==================== mem_port_arbiter
### Clock network drawn from the DEF, mem_port_arbiter

The bar under the picture is 20 um long.
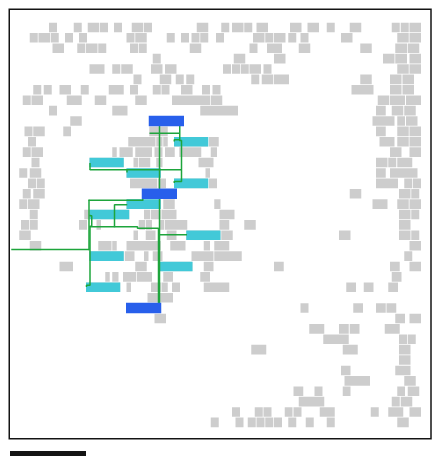
### Metal layers overlaid, mem_port_arbiter

The bar under the picture is 20 um long.
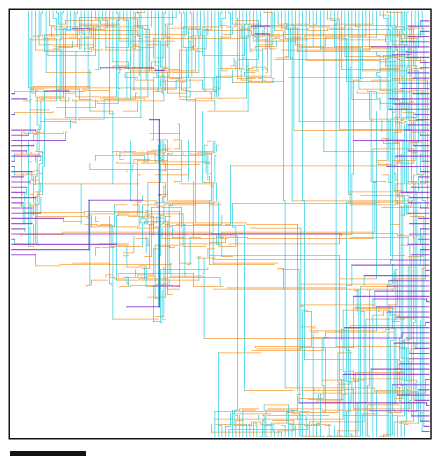
===== config.mk =====
export PLATFORM = sky130hd
export DESIGN_NAME = mem_port_arbiter
export DESIGN_NICKNAME = d
export VERILOG_FILES = /design/src/rtl/mem_arb_pkg.sv /design/src/rtl/arb_starve_counter.sv /design/src/rtl/mem_port_arbiter.sv
export SDC_FILE = /design/constraint.sdc
export NUM_CORES = 1
export LEC_CHECK = 0
export CAP_MARGIN = 30
export CORE_AREA = 2 2 108 110
export CTS_CLUSTER_DIAMETER = 40
export DETAILED_ROUTE_END_ITERATION = 8
export DIE_AREA = 0 0 110 112
export DONT_BUFFER_PORTS = 1
export GPL_TIMING_DRIVEN = 0
export PLACE_DENSITY = 0.3
export REMOVE_ABC_BUFFERS = 1
export SYNTH_ARGS = -nofsm -noshare
export SYNTH_HDL_FRONTEND = slang
export SYNTH_SLANG_ARGS = --single-unit
export TNS_END_PERCENT = 10

===== constraint.sdc =====
create_clock -name clk -period 2.15 [get_ports clk]
set_clock_uncertainty 0.2 [all_clocks]
set_input_delay 0.43 -clock clk [delete_from_list [all_inputs] [get_ports clk]]
set_output_delay 0.43 -clock clk [all_outputs]
set_load 0.01 [all_outputs]

===== src/rtl/mem_arb_pkg.sv =====
// Shared types and constants for the unified I/D memory port arbiter.
//   arb_state_t : arbiter FSM state (IDLE, WAIT)
//   arb_owner_t : which requester owns the outstanding transaction
//   ARB_CNT_W   : width of the latency and starvation counters
package mem_arb_pkg;

  localparam int ARB_CNT_W = 4;
  localparam logic [ARB_CNT_W-1:0] ARB_CNT_MAX = '1;

  typedef enum logic {
    IDLE = 1'b0,
    WAIT = 1'b1
  } arb_state_t;

  typedef enum logic {
    OWN_I = 1'b0,
    OWN_D = 1'b1
  } arb_owner_t;

endpackage


===== src/rtl/arb_starve_counter.sv =====
// Saturating count of consecutive cycles the fetch port has waited.
//   clk, rst  : clock, asynchronous active-low reset
//   waiting   : fetch request pending this cycle
//   granted   : fetch request accepted this cycle
//   count     : cycles waited so far, saturates at all-ones
//   at_limit  : count has reached LIMIT, fetch overrides data priority
module arb_starve_counter
  import mem_arb_pkg::*;
#(
  parameter int LIMIT = 4
) (
  input  logic                 clk,
  input  logic                 rst,
  input  logic                 waiting,
  input  logic                 granted,
  output logic [ARB_CNT_W-1:0] count,
  output logic                 at_limit
);

  localparam logic [ARB_CNT_W-1:0] LIMIT_C = LIMIT[ARB_CNT_W-1:0];

  always_ff @(posedge clk or negedge rst) begin
    if (!rst) begin
      count <= '0;
    end else if (!waiting || granted) begin
      count <= '0;
    end else if (count != ARB_CNT_MAX) begin
      count <= count + 1'b1;
    end
  end

  assign at_limit = (count >= LIMIT_C);

endmodule


===== src/rtl/mem_port_arbiter.sv =====
// Arbitrates one single-ported fixed-latency memory between the fetch
// (I) port and the data (D) port, one transaction at a time, and routes
// each response back to the port that issued it.
//   clk, rst                   : clock, asynchronous active-low reset
//   i_req/i_addr/i_gnt         : fetch request, address, accept strobe
//   i_rvalid/i_rdata           : fetch response pulse and data
//   d_req/d_we/d_be/d_addr/
//   d_wdata/d_gnt              : data request (load/store) and accept strobe
//   d_rvalid/d_rdata           : load data or store ack pulse, load data
//   mem_req/mem_we/mem_be/
//   mem_addr/mem_wdata         : memory issue interface
//   mem_rdata                  : memory read data, valid MEM_LATENCY after issue
//   busy                       : FSM state (high in WAIT), transaction outstanding
//
// Handshake: a requester raises x_req and holds it with stable attributes
// until x_gnt; the transfer happens in the cycle where x_req && x_gnt.
// Dropping x_req before x_gnt withdraws the request. Exactly one x_rvalid
// pulse follows each transfer, MEM_LATENCY cycles after the grant.
module mem_port_arbiter
  import mem_arb_pkg::*;
#(
  parameter int DATA_WIDTH   = 32,
  parameter int ADDR_WIDTH   = 32,
  parameter int MEM_LATENCY  = 2,
  parameter int STARVE_LIMIT = 4
) (
  input  logic                  clk,
  input  logic                  rst,
  input  logic                  i_req,
  input  logic [ADDR_WIDTH-1:0] i_addr,
  output logic                  i_gnt,
  output logic                  i_rvalid,
  output logic [DATA_WIDTH-1:0] i_rdata,
  input  logic                  d_req,
  input  logic                  d_we,
  input  logic [3:0]            d_be,
  input  logic [ADDR_WIDTH-1:0] d_addr,
  input  logic [DATA_WIDTH-1:0] d_wdata,
  output logic                  d_gnt,
  output logic                  d_rvalid,
  output logic [DATA_WIDTH-1:0] d_rdata,
  output logic                  mem_req,
  output logic                  mem_we,
  output logic [3:0]            mem_be,
  output logic [ADDR_WIDTH-1:0] mem_addr,
  output logic [DATA_WIDTH-1:0] mem_wdata,
  input  logic [DATA_WIDTH-1:0] mem_rdata,
  output logic                  busy
);

  localparam int RELOAD_I = MEM_LATENCY - 1;
  localparam logic [ARB_CNT_W-1:0] CNT_RELOAD = RELOAD_I[ARB_CNT_W-1:0];

  arb_state_t           state, state_d;
  arb_owner_t           owner, owner_d;
  logic [ARB_CNT_W-1:0] cnt, cnt_d;
  logic [ARB_CNT_W-1:0] scnt;
  logic                 starve_at_limit;
  logic                 resp, grant_opp, d_win, i_win;

  arb_starve_counter #(.LIMIT(STARVE_LIMIT)) u_starve (
    .clk      (clk),
    .rst      (rst),
    .waiting  (i_req),
    .granted  (i_win),
    .count    (scnt),
    .at_limit (starve_at_limit)
  );

  // The response cycle doubles as a grant opportunity so back-to-back
  // transactions sustain one per MEM_LATENCY cycles.
  always_comb begin
    resp      = (state == WAIT) && (cnt == '0);
    grant_opp = (state == IDLE) || resp;
    d_win     = grant_opp && d_req && !(i_req && starve_at_limit);
    i_win     = grant_opp && i_req && !d_win;
  end

  always_ff @(posedge clk or negedge rst) begin
    if (!rst) begin
      state <= IDLE;
      owner <= OWN_I;
      cnt   <= '0;
    end else begin
      state <= state_d;
      owner <= owner_d;
      cnt   <= cnt_d;
    end
  end

  always_comb begin
    state_d = state;
    owner_d = owner;
    cnt_d   = cnt;
    if (d_win || i_win) begin
      state_d = WAIT;
      cnt_d   = CNT_RELOAD;
      owner_d = d_win ? OWN_D : OWN_I;
    end else if (resp) begin
      state_d = IDLE;
    end else if (state == WAIT) begin
      cnt_d = cnt - 1'b1;
    end
  end

  // Grant and issue outputs. They are forced low while rst is asserted so a
  // request held through reset does not show a phantom grant.
  always_comb begin
    i_gnt     = 1'b0;
    d_gnt     = 1'b0;
    mem_req   = 1'b0;
    mem_we    = 1'b0;
    mem_be    = '0;
    mem_addr  = '0;
    mem_wdata = '0;
    if (rst) begin
      if (d_win) begin
        d_gnt     = 1'b1;
        mem_req   = 1'b1;
        mem_we    = d_we;
        mem_be    = d_be;
        mem_addr  = d_addr;
        mem_wdata = d_wdata;
      end else if (i_win) begin
        i_gnt    = 1'b1;
        mem_req  = 1'b1;
        mem_addr = i_addr;
      end
    end
  end

  always_comb begin
    i_rvalid = resp && (owner == OWN_I);
    d_rvalid = resp && (owner == OWN_D);
    i_rdata  = i_rvalid ? mem_rdata : '0;
    d_rdata  = d_rvalid ? mem_rdata : '0;
    busy     = (state == WAIT);
  end

endmodule


==> run summary <==
Item: results of the latest flow run.

- The flow ran to the end, but the final reports show violations.
- The checks that failed: negative setup slack.
- The timing report shows that the slowest cell on the worst path is or3b_4.
- Note that the worst hold path type here is input port to register.
- Once routing completed, OpenROAD measured the worst setup slack at -518 ps.
- The iteration tally of the first detailed-router pass is 4.
- Setup repair after global routing could not meet its margin everywhere.
- The total met2 wirelength after detailed routing is 6150 um.
- The chip area in the Yosys report is 1990 um2.
- The final-report setup violation count is 138.
- The final critical-path share of the clock period is 124%.
- The most common library cell in the layout ignoring fill and taps is and2_4.
- The number of antenna violations at the first check in global routing is 1.
- After clock tree synthesis, the clock-pin slew on the worst setup and hold paths is 40 ps.
- The most instantiated flip-flop cell in the synthesis netlist is dfrtp_1.
- The worst hold endpoint is u_starve.count[2].
- The maximum root-to-sink buffer count is 2.
- Buffers placed on the I/O ports in this run total 0.
- The post-route minimum period is 2670 ps.
- Once the floorplan was initialized, standard cells occupied 17.8% of the core.
- The category of cells accounting for the largest share of critical-path delay is simple AND/OR/NAND/NOR gates.
- Sequential cells were found to cover 12.6% of the synthesized design area.
- The number of hold buffers added after CTS was 1.
- The number of resized instances in the post-cts repair step is 115.
- In this run, the synthesized area fraction spent on xor and xnor cells is recorded as 0.440%.
- The delay of the slowest critical-path stage is 470 ps.
- A synthesized cell averages 6.82 um2.
- The CTS sink count is 10.
- Yosys mapped a number of flops with a built-in enable equal to 0.
- Sequential cells account for 14.4% of the total power.
- The post-synthesis share of cell area spent on and-or and or-and gates is 19.3%.
Notes on 'Clock network drawn from the DEF' of mem_port_arbiter above:
[green] clock wires | length: 242 um
[cyan] flip-flops | count: 10
[blue] clock drivers | count: 3
routed clock nets: 4
insertion delay to the later sink of the worst-skew pair: 240 ps
clock distribution power: 0.382 mW

Notes on 'Metal layers overlaid' of mem_port_arbiter above:
[orange] metal 1 | wire length: 4470 um
[blue] metal 4 | wire length: 61.9 um
[purple] metal 3 | wire length: 937 um
[cyan] metal 2 | wire length: 6150 um
via count: 2371
overall fraction of global-route tracks in use: 16.5%
Routed WL: 11600 um

## per-layer routing
layer | global-route usage [%] | vias to the layer above
met3 | 3.92 | 5
li1 | - | 1062
met4 | 2.53 | 0
met1 | 19.3 | 1175
met5 | 0 | -
met2 | 30.5 | 129
## cells by family after synthesis
| logic type | after synthesis |
|---|---|
| compound gates | 46 |
| xor+xnor | 1 |
| fa+ha+maj | 2 |
| buf+inv | 36 |
| flops | 10 |
| mux | 3 |
| simple gates | 194 |
## through the flow
stage          TNS (ps)  hold WS, ps  setup WS [ps]  util, %
6_report         -55930          149           -518     26.0
5_1_grt          -66000          150           -588     26.0
4_1_cts          -52520          146           -543     24.7
3_5_place_dp     -92130        -64.9           -868     18.6
3_3_place_gp    -149670        -65.0          -1560     18.0
2_1_floorplan    -60250        -65.6           -607        -
## layout make-up
type / count / area (um2) / area share, %
timing repair buffer: 24 / 288 / 9.92
inverter: 3 / 15.0 / 0.518
antenna: 1 / 2.50 / 0.0863
multi-input combinational: 257 / 2070 / 71.5
sequential: 10 / 254 / 8.76
tap: 143 / 179 / 6.17
clock buffer: 4 / 88.8 / 3.06
## registers in the layout, summed over array words and instances (netlist names)
name and flops:
owner 1, u_starve.count 4, busy 1, cnt 4

==================== mc_control_fsm_flat
[config.mk]
export PLATFORM = sky130hd
export DESIGN_NAME = mc_control_fsm_flat
export DESIGN_NICKNAME = d
export VERILOG_FILES = /design/src/rtl/mc_control_fsm_pkg.sv /design/src/rtl/mc_control_fsm_if.sv /design/src/rtl/mc_control_fsm_alu_decoder.sv /design/src/rtl/mc_control_fsm.sv /design/src/flat_wrapper.sv
export SDC_FILE = /design/constraint.sdc
export NUM_CORES = 1
export LEC_CHECK = 0
export CELL_PAD_IN_SITES_DETAIL_PLACEMENT = 0
export CELL_PAD_IN_SITES_GLOBAL_PLACEMENT = 1
export CORE_UTILIZATION = 27
export CTS_BUF_LIST = sky130_fd_sc_hd__clkbuf_8
export CTS_CLUSTER_SIZE = 20
export DETAILED_ROUTE_END_ITERATION = 12
export PLACE_DENSITY = 0.89
export SYNTH_ARGS = -nofsm -noshare
export SYNTH_HDL_FRONTEND = slang
export SYNTH_SLANG_ARGS = --single-unit
[constraint.sdc]
create_clock -name clk -period 2.2 [get_ports clk]
set_input_delay 0.44 -clock clk [delete_from_list [all_inputs] [get_ports clk]]
set_output_delay 0.44 -clock clk [all_outputs]
set_load 0.05 [all_outputs]
[src/rtl/mc_control_fsm_pkg.sv]
// Shared encodings for the multicycle RISC-V control path: FSM states,
// ALU operation codes, ALUOp classes and the opcodes the controller recognises.
package riscv_ctrl_pkg;

  typedef enum logic [3:0] {
    FETCH    = 4'd0,
    DECODE   = 4'd1,
    MEMADR   = 4'd2,
    MEMREAD  = 4'd3,
    MEMWB    = 4'd4,
    MEMWRITE = 4'd5,
    EXECUTER = 4'd6,
    EXECUTEI = 4'd7,
    ALUWB    = 4'd8,
    BEQ      = 4'd9,
    JAL      = 4'd10,
    ERROR    = 4'd11
  } state_t;

  typedef logic [2:0] alu_ctrl_t;

  localparam alu_ctrl_t add_ctrl = 3'b000;
  localparam alu_ctrl_t sub_ctrl = 3'b001;
  localparam alu_ctrl_t and_ctrl = 3'b010;
  localparam alu_ctrl_t or_ctrl  = 3'b011;
  localparam alu_ctrl_t slt_ctrl = 3'b101;

  localparam logic [1:0] ALUOP_ADD   = 2'b00;
  localparam logic [1:0] ALUOP_SUB   = 2'b01;
  localparam logic [1:0] ALUOP_FUNCT = 2'b10;

  localparam logic [6:0] OP_LW  = 7'b0000011;
  localparam logic [6:0] OP_SW  = 7'b0100011;
  localparam logic [6:0] OP_R   = 7'b0110011;
  localparam logic [6:0] OP_I   = 7'b0010011;
  localparam logic [6:0] OP_BEQ = 7'b1100011;
  localparam logic [6:0] OP_JAL = 7'b1101111;

  // Immediate format depends only on the opcode, independent of FSM state.
  function automatic logic [1:0] imm_src_of(input logic [6:0] op);
    case (op)
      OP_SW:   imm_src_of = 2'b01;
      OP_BEQ:  imm_src_of = 2'b10;
      OP_JAL:  imm_src_of = 2'b11;
      default: imm_src_of = 2'b00;
    endcase
  endfunction

endpackage

[src/rtl/mc_control_fsm_if.sv]
// Control bundle between the multicycle controller (master) and the datapath (slave).
interface mc_control_fsm_if;
  import riscv_ctrl_pkg::*;

  logic [6:0] op;
  logic [2:0] funct3;
  logic       funct7b5;
  logic       Z;
  logic       PCWrite;
  logic       AdrSrc;
  logic       MemWrite;
  logic       IRWrite;
  logic       RegWrite;
  logic [1:0] ResultSrc;
  logic [1:0] ALUSrcA;
  logic [1:0] ALUSrcB;
  logic [1:0] ImmSrc;
  alu_ctrl_t  ALU_control;
  logic       illegal;

  modport master (
    input  op, funct3, funct7b5, Z,
    output PCWrite, AdrSrc, MemWrite, IRWrite, RegWrite, ResultSrc,
           ALUSrcA, ALUSrcB, ImmSrc, ALU_control, illegal
  );

  modport slave (
    output op, funct3, funct7b5, Z,
    input  PCWrite, AdrSrc, MemWrite, IRWrite, RegWrite, ResultSrc,
           ALUSrcA, ALUSrcB, ImmSrc, ALU_control, illegal
  );

endinterface

[src/rtl/mc_control_fsm_alu_decoder.sv]
// Maps ALUOp plus the instruction function fields onto the 3-bit ALU operation code.
module alu_decoder
  import riscv_ctrl_pkg::*;
(
  input  logic [1:0] alu_op,
  input  logic [2:0] funct3,
  input  logic       funct7b5,
  input  logic       op5,
  output alu_ctrl_t  alu_control
);

  // Operation select; op5 separates R-type sub from addi with instr[30] set.
  always_comb begin
    alu_control = add_ctrl;
    case (alu_op)
      ALUOP_ADD: alu_control = add_ctrl;
      ALUOP_SUB: alu_control = sub_ctrl;
      ALUOP_FUNCT: begin
        case (funct3)
          3'b000: begin
            if (op5 && funct7b5) alu_control = sub_ctrl;
            else                 alu_control = add_ctrl;
          end
          3'b010:  alu_control = slt_ctrl;
          3'b110:  alu_control = or_ctrl;
          3'b111:  alu_control = and_ctrl;
          default: alu_control = add_ctrl;
        endcase
      end
      default: alu_control = add_ctrl;
    endcase
  end

endmodule

[src/rtl/mc_control_fsm.sv]
// Multicycle RISC-V main controller: Moore state decode of datapath selects and
// enables, with branch resolution from Z and a sticky illegal-opcode flag.
module mc_control_fsm
  import riscv_ctrl_pkg::*;
(
  input  logic                clk,
  input  logic                rst_n,
  mc_control_fsm_if.master    ctrl
);

  state_t     state_r;
  state_t     state_next_s;
  logic       illegal_r;
  logic       pcupdate_s;
  logic       branch_s;
  logic       adr_src_s;
  logic       mem_write_s;
  logic       ir_write_s;
  logic       reg_write_s;
  logic [1:0] result_src_s;
  logic [1:0] alu_src_a_s;
  logic [1:0] alu_src_b_s;
  logic [1:0] alu_op_s;
  alu_ctrl_t  alu_control_s;

  // State register and sticky illegal flag, set on the edge that enters ERROR.
  always_ff @(posedge clk or negedge rst_n) begin
    if (!rst_n) begin
      state_r   <= FETCH;
      illegal_r <= 1'b0;
    end else begin
      state_r <= state_next_s;
      if (state_next_s == ERROR) illegal_r <= 1'b1;
      else                       illegal_r <= illegal_r;
    end
  end

  // Next-state and Moore output decode.
  always_comb begin
    state_next_s = ERROR;
    pcupdate_s   = 1'b0;
    branch_s     = 1'b0;
    adr_src_s    = 1'b0;
    mem_write_s  = 1'b0;
    ir_write_s   = 1'b0;
    reg_write_s  = 1'b0;
    result_src_s = 2'b00;
    alu_src_a_s  = 2'b00;
    alu_src_b_s  = 2'b00;
    alu_op_s     = ALUOP_ADD;
    case (state_r)
      FETCH: begin
        ir_write_s   = 1'b1;
        alu_src_b_s  = 2'b10;
        result_src_s = 2'b10;
        pcupdate_s   = 1'b1;
        state_next_s = DECODE;
      end
      DECODE: begin
        alu_src_a_s = 2'b01;
        alu_src_b_s = 2'b01;
        case (ctrl.op)
          OP_LW, OP_SW: state_next_s = MEMADR;
          OP_R:         state_next_s = EXECUTER;
          OP_I:         state_next_s = EXECUTEI;
          OP_BEQ:       state_next_s = BEQ;
          OP_JAL:       state_next_s = JAL;
          default:      state_next_s = ERROR;
        endcase
      end
      MEMADR: begin
        alu_src_a_s = 2'b10;
        alu_src_b_s = 2'b01;
        if (ctrl.op == OP_LW)      state_next_s = MEMREAD;
        else if (ctrl.op == OP_SW) state_next_s = MEMWRITE;
        else                       state_next_s = ERROR;
      end
      MEMREAD: begin
        adr_src_s    = 1'b1;
        state_next_s = MEMWB;
      end
      MEMWB: begin
        result_src_s = 2'b01;
        reg_write_s  = 1'b1;
        state_next_s = FETCH;
      end
      MEMWRITE: begin
        adr_src_s    = 1'b1;
        mem_write_s  = 1'b1;
        state_next_s = FETCH;
      end
      EXECUTER: begin
        alu_src_a_s  = 2'b10;
        alu_op_s     = ALUOP_FUNCT;
        state_next_s = ALUWB;
      end
      EXECUTEI: begin
        alu_src_a_s  = 2'b10;
        alu_src_b_s  = 2'b01;
        alu_op_s     = ALUOP_FUNCT;
        state_next_s = ALUWB;
      end
      ALUWB: begin
        reg_write_s  = 1'b1;
        state_next_s = FETCH;
      end
      BEQ: begin
        alu_src_a_s  = 2'b10;
        alu_op_s     = ALUOP_SUB;
        branch_s     = 1'b1;
        state_next_s = FETCH;
      end
      JAL: begin
        alu_src_a_s  = 2'b01;
        alu_src_b_s  = 2'b10;
        pcupdate_s   = 1'b1;
        state_next_s = ALUWB;
      end
      ERROR:   state_next_s = ERROR;
      default: state_next_s = ERROR;
    endcase
  end

  alu_decoder u_alu_decoder (
    .alu_op      (alu_op_s),
    .funct3      (ctrl.funct3),
    .funct7b5    (ctrl.funct7b5),
    .op5         (ctrl.op[5]),
    .alu_control (alu_control_s)
  );

  // Write enables are gated by rst_n so an in-flight write drops without a clock edge.
  assign ctrl.PCWrite     = rst_n & (pcupdate_s | (branch_s & ctrl.Z));
  assign ctrl.MemWrite    = rst_n & mem_write_s;
  assign ctrl.IRWrite     = rst_n & ir_write_s;
  assign ctrl.RegWrite    = rst_n & reg_write_s;
  assign ctrl.AdrSrc      = adr_src_s;
  assign ctrl.ResultSrc   = result_src_s;
  assign ctrl.ALUSrcA     = alu_src_a_s;
  assign ctrl.ALUSrcB     = alu_src_b_s;
  assign ctrl.ImmSrc      = imm_src_of(ctrl.op);
  assign ctrl.ALU_control = alu_control_s;
  assign ctrl.illegal     = illegal_r;

endmodule

[src/flat_wrapper.sv]
// flat-port wrapper written by rule: the top's interface ports become plain ports
module mc_control_fsm_flat import riscv_ctrl_pkg::*;
  (clk, rst_n, ctrl_op, ctrl_funct3, ctrl_funct7b5, ctrl_Z, ctrl_PCWrite, ctrl_AdrSrc, ctrl_MemWrite, ctrl_IRWrite, ctrl_RegWrite, ctrl_ResultSrc, ctrl_ALUSrcA, ctrl_ALUSrcB, ctrl_ImmSrc, ctrl_ALU_control, ctrl_illegal);
  mc_control_fsm_if ctrl_i ();
  input  logic clk;
  input  logic rst_n;
  input wire logic [$bits(ctrl_i.op)-1:0] ctrl_op;
  input wire logic [$bits(ctrl_i.funct3)-1:0] ctrl_funct3;
  input wire logic [$bits(ctrl_i.funct7b5)-1:0] ctrl_funct7b5;
  input wire logic [$bits(ctrl_i.Z)-1:0] ctrl_Z;
  output wire logic [$bits(ctrl_i.PCWrite)-1:0] ctrl_PCWrite;
  output wire logic [$bits(ctrl_i.AdrSrc)-1:0] ctrl_AdrSrc;
  output wire logic [$bits(ctrl_i.MemWrite)-1:0] ctrl_MemWrite;
  output wire logic [$bits(ctrl_i.IRWrite)-1:0] ctrl_IRWrite;
  output wire logic [$bits(ctrl_i.RegWrite)-1:0] ctrl_RegWrite;
  output wire logic [$bits(ctrl_i.ResultSrc)-1:0] ctrl_ResultSrc;
  output wire logic [$bits(ctrl_i.ALUSrcA)-1:0] ctrl_ALUSrcA;
  output wire logic [$bits(ctrl_i.ALUSrcB)-1:0] ctrl_ALUSrcB;
  output wire logic [$bits(ctrl_i.ImmSrc)-1:0] ctrl_ImmSrc;
  output wire logic [$bits(ctrl_i.ALU_control)-1:0] ctrl_ALU_control;
  output wire logic [$bits(ctrl_i.illegal)-1:0] ctrl_illegal;
  assign ctrl_i.op = ctrl_op;
  assign ctrl_i.funct3 = ctrl_funct3;
  assign ctrl_i.funct7b5 = ctrl_funct7b5;
  assign ctrl_i.Z = ctrl_Z;
  assign ctrl_PCWrite = ctrl_i.PCWrite;
  assign ctrl_AdrSrc = ctrl_i.AdrSrc;
  assign ctrl_MemWrite = ctrl_i.MemWrite;
  assign ctrl_IRWrite = ctrl_i.IRWrite;
  assign ctrl_RegWrite = ctrl_i.RegWrite;
  assign ctrl_ResultSrc = ctrl_i.ResultSrc;
  assign ctrl_ALUSrcA = ctrl_i.ALUSrcA;
  assign ctrl_ALUSrcB = ctrl_i.ALUSrcB;
  assign ctrl_ImmSrc = ctrl_i.ImmSrc;
  assign ctrl_ALU_control = ctrl_i.ALU_control;
  assign ctrl_illegal = ctrl_i.illegal;
  mc_control_fsm u_core (.clk(clk), .rst_n(rst_n), .ctrl(ctrl_i));
endmodule
==> run summary <==
Item: results of the latest flow run.

- The number of resized instances in the post-cts repair step is 7.
- The utilization of the core after routing is 64.5%.
- The flow ran to the end, and the final reports show no timing, DRC or antenna violations.
- The STA report counts the stages on the worst setup path as 7.
- For this design, Yosys synthesis ends with a cell count of 85.
- Of all nets on the critical path, the largest fanout is 3.
- The vertical extent of the die is 49.2 um.
- Setup repair after global routing could not meet its margin everywhere.
- According to the I/O placement log, the pin count is 31.
- The placed cell area is 1160 um2.
- Per the power-grid run, VDD falls by no more than 0.185 mV.
- The power density over cell area is 236 nW/um2.
- Counting flops per register, the top entry is u_core.state_r.
- The first global-routing pass estimated 3010 um of wire.
- The OpenROAD warning count is 30.
- For the final routed database, the setup TNS stands at 0 ps.
- In this run, post-CTS hold repair placed 0 buffers.
- Checking max transition, the worst relative margin is 67.2%.
- The maximum number of pins on one net before global-route repair is 15.
- The iteration tally of the first detailed-router pass is 4.
- The number of synthesis warnings is 0.
- The report counts max-capacitance violations totalling 0.
- The number of buffers inserted to repair setup after CTS is 3.
==> final cells by class <==
| cell class | instances | area, um2 |
|---|---|---|
| Sequential cell | 5 | 125 |
| Clock inverter | 1 | 3.75 |
| Fill cell | 156 | 717 |
| Multi-Input combinational cell | 70 | 538 |
| Inverter | 5 | 18.8 |
| Clock buffer | 3 | 41.3 |
| Timing Repair Buffer | 44 | 544 |
| Tap cell | 27 | 33.8 |
==> power by group <==
group,switching [mW],internal (mW),total (mW)
Combinational,0.0197,0.0289,0.0486
Sequential,0,0.0926,0.0926
Clock,0.0465,0.120,0.166
==> synthesized netlist by cell type (3+ instances only) <==
master	number	share of area, %
xnor2_1	3	4.4
nor2b_1	3	3.1
nand2_1	7	4.4
inv_1	5	3.1
and3_1	4	4.2
nor2_1	14	8.7
a21oi_1	4	3.3
a31oi_1	3	3.1
nor3_1	4	3.3
dfrtp_1	5	21
clkbuf_1	3	1.9
==> routing by layer <==
| metal | share of wire [%] | vias up | wire length [um] |
|---|---|---|---|
| met2 | 50 | 23 | 892 |
| met1 | 42 | 332 | 750 |
| li1 | - | 387 | - |
| met3 | 4.2 | 5 | 75 |
| met5 | 0 | - | 0 |
| met4 | 2.9 | 0 | 52 |
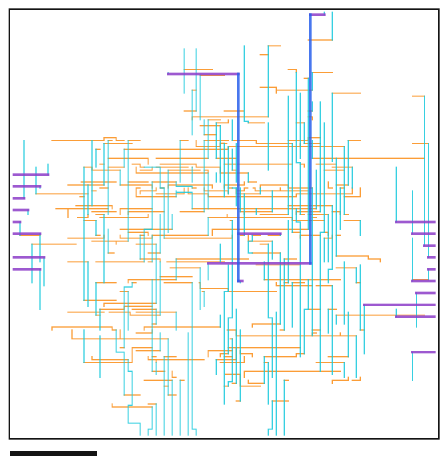
*Metal layers overlaid, mc_control_fsm_flat*
The bar under the picture is 10 um long.
[cyan] metal 2 | wire length: 893 um
[orange] metal 1 | wire length: 751 um
[purple] metal 3 | wire length: 75.3 um
[blue] metal 4 | wire length: 52.4 um
Routed WL: 1770 um
via count: 747
WL per Instance: 11.4 um


==================== serial_frame_demux
### Pin map, serial_frame_demux

Pins as bars across the die edge, other pins in grey.
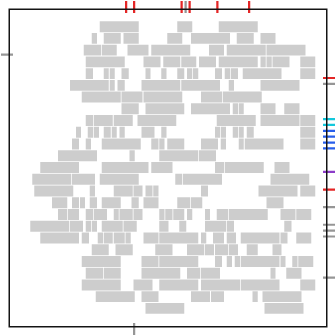
### Sequential cells grouped by signal name, serial_frame_demux

Other sequential cells in the stronger grey, the rest of the logic in the fainter grey.
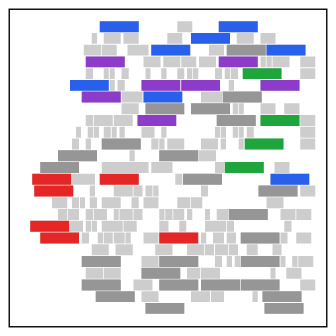
### Metal layers overlaid, serial_frame_demux

The bar under the picture is 20 um long.
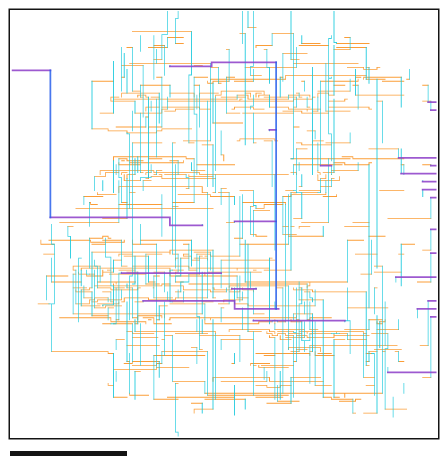
[config.mk]
export PLATFORM = sky130hd
export DESIGN_NAME = serial_frame_demux
export DESIGN_NICKNAME = d
export VERILOG_FILES = /design/src/rtl/serial_demux_pkg.sv /design/src/rtl/serial_word_packer.sv /design/src/rtl/serial_frame_demux.sv
export SDC_FILE = /design/constraint.sdc
export NUM_CORES = 1
export LEC_CHECK = 0
export ABC_CLOCK_PERIOD_IN_PS = 2300
export CELL_PAD_IN_SITES_DETAIL_PLACEMENT = 0
export CELL_PAD_IN_SITES_GLOBAL_PLACEMENT = 1
export CORE_MARGIN = 2
export CORE_UTILIZATION = 44
export CTS_CLUSTER_DIAMETER = 150
export DETAILED_ROUTE_END_ITERATION = 6
export GPL_TIMING_DRIVEN = 0
export PLACE_DENSITY = 0.77
export RECOVER_POWER = 100
export SYNTH_ARGS = -nofsm -noshare
export SYNTH_HDL_FRONTEND = slang
export SYNTH_SLANG_ARGS = --single-unit
export TNS_END_PERCENT = 30
[constraint.sdc]
create_clock -name clk -period 2.3 [get_ports clk]
set_input_delay 0.46 -clock clk [delete_from_list [all_inputs] [get_ports clk]]
set_output_delay 0.46 -clock clk [all_outputs]
set_load 0.01 [all_outputs]
[src/rtl/serial_demux_pkg.sv]
// Shared state encoding and header geometry for the serial frame demultiplexer.
// Stateless package; no latency or flow control of its own.
package serial_demux_pkg;

  typedef logic [2:0] state_t;

  localparam state_t ST_IDLE = 3'd0;
  localparam state_t ST_HDR  = 3'd1;
  localparam state_t ST_PAY  = 3'd2;
  localparam state_t ST_STOP = 3'd3;
  localparam state_t ST_ERR  = 3'd4;

  // Number of serial header bits that follow the start bit.
  function automatic int hdr_len(input int addr_w, input int len_w);
    return addr_w + len_w;
  endfunction

endpackage

[src/rtl/serial_word_packer.sv]
// Packs payload bits MSB-first into DATA_W words; a flush emits the partial word right-justified.
// Outputs registered one cycle after the shifted bit; no backpressure (DATA_W >= 2).
module serial_word_packer #(
  parameter int DATA_W = 8
) (
  input  logic              clk,
  input  logic              rst,
  input  logic              shift,
  input  logic              din,
  input  logic              flush,
  output logic [DATA_W-1:0] word_data,
  output logic              word_valid,
  output logic              word_last
);

  localparam int CW = $clog2(DATA_W);

  logic [DATA_W-1:0] word;
  logic [DATA_W-1:0] word_nxt;
  logic [CW-1:0]     cnt;
  logic              full;

  assign word_nxt = {word[DATA_W-2:0], din};
  assign full     = (cnt == CW'(DATA_W - 1));

  always_ff @(posedge clk or posedge rst) begin
    if (rst) begin
      word       <= '0;
      cnt        <= '0;
      word_data  <= '0;
      word_valid <= 1'b0;
      word_last  <= 1'b0;
    end else begin
      word_valid <= 1'b0;
      word_last  <= 1'b0;
      if (shift) begin
        if (full || flush) begin
          word_data  <= word_nxt;
          word_valid <= 1'b1;
          word_last  <= flush;
          word       <= '0;
          cnt        <= '0;
        end else begin
          word <= word_nxt;
          cnt  <= cnt + 1'b1;
        end
      end
    end
  end

endmodule

[src/rtl/serial_frame_demux.sv]
// Decodes start/addr/len/payload/stop serial frames and steers payload bits and words to a channel.
// All outputs one cycle after the sampling edge; no backpressure, the line is never stalled.
module serial_frame_demux
  import serial_demux_pkg::*;
#(
  parameter int ADDR_W = 2,
  parameter int LEN_W  = 6,
  parameter int DATA_W = 8
) (
  input  logic                clk,
  input  logic                rst,
  input  logic                sIn,
  output logic                valid,
  output logic [2**ADDR_W-1:0] ch_sel,
  output logic                ch_bit,
  output logic [DATA_W-1:0]   word_data,
  output logic [ADDR_W-1:0]   word_ch,
  output logic                word_valid,
  output logic                word_last,
  output logic                frame_done,
  output logic                error,
  output logic                busy
);

  localparam int NCH     = 2**ADDR_W;
  localparam int HDR_LEN = hdr_len(ADDR_W, LEN_W);
  localparam int HCW     = $clog2(HDR_LEN);

  state_t             state;
  logic [HCW-1:0]     hdr_cnt;
  logic [HDR_LEN-1:0] hdr_sh;
  logic [HDR_LEN-1:0] hdr_nxt;
  logic [LEN_W-1:0]   pay_cnt;
  logic [ADDR_W-1:0]  addr;
  logic               hdr_done;
  logic               pay_take;
  logic               pay_last;

  // Address sits in the top bits once the whole header has been shifted in.
  assign hdr_nxt  = {hdr_sh[HDR_LEN-2:0], sIn};
  assign addr     = hdr_sh[HDR_LEN-1 -: ADDR_W];
  assign hdr_done = (state == ST_HDR) && (hdr_cnt == HCW'(HDR_LEN - 1));
  assign pay_take = (state == ST_PAY);
  assign pay_last = pay_take && (pay_cnt == LEN_W'(1));
  assign busy     = (state != ST_IDLE);

  always_ff @(posedge clk or posedge rst) begin
    if (rst) begin
      state      <= ST_IDLE;
      hdr_cnt    <= '0;
      hdr_sh     <= '0;
      pay_cnt    <= '0;
      valid      <= 1'b0;
      ch_sel     <= '0;
      ch_bit     <= 1'b0;
      word_ch    <= '0;
      frame_done <= 1'b0;
      error      <= 1'b0;
    end else begin
      valid      <= pay_take;
      ch_bit     <= pay_take & sIn;
      ch_sel     <= pay_take ? (NCH'(1) << addr) : '0;
      frame_done <= (state == ST_STOP) && sIn;
      error      <= (state == ST_STOP) && !sIn;
      if (pay_take) begin
        word_ch <= addr;
      end

      case (state)
        ST_IDLE: begin
          if (!sIn) begin
            state   <= ST_HDR;
            hdr_cnt <= '0;
          end
        end
        ST_HDR: begin
          hdr_sh  <= hdr_nxt;
          hdr_cnt <= hdr_cnt + 1'b1;
          if (hdr_done) begin
            if (hdr_nxt[LEN_W-1:0] == '0) begin
              state <= ST_STOP;
            end else begin
              state   <= ST_PAY;
              pay_cnt <= hdr_nxt[LEN_W-1:0];
            end
          end
        end
        ST_PAY: begin
          pay_cnt <= pay_cnt - 1'b1;
          if (pay_last) begin
            state <= ST_STOP;
          end
        end
        ST_STOP: begin
          state <= sIn ? ST_IDLE : ST_ERR;
        end
        // The low that caused the error is consumed here, so it never looks like a start bit.
        ST_ERR: begin
          if (sIn) begin
            state <= ST_IDLE;
          end
        end
        default: state <= ST_IDLE;
      endcase
    end
  end

  serial_word_packer #(
    .DATA_W(DATA_W)
  ) u_packer (
    .clk       (clk),
    .rst       (rst),
    .shift     (pay_take),
    .din       (sIn),
    .flush     (pay_last),
    .word_data (word_data),
    .word_valid(word_valid),
    .word_last (word_last)
  );

endmodule

==> run summary <==
Item: results of the latest flow run.

- The run finished with clean final reports.
- The largest registers in the layout are hdr_sh x8, u_packer.word_data x8, u_packer.word x7.
- Buffers inserted during clock tree synthesis total 5.
- Post-CTS timing repair inserted 0 buffers for setup.
- The uppermost layer routed is met4.
- The count of unique library cells instantiated by Yosys is 39.
- The timing report notes that buffer and inverter cells on the critical path total 1.
- The final critical path takes up 90.7% of the cycle.
- The placed cell area is 2430 um2.
- The final design instance area without fill is 2500 um2.
- The clock tree from TritonCTS is built.
- After detailed routing, the number of remaining DRC violations is 0.
- The number of antenna violations at the first check in global routing came to 0.
- In the global route stage, met3 resource usage came out at 4.56%.
- The synthesized instance count is 177.
- In the per-layer summary, the met1 wirelength comes to 1830 um.
- The post-synthesis to final-layout area growth is 18.8%.
- When the netlist entered floorplanning its net count stood at 186.
- The area enclosed by the die boundary is 5360 um2.
- The post-route minimum period is 2090 ps.
- The met2 global-route usage is 24.4%.
- Once routing completed, OpenROAD measured the worst setup slack at 214 ps.
- The library cell occupying the most area in the post-synthesis netlist is dfrtp_1.
- The number of placed cells counting well taps is 255.
- The number of nets at the end of the flow is 217.
- The first global-routing pass estimated 6640 um of wire.
- The category of cells accounting for the largest share of critical-path delay is simple AND/OR/NAND/NOR gates.
- The number of synthesis warnings is 0.
- The element type at the critical path end is a register.
- After synthesis the cells add up to 2110 um2.
- For this run, the top clock speed supported by timing is 479 MHz.
- The number of global-route vias before repair is 1359.
- All stages included, the depth of the critical timing path comes to 5.
- The actual slew at the worst max-slew pin is 1020 ps.
- Across all register-to-register paths, the minimum setup slack is 210 ps.
- The count of library flops with an enable pin is 0.
- The final-report setup violation count is 0.
- By count the netlist is led by 50 x dfrtp_1, 27 x nand2_1, 17 x mux2_2.
- The arrival time of data at the critical path endpoint is 2270 ps.
- The largest single stage delay on the critical path is 560 ps.
- The filler cell count is 410.
- The final weighted congestion recorded by global placement is 0.819.
- The total overflow reported by the global router is 0.
- According to the I/O placement log, the pin count is 24.
- For this run, the detailed router's first-pass iteration total came to 4.
About 'Pin map' of serial_frame_demux:
[purple] word_valid | pins: 1 | direction: output | edge: east
[red] word_data | pins: 8 | direction: output | edge: 6 north, 2 east
[blue] ch_sel | pins: 4 | direction: output | edge: east
[cyan] word_ch | pins: 2 | direction: output | edge: east
all pins by edge: 15 east, 7 north, 1 west, 1 south
chip width: 73.2 um
number of I/O port buffers: 23
Die Height: 73.2 um

About 'Sequential cells grouped by signal name' of serial_frame_demux:
[green] ch_sel | sequential cells: 4 | where: east
[blue] u_packer.word_data | sequential cells: 8
[purple] u_packer.word | sequential cells: 7
[red] pay_cnt | sequential cells: 6
fraction of the core area covered by cells at the end of the flow: 53.7%
register cell area after layout: 1250 um2
share of cell area taken by flip-flops and latches: 50.0%
reported sequential group power: 1.30 mW

About 'Metal layers overlaid' of serial_frame_demux:
[cyan] metal 2 | wire length: 1770 um
[blue] metal 4 | wire length: 67.3 um
[orange] metal 1 | wire length: 1830 um
[purple] metal 3 | wire length: 166 um
via count: 1407
Routed WL: 3840 um
WL per Instance: 14.6 um
overall fraction of global-route tracks in use: 16.6%

-- final timing paths --
check / end / startpoint
min in group asynchronous: hdr_cnt[0] / rst
setup / recovery: pay_cnt[1] / sIn
hold / removal: word_ch[0] / word_ch[0]
hold reg to reg: word_ch[0] / word_ch[0]
max in group asynchronous: pay_cnt[4] / rst
setup reg to reg: pay_cnt[1] / hdr_sh[3]
-- layout make-up --
cell class / instances / share of cell area, %
multi-input combinational: 113 / 30.8
clock inverter: 1 / 1.20
timing repair buffer: 24 / 9.49
clock buffer: 6 / 3.30
inverter: 7 / 1.25
buffer: 7 / 1.35
tap: 54 / 2.70
sequential: 50 / 50.0
-- power breakdown --
part | switching (mW) | internal (mW) | leakage [nW] | total (mW)
Clock | 0.269 | 0.348 | 0.0573 | 0.617
Combinational | 0.338 | 0.393 | 0.554 | 0.731
Sequential | 0.202 | 1.10 | 0.657 | 1.30
-- timing repair --
action | in CTS | in global routing
setup endpoints to repair | 0 | 1
resized | 0 | 1
hold endpoints to repair | 0 | 0
-- per-stage QoR --
step / total power, mW / setup TNS [ps]
floorplan: 1.84 / 0
global placement: 2.03 / -10670
detailed placement: 2.07 / -858
CTS: 2.70 / 0
global route: 2.85 / 0
finish: 2.65 / 0

==================== mem_access_ctrl
### Pin map, mem_access_ctrl

Pins as bars across the die edge, other pins in grey.
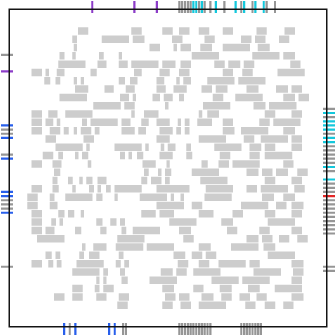
### The clock network, mem_access_ctrl

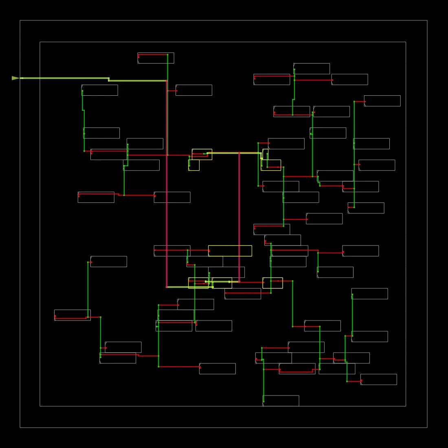
**config.mk**
```make
export PLATFORM = sky130hd
export DESIGN_NAME = mem_access_ctrl
export DESIGN_NICKNAME = d
export VERILOG_FILES = /design/src/rtl/mem_ctrl_pkg.sv /design/src/rtl/rd_lat_pipe.sv /design/src/rtl/mem_access_ctrl.sv
export SDC_FILE = /design/constraint.sdc
export NUM_CORES = 1
export LEC_CHECK = 0
export CAP_MARGIN = 40
export CELL_PAD_IN_SITES_DETAIL_PLACEMENT = 1
export CELL_PAD_IN_SITES_GLOBAL_PLACEMENT = 2
export CORE_MARGIN = 5
export CORE_UTILIZATION = 29
export DETAILED_ROUTE_END_ITERATION = 10
export PLACE_DENSITY_LB_ADDON = 0.1
export SYNTH_ARGS = -nofsm -noshare
export SYNTH_HDL_FRONTEND = slang
export SYNTH_SLANG_ARGS = --single-unit
```
**constraint.sdc**
```tcl
create_clock -name clock -period 5.1 [get_ports clock]
set_clock_uncertainty 0.2 [all_clocks]
set_input_delay 0.765 -clock clock [delete_from_list [all_inputs] [get_ports clock]]
set_output_delay 0.765 -clock clock [all_outputs]
set_load 0.02 [all_outputs]
```
**src/rtl/mem_ctrl_pkg.sv**
```systemverilog
// Shared state encoding, default widths and read-response token for the
// data-memory access controller.
package mem_ctrl_pkg;

  localparam int DEF_ADDR_W = 10;
  localparam int DEF_DATA_W = 16;
  localparam int DEF_LEN_W  = 4;

  typedef enum logic [1:0] {
    ST_IDLE  = 2'd0,
    ST_WRITE = 2'd1,
    ST_READ  = 2'd2,
    ST_DRAIN = 2'd3
  } state_t;

  typedef struct packed {
    logic valid;
    logic last;
  } rsp_tok_t;

endpackage

```
**src/rtl/rd_lat_pipe.sv**
```systemverilog
// Delay line that tracks read beats through the RAM's synchronous read
// latency so each token emerges in the cycle its data is on ram_dout.
module rd_lat_pipe
  import mem_ctrl_pkg::*;
#(
  parameter int RD_LAT = 1
) (
  input  logic     clock,
  input  logic     reset,
  input  rsp_tok_t tok_in,
  output rsp_tok_t tok_out
);

  rsp_tok_t [RD_LAT-1:0] stage_r;

  // Token shift register; stage 0 holds the newest token
  always_ff @(posedge clock or posedge reset) begin
    if (reset) begin
      stage_r <= '0;
    end else begin
      stage_r[0] <= tok_in;
      for (int i = 1; i < RD_LAT; i++) begin
        stage_r[i] <= stage_r[i-1];
      end
    end
  end

  assign tok_out = stage_r[RD_LAT-1];

endmodule

```
**src/rtl/mem_access_ctrl.sv**
```systemverilog
// Initiator-side controller for the single-port data RAM: single-word
// writes and burst reads, with read data returned as a beat stream.
module mem_access_ctrl
  import mem_ctrl_pkg::*;
#(
  parameter int ADDR_W = DEF_ADDR_W,
  parameter int DATA_W = DEF_DATA_W,
  parameter int LEN_W  = DEF_LEN_W,
  parameter int RD_LAT = 1
) (
  input  logic              clock,
  input  logic              reset,
  input  logic              req_valid,
  output logic              req_ready,
  input  logic              req_we,
  input  logic [ADDR_W-1:0] req_addr,
  input  logic [DATA_W-1:0] req_wdata,
  input  logic [LEN_W-1:0]  req_len,
  output logic              rsp_valid,
  output logic [DATA_W-1:0] rsp_data,
  output logic              rsp_last,
  output logic              busy,
  output logic              ram_en,
  output logic              ram_we,
  output logic [ADDR_W-1:0] ram_addr,
  output logic [DATA_W-1:0] ram_di,
  input  logic [DATA_W-1:0] ram_dout
);

  localparam logic [ADDR_W-1:0] ADDR_ONE = {{(ADDR_W-1){1'b0}}, 1'b1};
  localparam logic [LEN_W-1:0]  CNT_ONE  = {{(LEN_W-1){1'b0}}, 1'b1};
  localparam logic [LEN_W-1:0]  CNT_ZERO = {LEN_W{1'b0}};

  state_t            state_r, state_nxt_s;
  logic [LEN_W-1:0]  cnt_r, cnt_nxt_s;
  logic              ram_en_r, ram_en_nxt_s;
  logic              ram_we_r, ram_we_nxt_s;
  logic [ADDR_W-1:0] ram_addr_r, ram_addr_nxt_s;
  logic [DATA_W-1:0] ram_di_r, ram_di_nxt_s;
  logic              rsp_valid_r, rsp_last_r;
  logic [DATA_W-1:0] rsp_data_r;
  logic              accept_s;
  rsp_tok_t          tok_in_s, tok_out_s;

  assign req_ready = (state_r == ST_IDLE) & ~reset;
  assign accept_s  = req_valid & req_ready;
  assign busy      = (state_r != ST_IDLE);

  // Every read cycle on the port launches a token; last marks the final address
  always_comb begin
    tok_in_s       = '0;
    tok_in_s.valid = ram_en_r & ~ram_we_r;
    tok_in_s.last  = (cnt_r == CNT_ZERO);
  end

  rd_lat_pipe #(
    .RD_LAT (RD_LAT)
  ) u_rd_lat_pipe (
    .clock   (clock),
    .reset   (reset),
    .tok_in  (tok_in_s),
    .tok_out (tok_out_s)
  );

  // Next-state, address/count and RAM port decode
  always_comb begin
    state_nxt_s    = state_r;
    cnt_nxt_s      = cnt_r;
    ram_en_nxt_s   = ram_en_r;
    ram_we_nxt_s   = ram_we_r;
    ram_addr_nxt_s = ram_addr_r;
    ram_di_nxt_s   = ram_di_r;
    case (state_r)
      ST_IDLE: begin
        if (accept_s) begin
          ram_en_nxt_s   = 1'b1;
          ram_addr_nxt_s = req_addr;
          if (req_we) begin
            ram_we_nxt_s = 1'b1;
            ram_di_nxt_s = req_wdata;
            state_nxt_s  = ST_WRITE;
          end else begin
            ram_we_nxt_s = 1'b0;
            cnt_nxt_s    = req_len;
            state_nxt_s  = ST_READ;
          end
        end else begin
          state_nxt_s = ST_IDLE;
        end
      end
      ST_WRITE: begin
        ram_en_nxt_s = 1'b0;
        ram_we_nxt_s = 1'b0;
        state_nxt_s  = ST_IDLE;
      end
      ST_READ: begin
        // Address wraps naturally at the top of the RAM
        if (cnt_r != CNT_ZERO) begin
          ram_addr_nxt_s = ram_addr_r + ADDR_ONE;
          cnt_nxt_s      = cnt_r - CNT_ONE;
        end else begin
          ram_en_nxt_s = 1'b0;
          state_nxt_s  = ST_DRAIN;
        end
      end
      ST_DRAIN: begin
        if (tok_out_s.valid & tok_out_s.last) begin
          state_nxt_s = ST_IDLE;
        end else begin
          state_nxt_s = ST_DRAIN;
        end
      end
      default: begin
        ram_en_nxt_s = 1'b0;
        ram_we_nxt_s = 1'b0;
        state_nxt_s  = ST_IDLE;
      end
    endcase
  end

  // Control, RAM port and response registers
  always_ff @(posedge clock or posedge reset) begin
    if (reset) begin
      state_r     <= ST_IDLE;
      cnt_r       <= CNT_ZERO;
      ram_en_r    <= 1'b0;
      ram_we_r    <= 1'b0;
      ram_addr_r  <= {ADDR_W{1'b0}};
      ram_di_r    <= {DATA_W{1'b0}};
      rsp_valid_r <= 1'b0;
      rsp_last_r  <= 1'b0;
      rsp_data_r  <= {DATA_W{1'b0}};
    end else begin
      state_r     <= state_nxt_s;
      cnt_r       <= cnt_nxt_s;
      ram_en_r    <= ram_en_nxt_s;
      ram_we_r    <= ram_we_nxt_s;
      ram_addr_r  <= ram_addr_nxt_s;
      ram_di_r    <= ram_di_nxt_s;
      rsp_valid_r <= tok_out_s.valid;
      rsp_last_r  <= tok_out_s.valid & tok_out_s.last;
      if (tok_out_s.valid) begin
        rsp_data_r <= ram_dout;
      end else begin
        rsp_data_r <= rsp_data_r;
      end
    end
  end

  assign ram_en    = ram_en_r;
  assign ram_we    = ram_we_r;
  assign ram_addr  = ram_addr_r;
  assign ram_di    = ram_di_r;
  assign rsp_valid = rsp_valid_r;
  assign rsp_last  = rsp_last_r;
  assign rsp_data  = rsp_data_r;

endmodule
```
==> run summary <==
Item: results of the latest flow run.

- The run finished with clean final reports.
- The final design instance area without fill is 3720 um2.
- The synthesis run identifies the leading combinational cell family as multiplexers.
- The post-synthesis share of cell area spent on and-or and or-and gates is 11.5%.
- The violation count after the first detailed-route iteration is 49.
- The tool warning count for the run is 30.
- The sequential-to-total area share from yosys stat is 53.4%.
- According to the timing report, the critical path is launched from state_r[0].
- Data on the critical path arrives at its endpoint at 2220 ps.
- In this run the post-CTS setup repair buffer count came out at 0.
- The final design was reported to hold multi-input combinational gates totalling 147.
- In this run the worst setup path terminates at req_ready.
- Summing the areas of all and, or, nand and nor instances in the mapped netlist gives 13.9% of the synthesized area.
- During I/O placement, the number of pins put on the boundary was 98.
- The report lists the cells along the critical path as inv_1, ha_1, inv_1, nor2_1, clkdlybuf4s50_1.
- Between the synthesized netlist and the finished layout, the area growth was recorded as 47.0%.
- Final hold analysis gives a worst-case slack of 268 ps.
- The launching element type of the critical path is a register.
- The actual slew at the worst max-slew pin is 739 ps.
- Ranked by total cell area, the synthesized netlist is headed by dfrtp_1 53%, mux2_2 14%, ha_1 3.5%.
- The library cells used most frequently in the layout, excluding fill and tap cells, are 97 x clkdlybuf4s50_1, 54 x dfrtp_1, 32 x mux2_2, 16 x nand2_1, 11 x o21ai_0.
- The final route contains 2076 vias.
- After detailed routing, the average wire length per cell comes to 16.1 um.
- The global-route wire length before repair is 10900 um.
- The post-route minimum period is 3190 ps.
- The number of vias per cell after detailed routing is 4.88.
- The critical path in this run is classified as register to primary output.
- After its last routability iteration, the placer logged a weighted congestion of 0.694.
- The count of library flops with an enable pin is 0.
About 'Pin map' of mem_access_ctrl:
[red] rsp_valid | pins: 1 | direction: output | edge: east
[blue] ram_addr | pins: 10 | direction: output | edge: 6 west, 4 south
[purple] req_len | pins: 4 | direction: input | edge: 3 north, 1 west
[cyan] req_wdata | pins: 16 | direction: input | edge: 8 north, 8 east
all pins by edge: 32 east, 27 south, 24 north, 15 west
chip width: 103 um
number of I/O port buffers: 97
Die Height: 103 um

About 'The clock network' of mem_access_ctrl:
insertion delay to the later sink of the worst-skew pair: 300 ps
Num CTS Buffers: 5
number of sequential storage elements: 54
clk_buf instances: 6
clock distribution power: 0.291 mW

-- critical path, delay by kind of cell, from the launching register on --
family	cells	cell delay, ps
buffers and inverters	3	910
adder cells (fa/ha/maj)	1	450
AND/OR/NAND/NOR	1	130
flip-flops	1	430
-- kinds of logic (layout without fill, tap and decap cells) --
group | count (synthesis) | after routing
DFF | 54 | 54
AOI/OAI and AO/OA | 44 | 44
muxes | 33 | 33
adders and majority gates | 7 | 7
buffers and inverters | 18 | 116
and+or+nand+nor | 63 | 63
-- where the power goes --
group / internal (mW) / total, mW / switching (mW) / leakage [nW]
sequential: 0.623 / 0.792 / 0.169 / 0.638
combinational: 0.566 / 1.11 / 0.543 / 0.846
clock: 0.147 / 0.291 / 0.144 / 0.0514
-- layer usage --
metal  GRT usage [%]  routed length, um  vias up
li1                -                  -      985
met1            16.5               3000     1034
met2            22.0               3380       53
met5               0                  0        -
met3            3.15                385        4
met4            3.59                 85        0
-- stage by stage --
stage | power (mW) | utilization [%]
global placement | 1.90 | 42.0
detailed placement | 1.93 | 42.0
CTS | 2.23 | 43.3
finish | 2.19 | 43.3
floorplan | 1.41 | -
global route | 2.35 | 43.3

==================== wall_clock_counter
<file path="config.mk">
export PLATFORM = sky130hd
export DESIGN_NAME = wall_clock_counter
export DESIGN_NICKNAME = d
export VERILOG_FILES = /design/src/rtl/time_pkg.sv /design/src/rtl/bcd_mod_counter.sv /design/src/rtl/wall_clock_counter.sv
export SDC_FILE = /design/constraint.sdc
export NUM_CORES = 1
export LEC_CHECK = 0
export ABC_AREA = 1
export CAP_MARGIN = 10
export CORE_UTILIZATION = 35
export DETAILED_ROUTE_END_ITERATION = 10
export PLACE_DENSITY = 0.65
export SLEW_MARGIN = 20
export SYNTH_ARGS = -nofsm -noshare
export SYNTH_HDL_FRONTEND = slang
export SYNTH_HIERARCHICAL = 1
export SYNTH_SLANG_ARGS = --single-unit
</file>
<file path="constraint.sdc">
create_clock -name clk256 -period 2.8 [get_ports clk256]
set_clock_uncertainty 0.2 [all_clocks]
set_input_delay 0.42 -clock clk256 [delete_from_list [all_inputs] [get_ports clk256]]
set_output_delay 0.42 -clock clk256 [all_outputs]
set_load 0.02 [all_outputs]
</file>
<file path="src/rtl/time_pkg.sv">
// Shared types, limits, load-FSM states and BCD helpers for the wall clock counter.
package time_pkg;

   typedef logic [7:0] bcd8_t;

   localparam int unsigned MAX_SEC = 59;
   localparam bcd8_t       MAX_MIN = 8'h59;
   localparam bcd8_t       MAX_H24 = 8'h23;
   localparam bcd8_t       MAX_H12 = 8'h12;

   typedef enum logic [1:0] {
      LD_IDLE  = 2'd0,
      LD_CHECK = 2'd1,
      LD_DONE  = 2'd2
   } load_state_t;

   function automatic bcd8_t bcd_inc(input bcd8_t v);
      bcd8_t r;
      if (v[3:0] >= 4'd9) r = {v[7:4] + 4'd1, 4'd0};
      else                r = {v[7:4], v[3:0] + 4'd1};
      return r;
   endfunction

   function automatic logic bcd_digits_ok(input bcd8_t v);
      return (v[7:4] <= 4'd9) && (v[3:0] <= 4'd9);
   endfunction

   // Digit check first, so the numeric range compares below are on genuine BCD.
   function automatic logic load_ok(input bcd8_t hh, input bcd8_t mm, input logic mode_24h);
      logic ok;
      ok = bcd_digits_ok(hh) && bcd_digits_ok(mm) && (mm <= MAX_MIN);
      if (mode_24h) ok = ok && (hh <= MAX_H24);
      else          ok = ok && (hh != 8'h00) && (hh <= MAX_H12);
      return ok;
   endfunction

endpackage

</file>
<file path="src/rtl/bcd_mod_counter.sv">
// Two-digit BCD counter with programmable wrap point, wrap-to value, load and carry-out.
module bcd_mod_counter
   import time_pkg::*;
#(
   parameter bcd8_t MAX_VAL   = MAX_MIN,
   parameter bcd8_t WRAP_VAL  = 8'h00,
   parameter bcd8_t RESET_VAL = 8'h00
) (
   input  logic  clk,
   input  logic  reset,
   input  logic  inc,
   input  logic  load,
   input  bcd8_t load_value,
   output bcd8_t value,
   output bcd8_t next_value,
   output logic  carry
);

   // Load wins over increment; carry is only raised by an increment that wraps.
   always_comb begin
      next_value = value;
      carry      = 1'b0;
      if (load) begin
         next_value = load_value;
      end else if (inc) begin
         if (value == MAX_VAL) begin
            next_value = WRAP_VAL;
            carry      = 1'b1;
         end else begin
            next_value = bcd_inc(value);
         end
      end
   end

   always_ff @(posedge clk) begin
      if (reset) value <= RESET_VAL;
      else       value <= next_value;
   end

endmodule

</file>
<file path="src/rtl/wall_clock_counter.sv">
// Wall clock: edge-detected second/minute ticks, BCD hh:mm, binary seconds, validated time load.
// Optional alarm logic is compiled in with `define WALL_CLOCK_ALARM_EN.
module wall_clock_counter
   import time_pkg::*;
#(
   parameter int MODE_24H = 1
) (
   input  logic       clk256,
   input  logic       reset,
   input  logic       one_second,
   input  logic       one_minute,
   input  logic       load_valid,
   output logic       load_ready,
   input  logic [7:0] load_hh,
   input  logic [7:0] load_mm,
   output logic       load_error,
   output logic [7:0] hours_bcd,
   output logic [7:0] minutes_bcd,
   output logic [5:0] seconds,
   output logic       pm,
   input  logic [7:0] alarm_hh,
   input  logic [7:0] alarm_mm,
   input  logic       alarm_arm,
   input  logic       alarm_stop,
   output logic       alarm_active
);

   localparam logic  IS_24H    = (MODE_24H != 0);
   localparam bcd8_t HOUR_MAX  = IS_24H ? MAX_H24 : MAX_H12;
   localparam bcd8_t HOUR_WRAP = IS_24H ? 8'h00 : 8'h01;
   localparam bcd8_t HOUR_RST  = IS_24H ? 8'h00 : MAX_H12;

   load_state_t state;
   logic        sec_q, min_q;
   logic        sec_ev, min_ev;
   logic        load_wr, min_inc, sec_inc;
   logic        min_carry, hour_carry_unused;
   bcd8_t       min_next, hour_next;

   always_ff @(posedge clk256) begin
      if (reset) begin
         sec_q <= 1'b0;
         min_q <= 1'b0;
      end else begin
         sec_q <= one_second;
         min_q <= one_minute;
      end
   end

   assign sec_ev  = one_second & ~sec_q;
   assign min_ev  = one_minute & ~min_q;
   assign load_wr = (state == LD_CHECK) && load_ok(load_hh, load_mm, IS_24H);
   // A load write swallows any tick in the same cycle; a minute tick subsumes a second tick.
   assign min_inc = min_ev & ~load_wr;
   assign sec_inc = sec_ev & ~min_ev & ~load_wr;

   always_ff @(posedge clk256) begin
      if (reset) begin
         state      <= LD_IDLE;
         load_ready <= 1'b1;
         load_error <= 1'b0;
      end else begin
         load_error <= 1'b0;
         case (state)
            LD_IDLE: begin
               if (load_valid) begin
                  state      <= LD_CHECK;
                  load_ready <= 1'b0;
               end
            end
            LD_CHECK: begin
               state      <= LD_DONE;
               load_error <= ~load_wr;
            end
            LD_DONE: begin
               if (!load_valid) begin
                  state      <= LD_IDLE;
                  load_ready <= 1'b1;
               end
            end
            default: begin
               state      <= LD_IDLE;
               load_ready <= 1'b1;
            end
         endcase
      end
   end

   always_ff @(posedge clk256) begin
      if (reset || load_wr || min_inc) seconds <= '0;
      else if (sec_inc)                seconds <= (seconds == 6'(MAX_SEC)) ? '0 : seconds + 6'd1;
   end

   bcd_mod_counter #(
      .MAX_VAL   (MAX_MIN),
      .WRAP_VAL  (8'h00),
      .RESET_VAL (8'h00)
   ) u_minutes (
      .clk        (clk256),
      .reset      (reset),
      .inc        (min_inc),
      .load       (load_wr),
      .load_value (load_mm),
      .value      (minutes_bcd),
      .next_value (min_next),
      .carry      (min_carry)
   );

   bcd_mod_counter #(
      .MAX_VAL   (HOUR_MAX),
      .WRAP_VAL  (HOUR_WRAP),
      .RESET_VAL (HOUR_RST)
   ) u_hours (
      .clk        (clk256),
      .reset      (reset),
      .inc        (min_carry),
      .load       (load_wr),
      .load_value (load_hh),
      .value      (hours_bcd),
      .next_value (hour_next),
      .carry      (hour_carry_unused)
   );

   generate
      if (IS_24H) begin : g_pm_24h
         assign pm = 1'b0;
      end else begin : g_pm_12h
         // pm flips only on the 11 -> 12 step; the 12 -> 01 wrap keeps it.
         always_ff @(posedge clk256) begin
            if (reset || load_wr)                       pm <= 1'b0;
            else if (min_carry && hours_bcd == 8'h11)   pm <= ~pm;
         end
      end
   endgenerate

`ifdef WALL_CLOCK_ALARM_EN
   // Matches against the post-update time so the flag rises together with the new hh:mm.
   always_ff @(posedge clk256) begin
      if (reset || alarm_stop || !alarm_arm)
         alarm_active <= 1'b0;
      else if ((min_inc || load_wr) && hour_next == alarm_hh && min_next == alarm_mm)
         alarm_active <= 1'b1;
   end
`else
   logic alarm_unused;
   assign alarm_unused = ^{alarm_hh, alarm_mm, alarm_arm, alarm_stop, hour_next, min_next};
   assign alarm_active = 1'b0;
`endif

endmodule

</file>
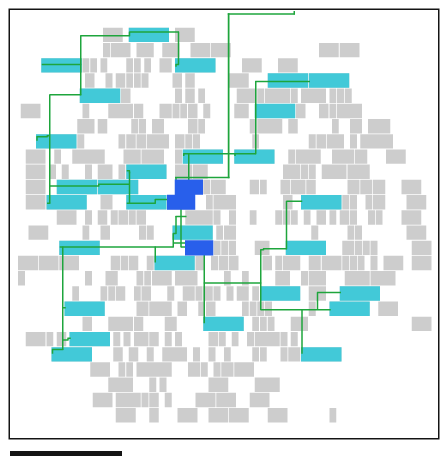
*Clock network drawn from the DEF, wall_clock_counter*
The bar under the picture is 20 um long.
[green] clock wires | length: 355 um
[blue] clock drivers | count: 3
[cyan] flip-flops | count: 28
routed clock nets: 4
clock distribution power: 0.248 mW
part of the total power dissipated in the clock network: 31.3%

==> run summary <==
Item: results of the latest flow run.

- The flow ran to the end, and the final reports show no timing, DRC or antenna violations.
- The placed cell area is 2470 um2.
- For reference, the critical path cell chain is clkdlybuf4s50_1, o21ai_1, nand2_1, nor2_1, nand2_4, inv_1, buf_4, nor2_1, buf_4, inv_2, nor2_1, nor2_1, nand2_1, a21oi_1.
- After technology mapping, the gate count stands at 280.
- The hold slack is 307 ps.
- The met2 global-route usage is 24.9%.
- Detailed routing inserted a total of 1794 vias.
- The area enclosed by the die boundary is 5860 um2.
- The post-CTS hold buffer count recorded in the log is 0.
- Counting stages on the worst path, the most repeated cell is nor2_1.
- The actual slew at the worst max-slew pin is 609 ps.
- By instance count after routing, the leading logic cell type is nand2_1.
- In this run the number of H-tree levels came out at 1.
- The half-perimeter wire length after placement is 3340 um.
- The total power is 0.793 mW.
- The average cell area after synthesis is 6.94 um2.
- Dividing the final minimum period by the clock period gives 87.4%.
- The path class of the tightest hold or removal check is register to register.
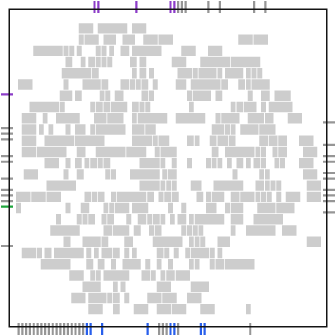
*Pin map, wall_clock_counter*
Pins as bars across the die edge, other pins in grey.
[blue] hours_bcd | pins: 8 | direction: output | edge: south
[purple] seconds | pins: 6 | direction: output | edge: 5 north, 1 west
[green] alarm_active | pins: 1 | direction: output | edge: west
all pins by edge: 31 south, 12 west, 12 north, 10 east
Die Height: 76.5 um
number of I/O port buffers: 44
chip width: 76.5 um

worst max-delay path: cells and delay by family:
family                 cells  cell delay, ps
and+or+nand+nor            7             690
buffers and inverters      5            1040
AOI/OAI and AO/OA          2             270
path summary, 6_finish.rpt:
kind / to / slack, ps / cells past startpoint
worst max-delay path: u_hours/value[2] / 350 / 14
worst min-delay path: state[0] / 310 / 1
worst max register to register: u_hours/value[2] / 600 / 14
worst min register to register: state[0] / 310 / 1
layer usage:
| metal | part of all wire, % | vias up |
|---|---|---|
| met3 | 2.9 | 2 |
| met1 | 52 | 781 |
| met2 | 45 | 30 |
| met5 | 0 | - |
| li1 | - | 981 |
| met4 | 0.69 | 0 |
state kept, by name, indices dropped and copies added (netlist names):
register and flops:
u_hours/value 8, u_minutes/value 8, seconds 6, state 2, sec_q 1, load_error 1, min_q 1, load_ready 1
final cells by class:
cell class / instances / area [um2]
Clock buffer: 4 / 55.1
Fill cell: 540 / 2710
Inverter: 42 / 158
Multi-Input combinational cell: 203 / 1180
Sequential cell: 28 / 561
Tap cell: 70 / 87.6
Timing Repair Buffer: 50 / 485

==================== fifo_write_arbiter_flat
===== src/rtl/fifo_arb_pkg.sv =====
// Shared types and width helpers for the FIFO write-port arbiter.
package fifo_arb_pkg;

    // Arbiter FSM states; also exported on the debug path.
    typedef enum logic {
        IDLE  = 1'b0,
        GRANT = 1'b1
    } arb_state_t;

    // Default configuration.
    localparam int NREQ_DEF  = 4;
    localparam int DSIZE_DEF = 8;
    localparam int BURST_DEF = 4;

    // Width of an owner index (at least one bit).
    function automatic int owner_width(input int n);
        return (n > 1) ? $clog2(n) : 1;
    endfunction

    // Width of the burst counter that counts 0..burst-1 (at least one bit).
    function automatic int count_width(input int burst);
        return (burst > 1) ? $clog2(burst) : 1;
    endfunction

endpackage


===== src/rtl/fifo_write_arbiter_if.sv =====
// Bundle between the requesters, the FIFO write port and the arbiter.
//
// Handshake: req[i] is requester i's valid and is paired with its req_data
// slice. The arbiter writes the word, and pulses ack[i] (the ready), on a
// clock edge where winc=1. A word is transferred only on an edge where
// req[i] and ack[i] are both 1. The requester holds req and data stable
// until it sees ack. It then presents the next word or drops req. Dropping
// req before ack withdraws the word. full=1 blocks every transfer.
interface fifo_write_arbiter_if #(
    parameter int NREQ  = 4,
    parameter int DSIZE = 8
);
    import fifo_arb_pkg::*;

    logic [NREQ-1:0]       req;
    logic [NREQ*DSIZE-1:0] req_data;
    logic                  full;
    logic [NREQ-1:0]       ack;
    logic [NREQ-1:0]       gnt;
    logic                  winc;
    logic [DSIZE-1:0]      wdata;
    logic                  busy;
    arb_state_t            state;   // debug view of the arbiter FSM

    modport master (
        input  req, req_data, full,
        output ack, gnt, winc, wdata, busy, state
    );

    modport slave (
        output req, req_data, full,
        input  ack, gnt, winc, wdata, busy, state
    );

endinterface


===== src/rtl/rr_pick.sv =====
// Rotate-priority encoder. It searches req from start+1 upward with
// wrap-around, so index 'start' has the lowest priority.
module rr_pick #(
    parameter int NREQ = 4,
    parameter int IW   = 2
) (
    input  logic [NREQ-1:0] req_i,
    input  logic [IW-1:0]   start_i,
    output logic [IW-1:0]   idx_o,
    output logic            found_o
);

    logic [2*NREQ-1:0] dbl;
    logic [NREQ-1:0]   rot;
    logic [IW:0]       sum;
    logic              hit;

    // Rotate so that bit 0 is start+1, then take the first set bit.
    always_comb begin
        dbl     = {req_i, req_i};
        rot     = NREQ'(dbl >> ({1'b0, start_i} + 1'b1));
        sum     = '0;
        hit     = 1'b0;
        idx_o   = '0;
        found_o = 1'b0;
        for (int k = 0; k < NREQ; k++) begin
            if (!hit && rot[k]) begin
                hit = 1'b1;
                sum = {1'b0, start_i} + (IW+1)'(k + 1);
                if (sum >= (IW+1)'(NREQ)) begin
                    sum = sum - (IW+1)'(NREQ);
                end
                idx_o   = IW'(sum);
                found_o = 1'b1;
            end
        end
    end

endmodule


===== src/rtl/fifo_write_arbiter.sv =====
// Round-robin arbiter that shares one FIFO write port among NREQ producers.
// It grants bursts of up to BURST words and re-arbitrates without a bubble.
// Optional feature: define FIFO_ARB_PRIO_EN to make requester 0 win every
// arbitration in which it requests. A running burst is never preempted.
module fifo_write_arbiter
    import fifo_arb_pkg::*;
#(
    parameter int NREQ  = NREQ_DEF,
    parameter int DSIZE = DSIZE_DEF,
    parameter int BURST = BURST_DEF
) (
    input  logic                 wclk,
    input  logic                 wrst_n,
    fifo_write_arbiter_if.master bus
);

    localparam int            IW       = owner_width(NREQ);
    localparam int            CW       = count_width(BURST);
    localparam logic [CW-1:0] CNT_LAST = CW'(BURST - 1);
    localparam logic [IW-1:0] LAST_RST = IW'(NREQ - 1);

    arb_state_t      state_q, state_d;
    logic [IW-1:0]   owner_q, owner_d;
    logic [IW-1:0]   last_q, last_d;
    logic [CW-1:0]   cnt_q, cnt_d;

    logic [NREQ-1:0]  owner_oh;
    logic [NREQ-1:0]  req_next;
    logic [NREQ-1:0]  pick_req;
    logic [IW-1:0]    pick_start;
    logic [IW-1:0]    rr_idx;
    logic [IW-1:0]    pick_idx;
    logic             rr_found;
    logic             owner_req;
    logic             accept;
    logic             rel;
    logic [DSIZE-1:0] words [NREQ];

    for (genvar g = 0; g < NREQ; g++) begin : g_words
        assign words[g] = bus.req_data[g*DSIZE +: DSIZE];
    end

    assign owner_oh  = NREQ'(1) << owner_q;
    assign owner_req = bus.req[owner_q];
    assign accept    = (state_q == GRANT) && owner_req && !bus.full;
    // A burst ends when the owner withdraws or its last allowed word is written.
    assign rel       = (state_q == GRANT) &&
                       (!owner_req || (accept && (cnt_q == CNT_LAST)));
    // A withdrawing owner must not win the re-arbitration it causes.
    assign req_next  = owner_req ? bus.req : (bus.req & ~owner_oh);

    // Select what is arbitrated. IDLE rotates from the last owner.
    // A release in GRANT rotates from the current owner.
    always_comb begin
        pick_req   = bus.req;
        pick_start = last_q;
        if (state_q == GRANT) begin
            pick_req   = req_next;
            pick_start = owner_q;
        end
    end

    rr_pick #(
        .NREQ (NREQ),
        .IW   (IW)
    ) u_rr_pick (
        .req_i   (pick_req),
        .start_i (pick_start),
        .idx_o   (rr_idx),
        .found_o (rr_found)
    );

`ifdef FIFO_ARB_PRIO_EN
    // Requester 0 overrides the rotation whenever it takes part.
    assign pick_idx = pick_req[0] ? '0 : rr_idx;
`else
    assign pick_idx = rr_idx;
`endif

    // State, owner, last-owner and burst-count registers.
    always_ff @(posedge wclk or negedge wrst_n) begin
        if (!wrst_n) begin
            state_q <= IDLE;
            owner_q <= '0;
            last_q  <= LAST_RST;
            cnt_q   <= '0;
        end else begin
            state_q <= state_d;
            owner_q <= owner_d;
            last_q  <= last_d;
            cnt_q   <= cnt_d;
        end
    end

    // Next-state logic: arbitration in IDLE, then burst counting and release in GRANT.
    always_comb begin
        state_d = state_q;
        owner_d = owner_q;
        last_d  = last_q;
        cnt_d   = cnt_q;
        case (state_q)
            IDLE: begin
                if (rr_found) begin
                    owner_d = pick_idx;
                    cnt_d   = '0;
                    state_d = GRANT;
                end
            end
            GRANT: begin
                if (accept) begin
                    cnt_d = cnt_q + CW'(1);
                end
                if (rel) begin
                    last_d = owner_q;
                    cnt_d  = '0;
                    if (rr_found) begin
                        owner_d = pick_idx;
                    end else begin
                        state_d = IDLE;
                    end
                end
            end
            default: begin
                state_d = IDLE;
            end
        endcase
    end

    assign bus.winc  = accept;
    assign bus.wdata = words[owner_q];
    assign bus.ack   = accept ? owner_oh : '0;
    assign bus.gnt   = (state_q == GRANT) ? owner_oh : '0;
    assign bus.busy  = (state_q == GRANT);
    assign bus.state = state_q;

endmodule


===== src/flat_wrapper.sv =====
// flat-port wrapper written by rule: the top's interface ports become plain ports
module fifo_write_arbiter_flat import fifo_arb_pkg::*;
#(
    parameter int NREQ  = NREQ_DEF,
    parameter int DSIZE = DSIZE_DEF,
    parameter int BURST = BURST_DEF
)
  (wclk, wrst_n, bus_req, bus_req_data, bus_full, bus_ack, bus_gnt, bus_winc, bus_wdata, bus_busy, bus_state);
  fifo_write_arbiter_if #(.NREQ(NREQ), .DSIZE(DSIZE)) bus_i ();
  input  logic wclk;
  input  logic wrst_n;
  input wire logic [$bits(bus_i.req)-1:0] bus_req;
  input wire logic [$bits(bus_i.req_data)-1:0] bus_req_data;
  input wire logic [$bits(bus_i.full)-1:0] bus_full;
  output wire logic [$bits(bus_i.ack)-1:0] bus_ack;
  output wire logic [$bits(bus_i.gnt)-1:0] bus_gnt;
  output wire logic [$bits(bus_i.winc)-1:0] bus_winc;
  output wire logic [$bits(bus_i.wdata)-1:0] bus_wdata;
  output wire logic [$bits(bus_i.busy)-1:0] bus_busy;
  output wire logic [$bits(bus_i.state)-1:0] bus_state;
  assign bus_i.req = bus_req;
  assign bus_i.req_data = bus_req_data;
  assign bus_i.full = bus_full;
  assign bus_ack = bus_i.ack;
  assign bus_gnt = bus_i.gnt;
  assign bus_winc = bus_i.winc;
  assign bus_wdata = bus_i.wdata;
  assign bus_busy = bus_i.busy;
  assign bus_state = bus_i.state;
  fifo_write_arbiter #(.NREQ(NREQ), .DSIZE(DSIZE), .BURST(BURST)) u_core (.wclk(wclk), .wrst_n(wrst_n), .bus(bus_i));
endmodule

===== config.mk =====
export PLATFORM = sky130hd
export DESIGN_NAME = fifo_write_arbiter_flat
export DESIGN_NICKNAME = d
export VERILOG_FILES = /design/src/rtl/fifo_arb_pkg.sv /design/src/rtl/fifo_write_arbiter_if.sv /design/src/rtl/rr_pick.sv /design/src/rtl/fifo_write_arbiter.sv /design/src/flat_wrapper.sv
export SDC_FILE = /design/constraint.sdc
export NUM_CORES = 1
export LEC_CHECK = 0
export CELL_PAD_IN_SITES_DETAIL_PLACEMENT = 1
export CELL_PAD_IN_SITES_GLOBAL_PLACEMENT = 2
export CORE_MARGIN = 3
export CORE_UTILIZATION = 18
export DETAILED_ROUTE_END_ITERATION = 12
export MAX_ROUTING_LAYER = met4
export PLACE_DENSITY = 0.81
export SLEW_MARGIN = 20
export SYNTH_ARGS = -nofsm -noshare
export SYNTH_HDL_FRONTEND = slang
export SYNTH_SLANG_ARGS = --single-unit

===== constraint.sdc =====
create_clock -name wclk -period 2.3 [get_ports wclk]
set_clock_uncertainty 0.05 [all_clocks]
set_input_delay 0.575 -clock wclk [delete_from_list [all_inputs] [get_ports wclk]]
set_output_delay 0.575 -clock wclk [all_outputs]
set_load 0.05 [all_outputs]

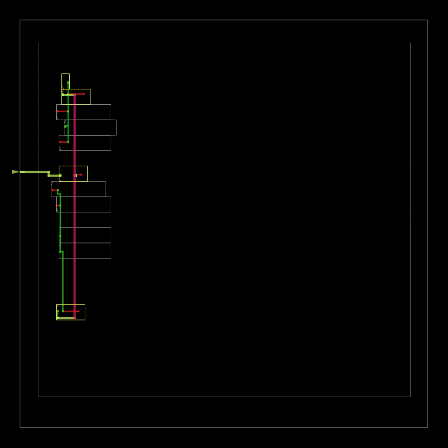
*The clock network, fifo_write_arbiter_flat*
# clock sinks: 7
Num CTS Buffers: 3

==> run summary <==
Item: results of the latest flow run.

- The layout has 70 buffers outside the clock class.
- Global routing used 12.5% of the available tracks across all layers.
- The total power is 2.12 mW.
- The vertical extent of the die is 72.1 um.
- The library cell occupying the most area in the post-synthesis netlist is mux4_2.
- The summed instance area of the synthesized netlist is 786 um2.
- The uppermost layer routed is met4.
- Ranking logic cells in the layout by count gives the top entries 32 x clkdlybuf4s50_1, 18 x buf_4, 9 x mux4_2, 8 x buf_6, 8 x buf_12.
- The area used by multi-input combinational logic is 608 um2.
- Among cell families on the critical path, the largest total delay comes from buffers and inverters.
- The maximum root-to-sink buffer count is 2.
- For this run, the chip area from Yosys synthesis comes to 786 um2.
- Setup slack on the worst path after placement came out at -350 ps.
- Pins over their slew limit in the final report were tallied at 0.
- The last timing report of the flow puts the setup violation total at 0.
- The run finished with clean final reports.
- The number of placed I/O pins is 58.
- The startpoint of the lowest-slack register-to-register path is u_core.owner_q[1].
- The post-detailed-route count of antenna-violating nets is 0.
- The detailed router placed 880 vias in this run.
- By instance count after routing, the leading logic cell type is clkdlybuf4s50_1.
- The fmax is 438 MHz.
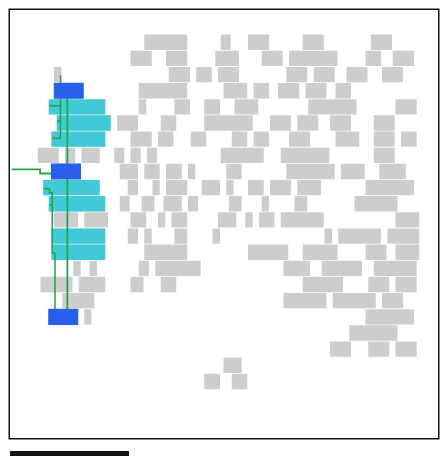
*Clock network drawn from the DEF, fifo_write_arbiter_flat*
The bar under the picture is 20 um long.
[green] clock wires | length: 98.3 um
[cyan] flip-flops | count: 7
[blue] clock drivers | count: 3
routed clock nets: 4
part of the total power dissipated in the clock network: 8.0%
insertion delay to the later sink of the worst-skew pair: 230 ps
clock distribution power: 0.170 mW

-- power breakdown --
part           leakage [nW]  internal (mW)  switching (mW)  total (mW)
clock                0.0228          0.120          0.0504       0.170
combinational         0.601          0.780           0.929        1.71
sequential           0.0788          0.189          0.0527       0.242
-- registers in the layout, summed over array words and instances, names as in the netlist --
register and flops:
u_core.bus.busy 1, u_core.cnt_q 2, u_core.owner_q 2, u_core.last_q 2
-- kinds of logic (layout without fill, tap and decap cells) --
group / count (synthesis) / count (layout) / synth area share [%]
AND-OR/OR-AND: 16 / 16 / 15.9
flip-flops: 7 / 7 / 22.6
adder cells (fa/ha/maj): 1 / 1 / 1.59
buffers and inverters: 11 / 78 / 7.32
multiplexers: 14 / 14 / 33.8
AND/OR/NAND/NOR: 25 / 25 / 18.8
-- what timing repair did --
item                       4_1_cts  5_1_grt
pin swaps                        2        1
gates cloned                     0        0
buffers inserted                 1        0
setup endpoints to repair        7        9
gates resized                   24        7
-- worst register-to-register path, delay by kind of cell, from the launching register on --
| family | cells | cell delay, ps |
|---|---|---|
| AOI/OAI and AO/OA | 1 | 220 |
| DFF | 1 | 360 |
| muxes | 2 | 840 |
| buffers and inverters | 2 | 290 |

==================== ripemd160_right_line_flat
### The clock network, ripemd160_right_line_flat

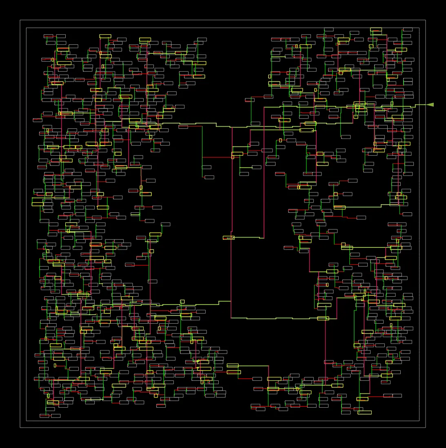
### Clock network drawn from the DEF, ripemd160_right_line_flat

The bar under the picture is 100 um long.
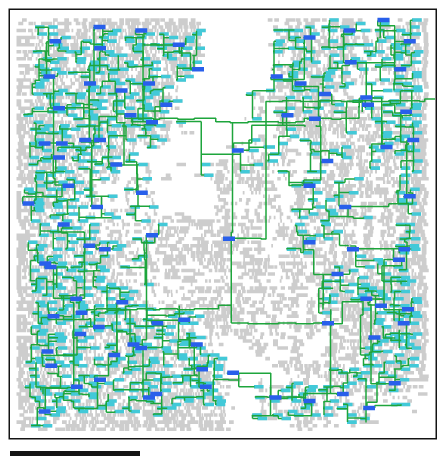
[src/rtl/ripemd160_right_line_if.sv]
// Block-request / result bundle between a RIPEMD-160 driver and the right-line engine.
interface ripemd160_right_line_if;
  logic         start;
  logic [511:0] block_in;
  logic [159:0] h_in;
  logic         busy;
  logic         done;
  logic [159:0] right_out;

  modport master (output start, block_in, h_in, input busy, done, right_out);
  modport slave  (input start, block_in, h_in, output busy, done, right_out);
endinterface

[src/rtl/ripemd160_right_line.sv]
// RIPEMD-160 right (parallel) line: 80 steps over one captured block,
// UNROLL steps per clock, final five-word state reported with a done pulse.
module ripemd160_right_line #(
  parameter int unsigned UNROLL = 1
) (
  input  logic                  clk,
  input  logic                  rst,
  ripemd160_right_line_if.slave bus
);
  localparam int unsigned WORD_W    = 32;
  localparam int unsigned NUM_WORDS = 16;
  localparam int unsigned NUM_STEPS = 80;
  localparam int unsigned J_W       = 7;

  if (UNROLL != 1 && UNROLL != 2 && UNROLL != 4) begin : g_bad_unroll
    $error("ripemd160_right_line: UNROLL must be 1, 2 or 4");
  end

  localparam logic [3:0] R_TAB [NUM_STEPS] = '{
    4'd5,  4'd14, 4'd7,  4'd0,  4'd9,  4'd2,  4'd11, 4'd4,  4'd13, 4'd6,  4'd15, 4'd8,  4'd1,  4'd10, 4'd3,  4'd12,
    4'd6,  4'd11, 4'd3,  4'd7,  4'd0,  4'd13, 4'd5,  4'd10, 4'd14, 4'd15, 4'd8,  4'd12, 4'd4,  4'd9,  4'd1,  4'd2,
    4'd15, 4'd5,  4'd1,  4'd3,  4'd7,  4'd14, 4'd6,  4'd9,  4'd11, 4'd8,  4'd12, 4'd2,  4'd10, 4'd0,  4'd4,  4'd13,
    4'd8,  4'd6,  4'd4,  4'd1,  4'd3,  4'd11, 4'd15, 4'd0,  4'd5,  4'd12, 4'd2,  4'd13, 4'd9,  4'd7,  4'd10, 4'd14,
    4'd12, 4'd15, 4'd10, 4'd4,  4'd1,  4'd5,  4'd8,  4'd7,  4'd6,  4'd2,  4'd13, 4'd14, 4'd0,  4'd3,  4'd9,  4'd11
  };

  localparam logic [3:0] S_TAB [NUM_STEPS] = '{
    4'd8,  4'd9,  4'd9,  4'd11, 4'd13, 4'd15, 4'd15, 4'd5,  4'd7,  4'd7,  4'd8,  4'd11, 4'd14, 4'd14, 4'd12, 4'd6,
    4'd9,  4'd13, 4'd15, 4'd7,  4'd12, 4'd8,  4'd9,  4'd11, 4'd7,  4'd7,  4'd12, 4'd7,  4'd6,  4'd15, 4'd13, 4'd11,
    4'd9,  4'd7,  4'd15, 4'd11, 4'd8,  4'd6,  4'd6,  4'd14, 4'd12, 4'd13, 4'd5,  4'd14, 4'd13, 4'd13, 4'd7,  4'd5,
    4'd15, 4'd5,  4'd8,  4'd11, 4'd14, 4'd14, 4'd6,  4'd14, 4'd6,  4'd9,  4'd12, 4'd9,  4'd12, 4'd5,  4'd15, 4'd8,
    4'd8,  4'd5,  4'd12, 4'd9,  4'd12, 4'd5,  4'd14, 4'd6,  4'd8,  4'd13, 4'd6,  4'd5,  4'd15, 4'd13, 4'd11, 4'd11
  };

  function automatic logic [WORD_W-1:0] rol(input logic [WORD_W-1:0] v, input logic [3:0] n);
    logic [2*WORD_W-1:0] w;
    w = {v, v} << n;
    return w[2*WORD_W-1:WORD_W];
  endfunction

  // Right line walks the boolean functions in reverse order (F5 first).
  function automatic logic [WORD_W-1:0] f_of(input logic [J_W-1:0] idx,
                                              input logic [WORD_W-1:0] b, c, d);
    if (idx < J_W'(16))      return b ^ (c | ~d);
    else if (idx < J_W'(32)) return (b & d) | (c & ~d);
    else if (idx < J_W'(48)) return (b | ~c) ^ d;
    else if (idx < J_W'(64)) return (b & c) | (~b & d);
    else                     return b ^ c ^ d;
  endfunction

  function automatic logic [WORD_W-1:0] k_of(input logic [J_W-1:0] idx);
    if (idx < J_W'(16))      return 32'h50A28BE6;
    else if (idx < J_W'(32)) return 32'h5C4DD124;
    else if (idx < J_W'(48)) return 32'h6D703EF3;
    else if (idx < J_W'(64)) return 32'h7A6D76E9;
    else                     return 32'h00000000;
  endfunction

  typedef enum logic {S_IDLE, S_RUN} state_t;

  state_t              state_q, state_d;
  logic [J_W-1:0]      j_q, j_d;
  logic [WORD_W-1:0]   a_q, b_q, c_q, d_q, e_q;
  logic [WORD_W-1:0]   a_d, b_d, c_d, d_d, e_d;
  logic [WORD_W-1:0]   x_q [NUM_WORDS];
  logic [WORD_W-1:0]   x_d [NUM_WORDS];
  logic                busy_q, busy_d, done_q, done_d;
  logic [159:0]        right_out_q, right_out_d;
  logic [WORD_W-1:0]   sa, sb, sc, sd, se, t;
  logic [J_W-1:0]      idx;

  always_ff @(posedge clk) begin
    if (rst) begin
      state_q     <= S_IDLE;
      j_q         <= '0;
      a_q         <= '0;
      b_q         <= '0;
      c_q         <= '0;
      d_q         <= '0;
      e_q         <= '0;
      x_q         <= '{default: '0};
      busy_q      <= 1'b0;
      done_q      <= 1'b0;
      right_out_q <= '0;
    end else begin
      state_q     <= state_d;
      j_q         <= j_d;
      a_q         <= a_d;
      b_q         <= b_d;
      c_q         <= c_d;
      d_q         <= d_d;
      e_q         <= e_d;
      x_q         <= x_d;
      busy_q      <= busy_d;
      done_q      <= done_d;
      right_out_q <= right_out_d;
    end
  end

  always_comb begin
    state_d     = state_q;
    j_d         = j_q;
    a_d         = a_q;
    b_d         = b_q;
    c_d         = c_q;
    d_d         = d_q;
    e_d         = e_q;
    x_d         = x_q;
    done_d      = 1'b0;
    right_out_d = right_out_q;
    sa          = a_q;
    sb          = b_q;
    sc          = c_q;
    sd          = d_q;
    se          = e_q;
    t           = '0;
    idx         = '0;

    // UNROLL chained steps from the current counter value.
    for (int unsigned u = 0; u < UNROLL; u++) begin
      idx = j_q + J_W'(u);
      t   = rol(sa + f_of(idx, sb, sc, sd) + x_q[R_TAB[idx]] + k_of(idx), S_TAB[idx]) + se;
      sa  = se;
      se  = sd;
      sd  = rol(sc, 4'd10);
      sc  = sb;
      sb  = t;
    end

    case (state_q)
      S_IDLE: begin
        if (bus.start) begin
          state_d = S_RUN;
          j_d     = '0;
          for (int i = 0; i < NUM_WORDS; i++) x_d[i] = bus.block_in[WORD_W*i +: WORD_W];
          {a_d, b_d, c_d, d_d, e_d} = bus.h_in;
        end
      end
      S_RUN: begin
        {a_d, b_d, c_d, d_d, e_d} = {sa, sb, sc, sd, se};
        // Counter parks on the last group so it never passes step 79.
        if (j_q == J_W'(NUM_STEPS - UNROLL)) begin
          state_d     = S_IDLE;
          done_d      = 1'b1;
          right_out_d = {sa, sb, sc, sd, se};
        end else begin
          j_d = j_q + J_W'(UNROLL);
        end
      end
      default: state_d = S_IDLE;
    endcase

    busy_d = (state_d == S_RUN);
  end

  assign bus.busy      = busy_q;
  assign bus.done      = done_q;
  assign bus.right_out = right_out_q;
endmodule

[src/flat_wrapper.sv]
// flat-port wrapper written by rule: the top's interface ports become plain ports
module ripemd160_right_line_flat 
#(
  parameter int unsigned UNROLL = 1
)
  (clk, rst, bus_start, bus_block_in, bus_h_in, bus_busy, bus_done, bus_right_out);
  ripemd160_right_line_if bus_i ();
  input  logic clk;
  input  logic rst;
  input wire logic [$bits(bus_i.start)-1:0] bus_start;
  input wire logic [$bits(bus_i.block_in)-1:0] bus_block_in;
  input wire logic [$bits(bus_i.h_in)-1:0] bus_h_in;
  output wire logic [$bits(bus_i.busy)-1:0] bus_busy;
  output wire logic [$bits(bus_i.done)-1:0] bus_done;
  output wire logic [$bits(bus_i.right_out)-1:0] bus_right_out;
  assign bus_i.start = bus_start;
  assign bus_i.block_in = bus_block_in;
  assign bus_i.h_in = bus_h_in;
  assign bus_busy = bus_i.busy;
  assign bus_done = bus_i.done;
  assign bus_right_out = bus_i.right_out;
  ripemd160_right_line #(.UNROLL(UNROLL)) u_core (.clk(clk), .rst(rst), .bus(bus_i));
endmodule
[config.mk]
export PLATFORM = sky130hd
export DESIGN_NAME = ripemd160_right_line_flat
export DESIGN_NICKNAME = d
export VERILOG_FILES = /design/src/rtl/ripemd160_right_line_if.sv /design/src/rtl/ripemd160_right_line.sv /design/src/flat_wrapper.sv
export SDC_FILE = /design/constraint.sdc
export NUM_CORES = 2
export LEC_CHECK = 0
export CORE_AREA = 5 5 323 325
export CTS_CLUSTER_SIZE = 25
export DETAILED_ROUTE_END_ITERATION = 10
export DIE_AREA = 0 0 328 330
export HOLD_SLACK_MARGIN = 0.12
export PLACE_DENSITY = 0.81
export SLEW_MARGIN = 20
export SYNTH_ARGS = -nofsm -noshare
export SYNTH_HDL_FRONTEND = slang
export SYNTH_SLANG_ARGS = --single-unit
[constraint.sdc]
create_clock -name clk -period 28.8 [get_ports clk]
set_clock_uncertainty 0.2 [all_clocks]
set_input_delay 7.2 -clock clk [delete_from_list [all_inputs] [get_ports clk]]
set_output_delay 7.2 -clock clk [all_outputs]
set_load 0.01 [all_outputs]
==> run summary <==
Item: results of the latest flow run.

- The flow ran to the end, and the final reports show no timing, DRC or antenna violations.
- The slew check shows that the tightest pin keeps a relative margin of 13.3%.
- Setup repair after global routing left no endpoint under its margin.
- The leakage power in the latest report is 21.8 nW.
- The critical path class is register to register.
- Summing over the stages, the warning tally comes to 61.
- The met3 track demand over resource in global routing is 7.29%.
- The worst-case IR drop observed on VDD is 0.0861 mV.
- The last element of the critical path is u_core.bus.right_out[124].
- After legalization and detailed placement, the total HPWL measured 149000 um.
- The synthesized netlist devotes 22.6% of its cell area to compound gates.
- The share of power burned in registers is 24.4%.
- The number of synthesis warnings is 0.
- For this design the ratio of total power to cell area is 96.8 nW/um2.
- Before placement the cells fill 45.2% of the core.
- The maximum number of pins on one net before global-route repair is 250.
- Per the synthesis report, the XOR/XNOR share of the synthesized area is 1.82%.
- In this run the top signal layer used is met5.
- The average cell area after synthesis is 7.25 um2.
- In the final report, the number of pins over their slew limit comes to 0.
- The run reported a max-capacitance violation count of 0.
- In this run the worst hold path is classified as register to register.
- The met2 global-route usage is 55.7%.
- The script reports the combined buffer and inverter count of the critical path as 4.
- The arrival time of data at the critical path endpoint is 13790 ps.
- The worst hold endpoint is u_core.x_q[405].
- The worst reg2reg path depth is 45.
- The area inside the core boundary is 101000 um2.
- The power dissipated by switching net loads is 2.58 mW.
- The clock period could shrink to 13450 ps.
- The number of placed I/O pins is 837.
- Leaving out buffers and inverters, the combinational logic in the layout accounts for 26300 um2.
- The number of nets in the synthesized netlist is 7155.
- The number of antenna violations at the first check in global routing is 35.
- After synthesis, the most frequently instantiated cells are 1657 x nand2_1, 932 x a21oi_1, 841 x dfxtp_1.
- Across the whole layout, storage elements account for 16800 um2.
- The CTS log lists the clock sinks for this run as 841.
- The combinational cell fraction of total power is 53.5%.
- In the layout the commonest cells are 1656 x nand2_1, 930 x a21oi_1, 837 x dfxtp_1, 834 x clkdlybuf4s50_1, 616 x nor2_1.
- The combinational-cell power consumption is 2.98 mW.
- For reference, the placement row count at floorplan is 117.
- The most common library cell in the layout ignoring fill and taps is nand2_1.
- The post-synthesis to final-layout area growth is 25.9%.
Notes on 'The clock network' of ripemd160_right_line_flat above:
clk_buf instances: 126
Num CTS Buffers: 90

Notes on 'Clock network drawn from the DEF' of ripemd160_right_line_flat above:
[cyan] flip-flops | count: 841
[blue] clock drivers | count: 90
[green] clock wires | length: 10800 um
flops lie: all over the die
insertion delay to the later sink of the worst-skew pair: 710 ps
clock distribution power: 1.23 mW

==> sequential cells by signal, indices dropped and copies added, names as in the netlist <==
name	flops
u_core.x_q	512
u_core.bus.right_out	160
u_core.a_q	32
u_core.b_q	32
u_core.c_q	32
u_core.d_q	32
u_core.e_q	32
u_core.j_q	7
u_core.bus.busy	1
u_core.bus.done	1
==> worst register-to-register path: cells and delay by family (launching register included) <==
family	cells	cell delay, ps
XOR/XNOR	1	230
AND-OR/OR-AND	21	5510
flip-flops	1	640
AND/OR/NAND/NOR	13	2110
adder cells (fa/ha/maj)	6	2610
buffers and inverters	4	1980
==> per-stage QoR <==
step                      hold slack (ps)  cell area [um2]  instances  setup WS [ps]
after floorplan                       232            45800       6314          18620
after global placement                238            54400       8031          15970
after detailed placement              242            54400       8031          15860
after CTS                             251            57500       8199          15710
after global routing                  266            57600       8221          14610
final                                 251            57600       8227          15350
==> layout make-up <==
| type | count | share of cell area (%) |
|---|---|---|
| inverter | 176 | 1.15 |
| antenna | 28 | 0.122 |
| clock buffer | 126 | 4.48 |
| clock inverter | 42 | 0.967 |
| tap | 1368 | 2.97 |
| timing repair buffer | 899 | 15.5 |
| sequential | 841 | 29.2 |
| multi-input combinational | 4747 | 45.6 |

==================== tri_counter_feed
### src/rtl/tri_counter_feed.sv
// tri_counter_feed: three-channel run-gated event counter with atomic valid/ready snapshot output.
// Build option: define SNAP_CLEAR_EN for read-and-clear counters on each capture.
module tri_counter_feed #(
  parameter int WIDTH = 8,
  parameter bit RUN_ON_RESET = 1'b0
) (
  input  logic             clk,
  input  logic             reset,
  input  logic             start,
  input  logic             stop,
  input  logic             clear,
  input  logic             inc_a,
  input  logic             inc_b,
  input  logic             inc_c,
  input  logic             snap_req,
  input  logic             out_ready,
  output logic             out_valid,
  output logic [WIDTH-1:0] a,
  output logic [WIDTH-1:0] b,
  output logic [WIDTH-1:0] c,
  output logic [2:0]       ovf,
  output logic             snap_drop,
  output logic             running
);
  typedef enum logic {IDLE, RUN} state_t;
`ifdef SNAP_CLEAR_EN
  localparam bit SNAP_CLR = 1'b1;
`else
  localparam bit SNAP_CLR = 1'b0;
`endif
  state_t state, state_n;
  logic [WIDTH-1:0] cnt [3];
  logic [2:0] hit;
  logic take;
  always_ff @(posedge clk or posedge reset)
    if (reset) state <= RUN_ON_RESET ? RUN : IDLE;
    else state <= state_n;
  always_comb begin
    state_n = stop ? IDLE : (start ? RUN : state);
    hit = {inc_c, inc_b, inc_a} & {3{state == RUN}};
    take = snap_req && (!out_valid || out_ready);
  end
  assign running = (state == RUN);
  always_ff @(posedge clk or posedge reset)
    if (reset) begin
      cnt <= '{default: '0};
      ovf <= '0;
    end else begin
      for (int i = 0; i < 3; i++)
        if (clear) begin
          cnt[i] <= '0;
          ovf[i] <= 1'b0;
        end else if (SNAP_CLR && take) begin
          cnt[i] <= WIDTH'(hit[i]);
          ovf[i] <= 1'b0;
        end else begin
          cnt[i] <= cnt[i] + WIDTH'(hit[i]);
          if (hit[i] && &cnt[i]) ovf[i] <= 1'b1;
        end
    end
  // Capture takes pre-increment, pre-clear counts; accept and capture together keep the slot full.
  always_ff @(posedge clk or posedge reset)
    if (reset) begin
      out_valid <= 1'b0;
      a <= '0;
      b <= '0;
      c <= '0;
      snap_drop <= 1'b0;
    end else begin
      snap_drop <= snap_req && !take;
      if (take) begin
        out_valid <= 1'b1;
        a <= cnt[0];
        b <= cnt[1];
        c <= cnt[2];
      end else if (out_ready) out_valid <= 1'b0;
    end
endmodule

### config.mk
export PLATFORM = sky130hd
export DESIGN_NAME = tri_counter_feed
export DESIGN_NICKNAME = d
export VERILOG_FILES = /design/src/rtl/tri_counter_feed.sv
export SDC_FILE = /design/constraint.sdc
export NUM_CORES = 1
export LEC_CHECK = 0
export ABC_CLOCK_PERIOD_IN_PS = 4950
export CORE_MARGIN = 3
export CORE_UTILIZATION = 65
export DETAILED_ROUTE_END_ITERATION = 7
export DONT_BUFFER_PORTS = 1
export PLACE_DENSITY_LB_ADDON = 0.2
export SYNTH_ARGS = -nofsm -noshare
export SYNTH_HDL_FRONTEND = slang
export SYNTH_SLANG_ARGS = --single-unit
### constraint.sdc
create_clock -name clk -period 4.95 [get_ports clk]
set_input_delay 1.485 -clock clk [delete_from_list [all_inputs] [get_ports clk]]
set_output_delay 1.485 -clock clk [all_outputs]
set_load 0.005 [all_outputs]
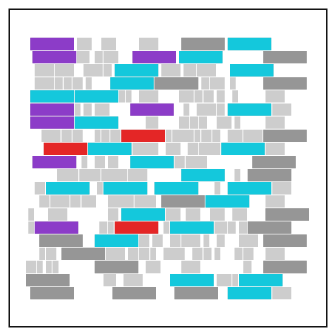
*Sequential cells grouped by signal name, tri_counter_feed*
Other sequential cells in the stronger grey, the rest of the logic in the fainter grey.
[red] ovf | sequential cells: 3
[cyan] cnt | sequential cells: 24
[purple] b | sequential cells: 8
register cell area after layout: 1350 um2
reported sequential group power: 0.455 mW
fraction of the core area covered by cells at the end of the flow: 74.1%
share of cell area taken by flip-flops and latches: 57.0%

==> run summary <==
Item: results of the latest flow run.

- The share of power burned in registers is 68.4%.
- After routing the design area is 2370 um2.
- In this run the post-CTS setup repair buffer count came out at 0.
- Once the floorplan was initialized, standard cells occupied 71.9% of the core.
- The number of hold buffers added after CTS is 0.
- After synthesis the cells add up to 2300 um2.
- The die span in x is 65.5 um.
- The most critical hold endpoint after final layout shows a slack of 550 ps.
- The detailed router used layers up to and including met4.
- Per the synthesis report, the adder-cell share of the synthesized area is 3.26%.
- The synthesized instance count is 181.
- The required time of the critical path is 3460 ps.
- The element type at the critical path end is a primary output.
- The sequential-to-total area share from yosys stat is 58.7%.
- The most common logic cells in the final layout are 54 x dfrtp_1, 24 x mux2_2, 21 x nor2_1, 9 x nand3_1, 8 x nor2b_1.
- The violation count after the first detailed-route iteration is 73.
- The layout summary lists the proportion of cells stronger than drive strength 1 as 24.0%.
- The placement row count is 20.
- The count of max-cap constraint violations is 0.
- The final setup skew is 5.89 ps.
- Setup repair after global routing left no endpoint under its margin.
- The total met3 wirelength after detailed routing is 266 um.
- The total of buffers placed on input and output ports is 0.
- After synthesis, the chip area reported by Yosys is 2300 um2.
- The most used flip-flop cell after synthesis is dfrtp_1.
- The final instance count without filler cells is 227.
- The highest supply drop recorded on VDD is 0.238 mV.
- The library cell used as clock root buffer is clkbuf_4.
- The number of placed I/O pins is 40.
- Global routing used 20.9% of the available tracks.
- The clock period could shrink to 2310 ps.
- The number of hold violations in the final report is 0.
- The CTS sink count is 54.
- For reference, simple AND, OR, NAND and NOR cells occupy 14.9% of the area reported after synthesis.
- The synthesized flop and latch total is 54.
- The worst pin sits at a relative slew slack of 29.3%.
- For this sky-water flow run, the detailed-routed wirelength per cell is reported as 16.5 um.
- The number of max-slew violations in the final report is 0.
- The actual slew at the worst max-slew pin is 1060 ps.
- The number of placed cells counting well taps is 220.
- The maximum root-to-sink buffer count is 2.
- The flow ran to the end, and the final reports show no timing, DRC or antenna violations.
- Yosys printed 0 warnings.
- The switching portion of total power is 23.1%.
-- sequential cells by signal, indices dropped and copies added (netlist names) --
signal     cells
a              8
b              8
c              8
cnt           24
out_valid      1
ovf            3
running        1
snap_drop      1
-- stage by stage --
step	setup slack (ps)	util (%)
after floorplan	2150	-
after global placement	2350	72.6
after detailed placement	2290	72.6
after CTS	2630	74.1
after global routing	2590	74.1
final	2640	74.1
-- worst paths after layout --
path / slack [ps] / cells after the start / start / endpoint
min in group asynchronous: 1230 / 1 / reset / running
worst max-delay path: 2640 / 0 / running / running
worst min register to register: 550 / 1 / c[2] / c[2]
max in group asynchronous: 3070 / 1 / reset / cnt[11]
worst min-delay path: 550 / 1 / c[2] / c[2]
worst max register to register: 3380 / 6 / running / cnt[4]
-- cell type report --
type                    count  area, um2  share of cell area (%)
flip-flops and latches     54       1350                    57.0
multi-input cells         120        911                    38.4
well taps                  44       55.1                    2.32
clock buffers               5       37.5                    1.58
clock inverters             2       10.0                   0.422
inverters                   2       7.51                   0.316
-- worst reg2reg max path, delay by kind of cell (launching register included) --
family | cells | cell delay (ps)
xor gates and xnor gates | 1 | 150
adders and majority gates | 2 | 500
DFF | 1 | 450
and+or+nand+nor | 3 | 430

==================== usb_nrzi_stuff_encoder
### The clock network, usb_nrzi_stuff_encoder

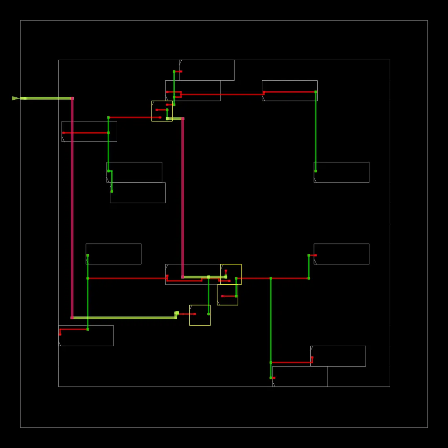
### Clock network drawn from the DEF, usb_nrzi_stuff_encoder

The bar under the picture is 20 um long.
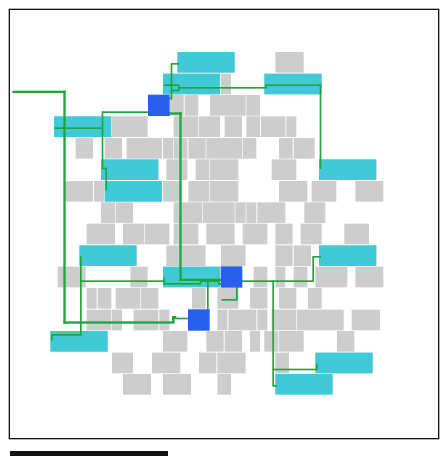
### Sequential cells grouped by signal name, usb_nrzi_stuff_encoder

Other sequential cells in the stronger grey, the rest of the logic in the fainter grey.
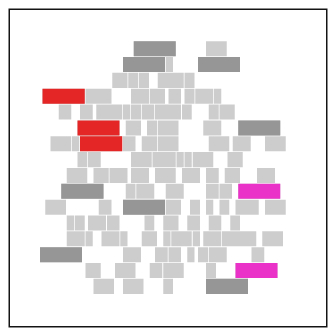
==> config.mk <==
export PLATFORM = sky130hd
export DESIGN_NAME = usb_nrzi_stuff_encoder
export DESIGN_NICKNAME = d
export VERILOG_FILES = /design/src/rtl/usb_nrzi_stuff_encoder.sv
export SDC_FILE = /design/constraint.sdc
export NUM_CORES = 1
export LEC_CHECK = 0
export CORE_MARGIN = 5
export CORE_UTILIZATION = 45
export CTS_BUF_LIST = sky130_fd_sc_hd__clkbuf_4 sky130_fd_sc_hd__clkbuf_8 sky130_fd_sc_hd__clkbuf_16
export DETAILED_ROUTE_END_ITERATION = 10
export GPL_ROUTABILITY_DRIVEN = 0
export HOLD_SLACK_MARGIN = 0.06
export PLACE_DENSITY = 0.67
export SLEW_MARGIN = 20
export SYNTH_ARGS = -nofsm -noshare
export SYNTH_HDL_FRONTEND = slang
export SYNTH_SLANG_ARGS = --single-unit
==> constraint.sdc <==
create_clock -name clk -period 3.6 [get_ports clk]
set_input_delay 0.54 -clock clk [delete_from_list [all_inputs] [get_ports clk]]
set_output_delay 0.54 -clock clk [all_outputs]
set_load 0.02 [all_outputs]
==> src/rtl/usb_nrzi_stuff_encoder.sv <==
// USB transmit line encoder: NRZI with bit stuffing, per-bit slot timer and
// autonomous EOP (SE0 slots followed by one J slot).
module usb_nrzi_stuff_encoder #(
  parameter int unsigned BIT_PERIOD   = 8,
  parameter int unsigned STUFF_LEN    = 6,
  parameter int unsigned EOP_SE0_BITS = 2,
  parameter int unsigned LOW_SPEED    = 0
) (
  input  logic clk,
  input  logic rst,
  input  logic bit_valid,
  input  logic bit_data,
  output logic bit_ready,
  input  logic eop_req,
  output logic d_plus,
  output logic d_minus,
  output logic busy,
  output logic eop_done,
  output logic underrun
);
  localparam int unsigned TW = (BIT_PERIOD > 1) ? $clog2(BIT_PERIOD) : 1;
  localparam int unsigned OW = $clog2(STUFF_LEN + 1);
  localparam int unsigned SW = (EOP_SE0_BITS > 1) ? $clog2(EOP_SE0_BITS) : 1;
  localparam logic [TW-1:0] TMR_LAST = TW'(BIT_PERIOD - 1);
  localparam logic [OW-1:0] ONES_MAX = OW'(STUFF_LEN);
  localparam logic [SW-1:0] SE0_LAST = SW'(EOP_SE0_BITS - 1);
  localparam logic [1:0]    LINE_J   = (LOW_SPEED != 0) ? 2'b01 : 2'b10;
  localparam logic [1:0]    LINE_K   = ~LINE_J;

  typedef enum logic [2:0] {S_IDLE, S_DATA, S_STUFF, S_SE0, S_EOP_J} state_t;

  state_t        r_state;
  logic [TW-1:0] r_tmr;
  logic [OW-1:0] r_ones;
  logic [SW-1:0] r_se0;
  logic          r_lvl_j;
  logic [1:0]    r_line;

  logic w_slot_end;
  logic w_data_slot;
  logic w_stuff_due;
  logic w_take;
  logic w_tx_lvl;

  function automatic logic [1:0] line_of(input logic is_j);
    return is_j ? LINE_J : LINE_K;
  endfunction

  assign w_slot_end  = (r_state != S_IDLE) && (r_tmr == TMR_LAST);
  assign w_data_slot = (r_state == S_DATA) || (r_state == S_STUFF);
  assign w_stuff_due = (r_ones == ONES_MAX);
  // A data 0 toggles the line level, a data 1 holds it.
  assign w_tx_lvl    = bit_data ? r_lvl_j : !r_lvl_j;

  assign bit_ready = !rst && ((r_state == S_IDLE) ||
                              (w_data_slot && w_slot_end && !w_stuff_due));
  assign w_take    = bit_valid && bit_ready;
  assign underrun  = !rst && w_data_slot && w_slot_end && !w_stuff_due &&
                     !bit_valid && !eop_req;
  assign eop_done  = !rst && (r_state == S_EOP_J) && w_slot_end;
  assign busy      = (r_state != S_IDLE);
  assign d_plus    = r_line[1];
  assign d_minus   = r_line[0];

  always_ff @(posedge clk) begin
    if (rst) begin
      r_state <= S_IDLE;
      r_tmr   <= '0;
      r_ones  <= '0;
      r_se0   <= '0;
      r_lvl_j <= 1'b1;
      r_line  <= LINE_J;
    end else begin
      if ((r_state == S_IDLE) || w_slot_end) r_tmr <= '0;
      else                                   r_tmr <= r_tmr + TW'(1);

      unique case (r_state)
        S_IDLE: begin
          r_ones <= '0;
          if (w_take) begin
            r_state <= S_DATA;
            r_lvl_j <= w_tx_lvl;
            r_line  <= line_of(w_tx_lvl);
            r_ones  <= bit_data ? OW'(1) : '0;
          end
        end
        S_DATA, S_STUFF: begin
          if (w_slot_end) begin
            // A pending stuff bit wins over both new data and EOP.
            if (w_stuff_due) begin
              r_state <= S_STUFF;
              r_ones  <= '0;
              r_lvl_j <= !r_lvl_j;
              r_line  <= line_of(!r_lvl_j);
            end else if (w_take) begin
              r_state <= S_DATA;
              r_lvl_j <= w_tx_lvl;
              r_line  <= line_of(w_tx_lvl);
              r_ones  <= bit_data ? r_ones + OW'(1) : '0;
            end else begin
              r_state <= S_SE0;
              r_se0   <= '0;
              r_line  <= 2'b00;
            end
          end
        end
        S_SE0: begin
          if (w_slot_end) begin
            if (r_se0 == SE0_LAST) begin
              r_state <= S_EOP_J;
              r_lvl_j <= 1'b1;
              r_line  <= LINE_J;
            end else begin
              r_se0 <= r_se0 + SW'(1);
            end
          end
        end
        S_EOP_J: begin
          if (w_slot_end) begin
            r_state <= S_IDLE;
            r_ones  <= '0;
          end
        end
        default: r_state <= S_IDLE;
      endcase
    end
  end
endmodule

==> run summary <==
Item: results of the latest flow run.

- The synth_stat.txt file lists the number of cells as 103.
- The capturing point of the worst reg2reg path is r_line[0].
- CTS built an H-tree with a depth of 1.
- The OpenROAD warning count is 27.
- Counting I/O delays and the setup requirement, the final critical path takes 2870 ps.
- The path type of the worst min-delay path is register to register.
- The synthesis stat section lists a flop and latch total of 13.
- The average cell area after synthesis is 8.55 um2.
- The maximum number of pins on one net before global-route repair is 18.
- The capture point of the critical path was reported as bit_ready.
- Counting flops with an async set or reset pin after synthesis yields a share of 0%.
- Sorting the Yosys area breakdown by cell type puts at the top dfxtp_1.
- The relative max-transition margin is 59.6%.
- Adding up every negative setup slack in the final design gives 0 ps.
- The power dissipated by switching net loads is 0.326 mW.
- The worst hold path cell count is 1.
- The chip area line in the Yosys stat output reads 881 um2.
- The start point of the critical path is r_ones[0].
- The met2 global-route usage is 26.5%.
- The worst hold endpoint is r_tmr[0].
- Before antenna repair, the detailed router went through 4 iterations.
- For this run, the register share of the synthesized area comes to 29.5%.
- The count of max-cap constraint violations is 0.
- Per the repair_timing log after CTS, setup buffers inserted total 0.
- The total area inside the core boundary comes to 1920 um2.
- The arrival time of data at the critical path endpoint is 2330 ps.
- The total of buffers placed on input and output ports is 10.
- The library cell used as clock root buffer is clkbuf_4.
- Synthesis instantiated 44 different standard cells from the library.
- The highest-utilization routing layer at the global route stage is met2.
- The actual slew at the worst max-slew pin is 601 ps.
- The number of hold violations in the final report is 0.
- The clock tree from TritonCTS is built.
- The global-route wire length before repair is 3480 um.
- The script logs the ratio of routed vias to standard cells as 5.91.
- The flow ran to the end, and the final reports show no timing, DRC or antenna violations.
- The count of inserted antenna diode cells is 0.
- The combinational-cell power consumption is 0.399 mW.
- The HPWL after detailed placement is 1430 um.
- The internal portion of the total power is 0.414 mW.
- The maximum root-to-sink buffer count is 2.
- The register-to-register path setup slack is 1540 ps.
- Post-synth the commonest register cell is dfxtp_1.
About 'The clock network' of usb_nrzi_stuff_encoder:
clk_buf instances: 4
number of sequential storage elements: 13
clock distribution power: 0.101 mW

About 'Clock network drawn from the DEF' of usb_nrzi_stuff_encoder:
[cyan] flip-flops | count: 13
[blue] clock drivers | count: 3
[green] clock wires | length: 224 um
flops lie: all over the die
routed clock nets: 4
insertion delay to the later sink of the worst-skew pair: 280 ps
part of the total power dissipated in the clock network: 13.7%
Layout Skew: 7.59 ps

About 'Sequential cells grouped by signal name' of usb_nrzi_stuff_encoder:
[red] r_tmr | sequential cells: 3
[magenta] r_line | sequential cells: 2
not coloured: 8
share of cell area taken by flip-flops and latches: 25.1%
reported sequential group power: 0.239 mW

critical path, cell delays in order (launching register included):
cell and delay, ps:
dfxtp_1 330, inv_1 70, ha_1 250, a21bo_2 260, maj3_2 350, nor3_1 160
clkdlybuf4s50_1 640
cell usage after synthesis (all sizes together), types with 2 or more instances:
cell type,n
o311ai,2
a221oi,3
a21oi,5
a21bo,2
nand2,3
a31oi,3
nor4,4
inv,5
o21ai,3
nand2b,4
nor2,5
nand4b,3
buf,2
and2,2
dfxtp,13
nand3,4
ha,4
clkbuf,3
and3b,2
maj3,2
or3,3
nor3,6
flip-flops by register name, summed over array words and instances (netlist names):
signal and cells:
r_line 2, r_se0 1, r_lvl_j 1, r_state 3
r_ones 3, r_tmr 3
cell type report:
cell class,instances,area (um2),area share [%]
clock buffers,4,30.0,2.89
inverters,5,18.8,1.81
multi-input cells,80,581,55.9
flip-flops and latches,13,260,25.1
well taps,27,33.8,3.25
repair buffers,12,115,11.1
metrics by stage:
step                      hold WS [ps]  setup WS (ps)  utilization [%]  area (um2)
after floorplan                    408           1410                -         881
after global placement             427            765             52.5        1010
after detailed placement           437            728             52.5        1010
after CTS                          449            698             54.0        1040
after global routing               463            579             54.0        1040
final                              440            729             54.0        1040

==================== store_handler
### Metal layers overlaid, store_handler

The bar under the picture is 20 um long.
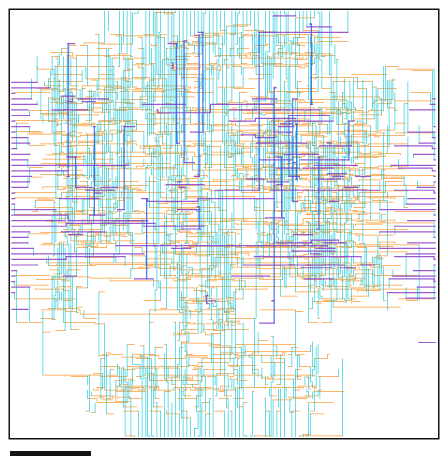
### The clock network, store_handler

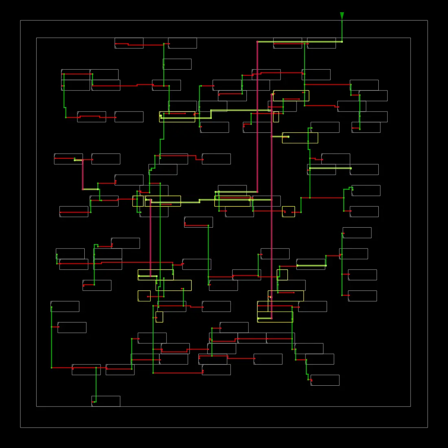
File: src/rtl/store_handler.sv
// store_handler: performs SB/SH/SW stores on a word-only memory port.
// Sub-word stores use read-modify-write: read the aligned word, merge the
// byte or halfword into its lane, then write the whole word back.
module store_handler (
    input  logic        clk,
    input  logic        reset,
    input  logic        req_valid,
    output logic        req_ready,
    input  logic [31:0] req_address,
    input  logic [31:0] req_data,
    input  logic [2:0]  req_funct3,
    output logic        mem_req,
    output logic        mem_we,
    output logic [31:0] mem_address,
    output logic [31:0] mem_wdata,
    input  logic [31:0] mem_rdata,
    input  logic        mem_ack,
    output logic        done,
    output logic        error
);

    localparam logic [2:0] F3_SB = 3'b000;
    localparam logic [2:0] F3_SH = 3'b001;
    localparam logic [2:0] F3_SW = 3'b010;

    typedef enum logic [2:0] {
        S_IDLE,
        S_READ,
        S_WRITE,
        S_DONE,
        S_ERROR
    } state_t;

    state_t      state_q, state_d;
    logic [31:0] addr_q, addr_d;
    logic [31:0] data_q, data_d;
    logic [2:0]  funct3_q, funct3_d;
    logic [31:0] word_q, word_d;

    // Unknown funct3 or a halfword/word access off its natural alignment.
    function automatic logic req_rejected(input logic [2:0] f3, input logic [1:0] off);
        logic bad;
        case (f3)
            F3_SB:   bad = 1'b0;
            F3_SH:   bad = off[0];
            F3_SW:   bad = (off != 2'b00);
            default: bad = 1'b1;
        endcase
        return bad;
    endfunction

    // Insert the low byte (SB) or low halfword (SH) of src into lane off of old.
    function automatic logic [31:0] merge_lane(input logic [31:0] old,
                                               input logic [31:0] src,
                                               input logic [2:0]  f3,
                                               input logic [1:0]  off);
        logic [31:0] w;
        w = old;
        if (f3 == F3_SH) begin
            if (off[1]) w[31:16] = src[15:0];
            else        w[15:0]  = src[15:0];
        end else begin
            case (off)
                2'd0:    w[7:0]   = src[7:0];
                2'd1:    w[15:8]  = src[7:0];
                2'd2:    w[23:16] = src[7:0];
                default: w[31:24] = src[7:0];
            endcase
        end
        return w;
    endfunction

    // Next-state and register-update logic for the store sequence.
    always_comb begin
        state_d  = state_q;
        addr_d   = addr_q;
        data_d   = data_q;
        funct3_d = funct3_q;
        word_d   = word_q;
        case (state_q)
            S_IDLE: begin
                if (req_valid) begin
                    addr_d   = req_address;
                    data_d   = req_data;
                    funct3_d = req_funct3;
                    if (req_rejected(req_funct3, req_address[1:0])) begin
                        state_d = S_ERROR;
                    end else if (req_funct3 == F3_SW) begin
                        word_d  = req_data;
                        state_d = S_WRITE;
                    end else begin
                        state_d = S_READ;
                    end
                end
            end
            S_READ: begin
                if (mem_ack) begin
                    word_d  = merge_lane(mem_rdata, data_q, funct3_q, addr_q[1:0]);
                    state_d = S_WRITE;
                end
            end
            S_WRITE: begin
                if (mem_ack) state_d = S_DONE;
            end
            S_DONE:  state_d = S_IDLE;
            S_ERROR: state_d = S_IDLE;
            default: state_d = S_IDLE;
        endcase
    end

    // Moore outputs: decoded purely from state and held registers.
    always_comb begin
        req_ready   = 1'b0;
        mem_req     = 1'b0;
        mem_we      = 1'b0;
        done        = 1'b0;
        error       = 1'b0;
        mem_address = {addr_q[31:2], 2'b00};
        mem_wdata   = word_q;
        case (state_q)
            S_IDLE:  req_ready = 1'b1;
            S_READ:  mem_req   = 1'b1;
            S_WRITE: begin
                mem_req = 1'b1;
                mem_we  = 1'b1;
            end
            S_DONE:  done  = 1'b1;
            S_ERROR: error = 1'b1;
            default: req_ready = 1'b0;
        endcase
    end

    // State and datapath registers; reset clears everything and aborts any access.
    always_ff @(posedge clk) begin
        if (reset) begin
            state_q  <= S_IDLE;
            addr_q   <= 32'd0;
            data_q   <= 32'd0;
            funct3_q <= 3'd0;
            word_q   <= 32'd0;
        end else begin
            state_q  <= state_d;
            addr_q   <= addr_d;
            data_q   <= data_d;
            funct3_q <= funct3_d;
            word_q   <= word_d;
        end
    end

endmodule

File: config.mk
export PLATFORM = sky130hd
export DESIGN_NAME = store_handler
export DESIGN_NICKNAME = d
export VERILOG_FILES = /design/src/rtl/store_handler.sv
export SDC_FILE = /design/constraint.sdc
export NUM_CORES = 1
export LEC_CHECK = 0
export CAP_MARGIN = 10
export CORE_MARGIN = 4
export CORE_UTILIZATION = 48
export CTS_BUF_LIST = sky130_fd_sc_hd__clkbuf_16
export DETAILED_ROUTE_END_ITERATION = 7
export PLACE_DENSITY = 0.93
export SYNTH_ARGS = -nofsm -noshare
export SYNTH_HDL_FRONTEND = slang
export SYNTH_SLANG_ARGS = --single-unit
File: constraint.sdc
create_clock -name clk -period 3 [get_ports clk]
set_input_delay 0.6 -clock clk [delete_from_list [all_inputs] [get_ports clk]]
set_output_delay 0.6 -clock clk [all_outputs]
set_load 0.02 [all_outputs]
==> run summary <==
Item: results of the latest flow run.

- The flow ran to the end, and the final reports show no timing, DRC or antenna violations.
- After routing, the total negative slack on setup checks comes to 0 ps.
- The final instance count without filler cells is 804.
- Sorting the synthesized cells by area gives the leading types as dfxtp_1 38%, a21oi_1 9.9%, nand2_1 8.8%.
- The area taken by multi-input combinational cells is reported as 2260 um2.
- The summed instance area of the synthesized netlist is 4530 um2.
- The final critical-path share of the clock period is 87.8%.
- Final hold analysis gives a worst-case slack of 454 ps.
- The number of synthesis warnings is 0.
- The combined flip-flop and latch cell area is 1720 um2.
- The report gives the cell count of the worst hold path as 2.
- The arrival time of data at the critical path endpoint is 2030 ps.
- The global-route wire length before repair is 22800 um.
- The H-tree depth reported by CTS is 3.
- The total overflow reported by the global router is 0.
## Picture notes: 'Metal layers overlaid' of store_handler
[blue] metal 4 | wire length: 433 um
[orange] metal 1 | wire length: 5610 um
[cyan] metal 2 | wire length: 6890 um
[purple] metal 3 | wire length: 1210 um
via count: 4655
Routed WL: 14100 um
WL per Instance: 17.6 um

## Picture notes: 'The clock network' of store_handler
Num CTS Buffers: 9
# clock sinks: 86
number of sequential storage elements: 86

==> per-layer routing <==
layer | share of wire, % | vias to the layer above | global-route usage (%)
li1 | - | 2192 | -
met2 | 49 | 253 | 41.9
met1 | 40 | 2167 | 31.0
met5 | 0 | - | 0
met3 | 8.5 | 43 | 5.81
met4 | 3.1 | 0 | 10.9
==> synth_stat cells (all sizes together) <==
master and n:
nand2 106, a21oi 90, dfxtp 86, buf 53, nor2 41, clkbuf 27
inv 26, o21ai 18, a311oi 16, mux2 16, o22ai 16, o32ai 16
nand2b 10, a211o 8, mux2i 7, o211ai 7, nor3 6, o2111ai 3
a21o 2, and2 2, and3 2, or2 2, or3 2, or3b 2
or4 2, a211oi 1, a22oi 1, conb 1, nand4bb 1, nor3b 1
o21bai 1, o311a 1, o31ai 1, or4b 1, xnor2 1
==> layout make-up <==
class | instances | share of cell area, %
repair buffers | 180 | 28.4
clock buffers | 9 | 3.59
flip-flops and latches | 86 | 27.4
multi-input cells | 385 | 36.1
inverters | 26 | 1.55
clock inverters | 7 | 0.777
well taps | 111 | 2.21
==> flip-flops by register name, summed over array words and instances, names as in the netlist <==
register	count
data_q	16
funct3_q	3
mem_wdata	32
addr_q	32
state_q	3


==> screenshots <==
Metal layers overlaid.
shot_01.png
The bar under the picture is 20 um long.
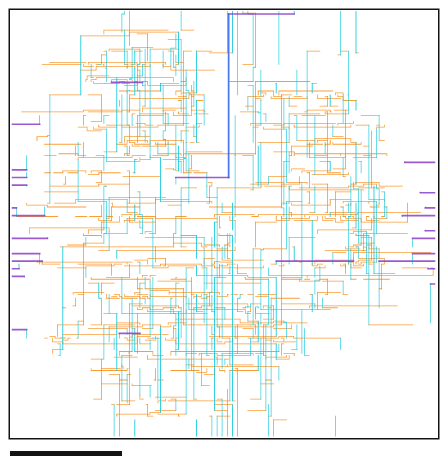
shot_02.png
The bar under the picture is 20 um long.
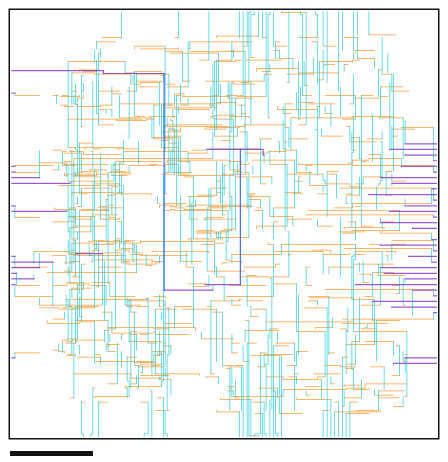
shot_03.png
The bar under the picture is 20 um long.
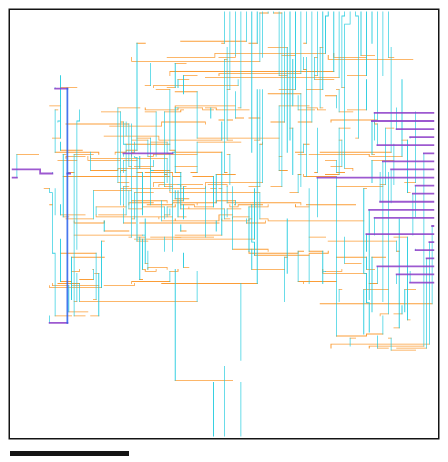
shot_04.png
The bar under the picture is 20 um long.
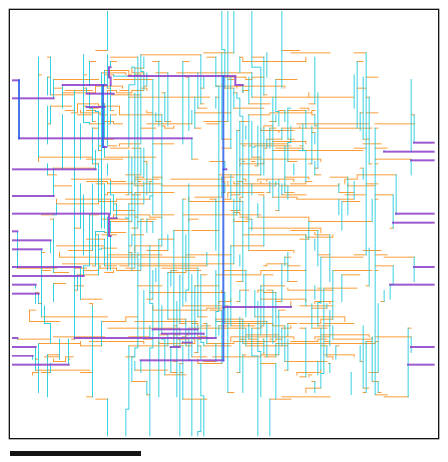
shot_05.png
The bar under the picture is 100 um long.
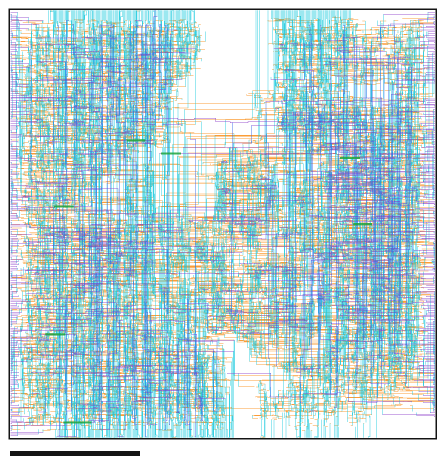
shot_06.png
The bar under the picture is 20 um long.
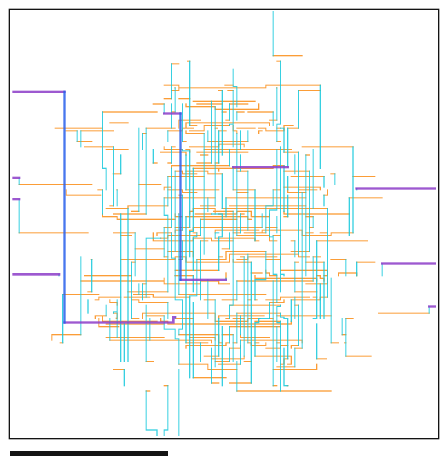
shot_01.png: wall_clock_counter
shot_02.png: mem_access_ctrl
shot_04.png: tri_counter_feed
shot_06.png: usb_nrzi_stuff_encoder
shot_03.png: fifo_write_arbiter_flat
shot_05.png: ripemd160_right_line_flat


==> screenshots <==
The clock network.
panel A
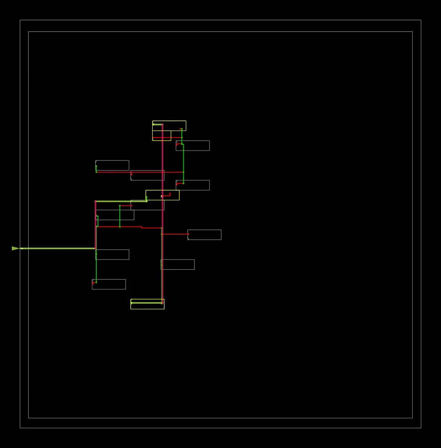
panel B
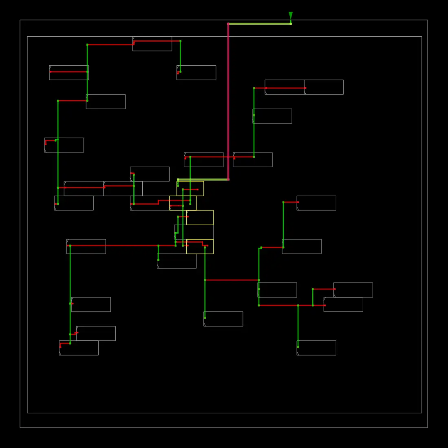
panel C
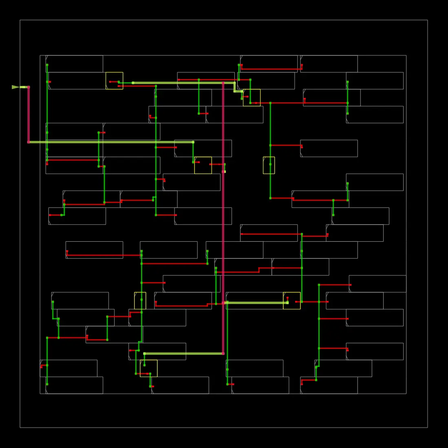
panel D
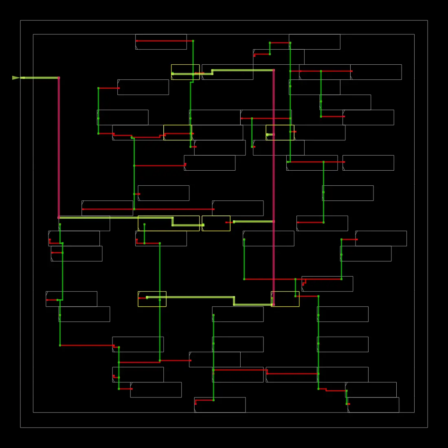
panel E
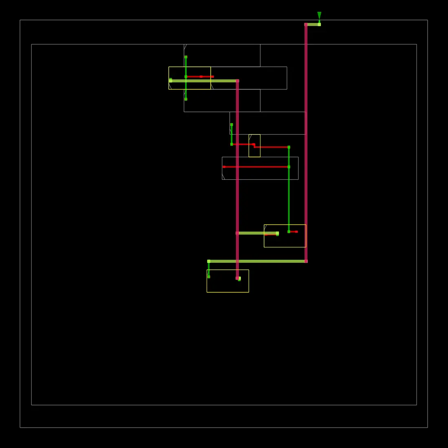
serial_frame_demux: panel D
wall_clock_counter: panel B
mc_control_fsm_flat: panel E
mem_port_arbiter: panel A
tri_counter_feed: panel C
- fewest sequential cells: panel E

No activity file was given, so power comes from the tool's default toggle rates.
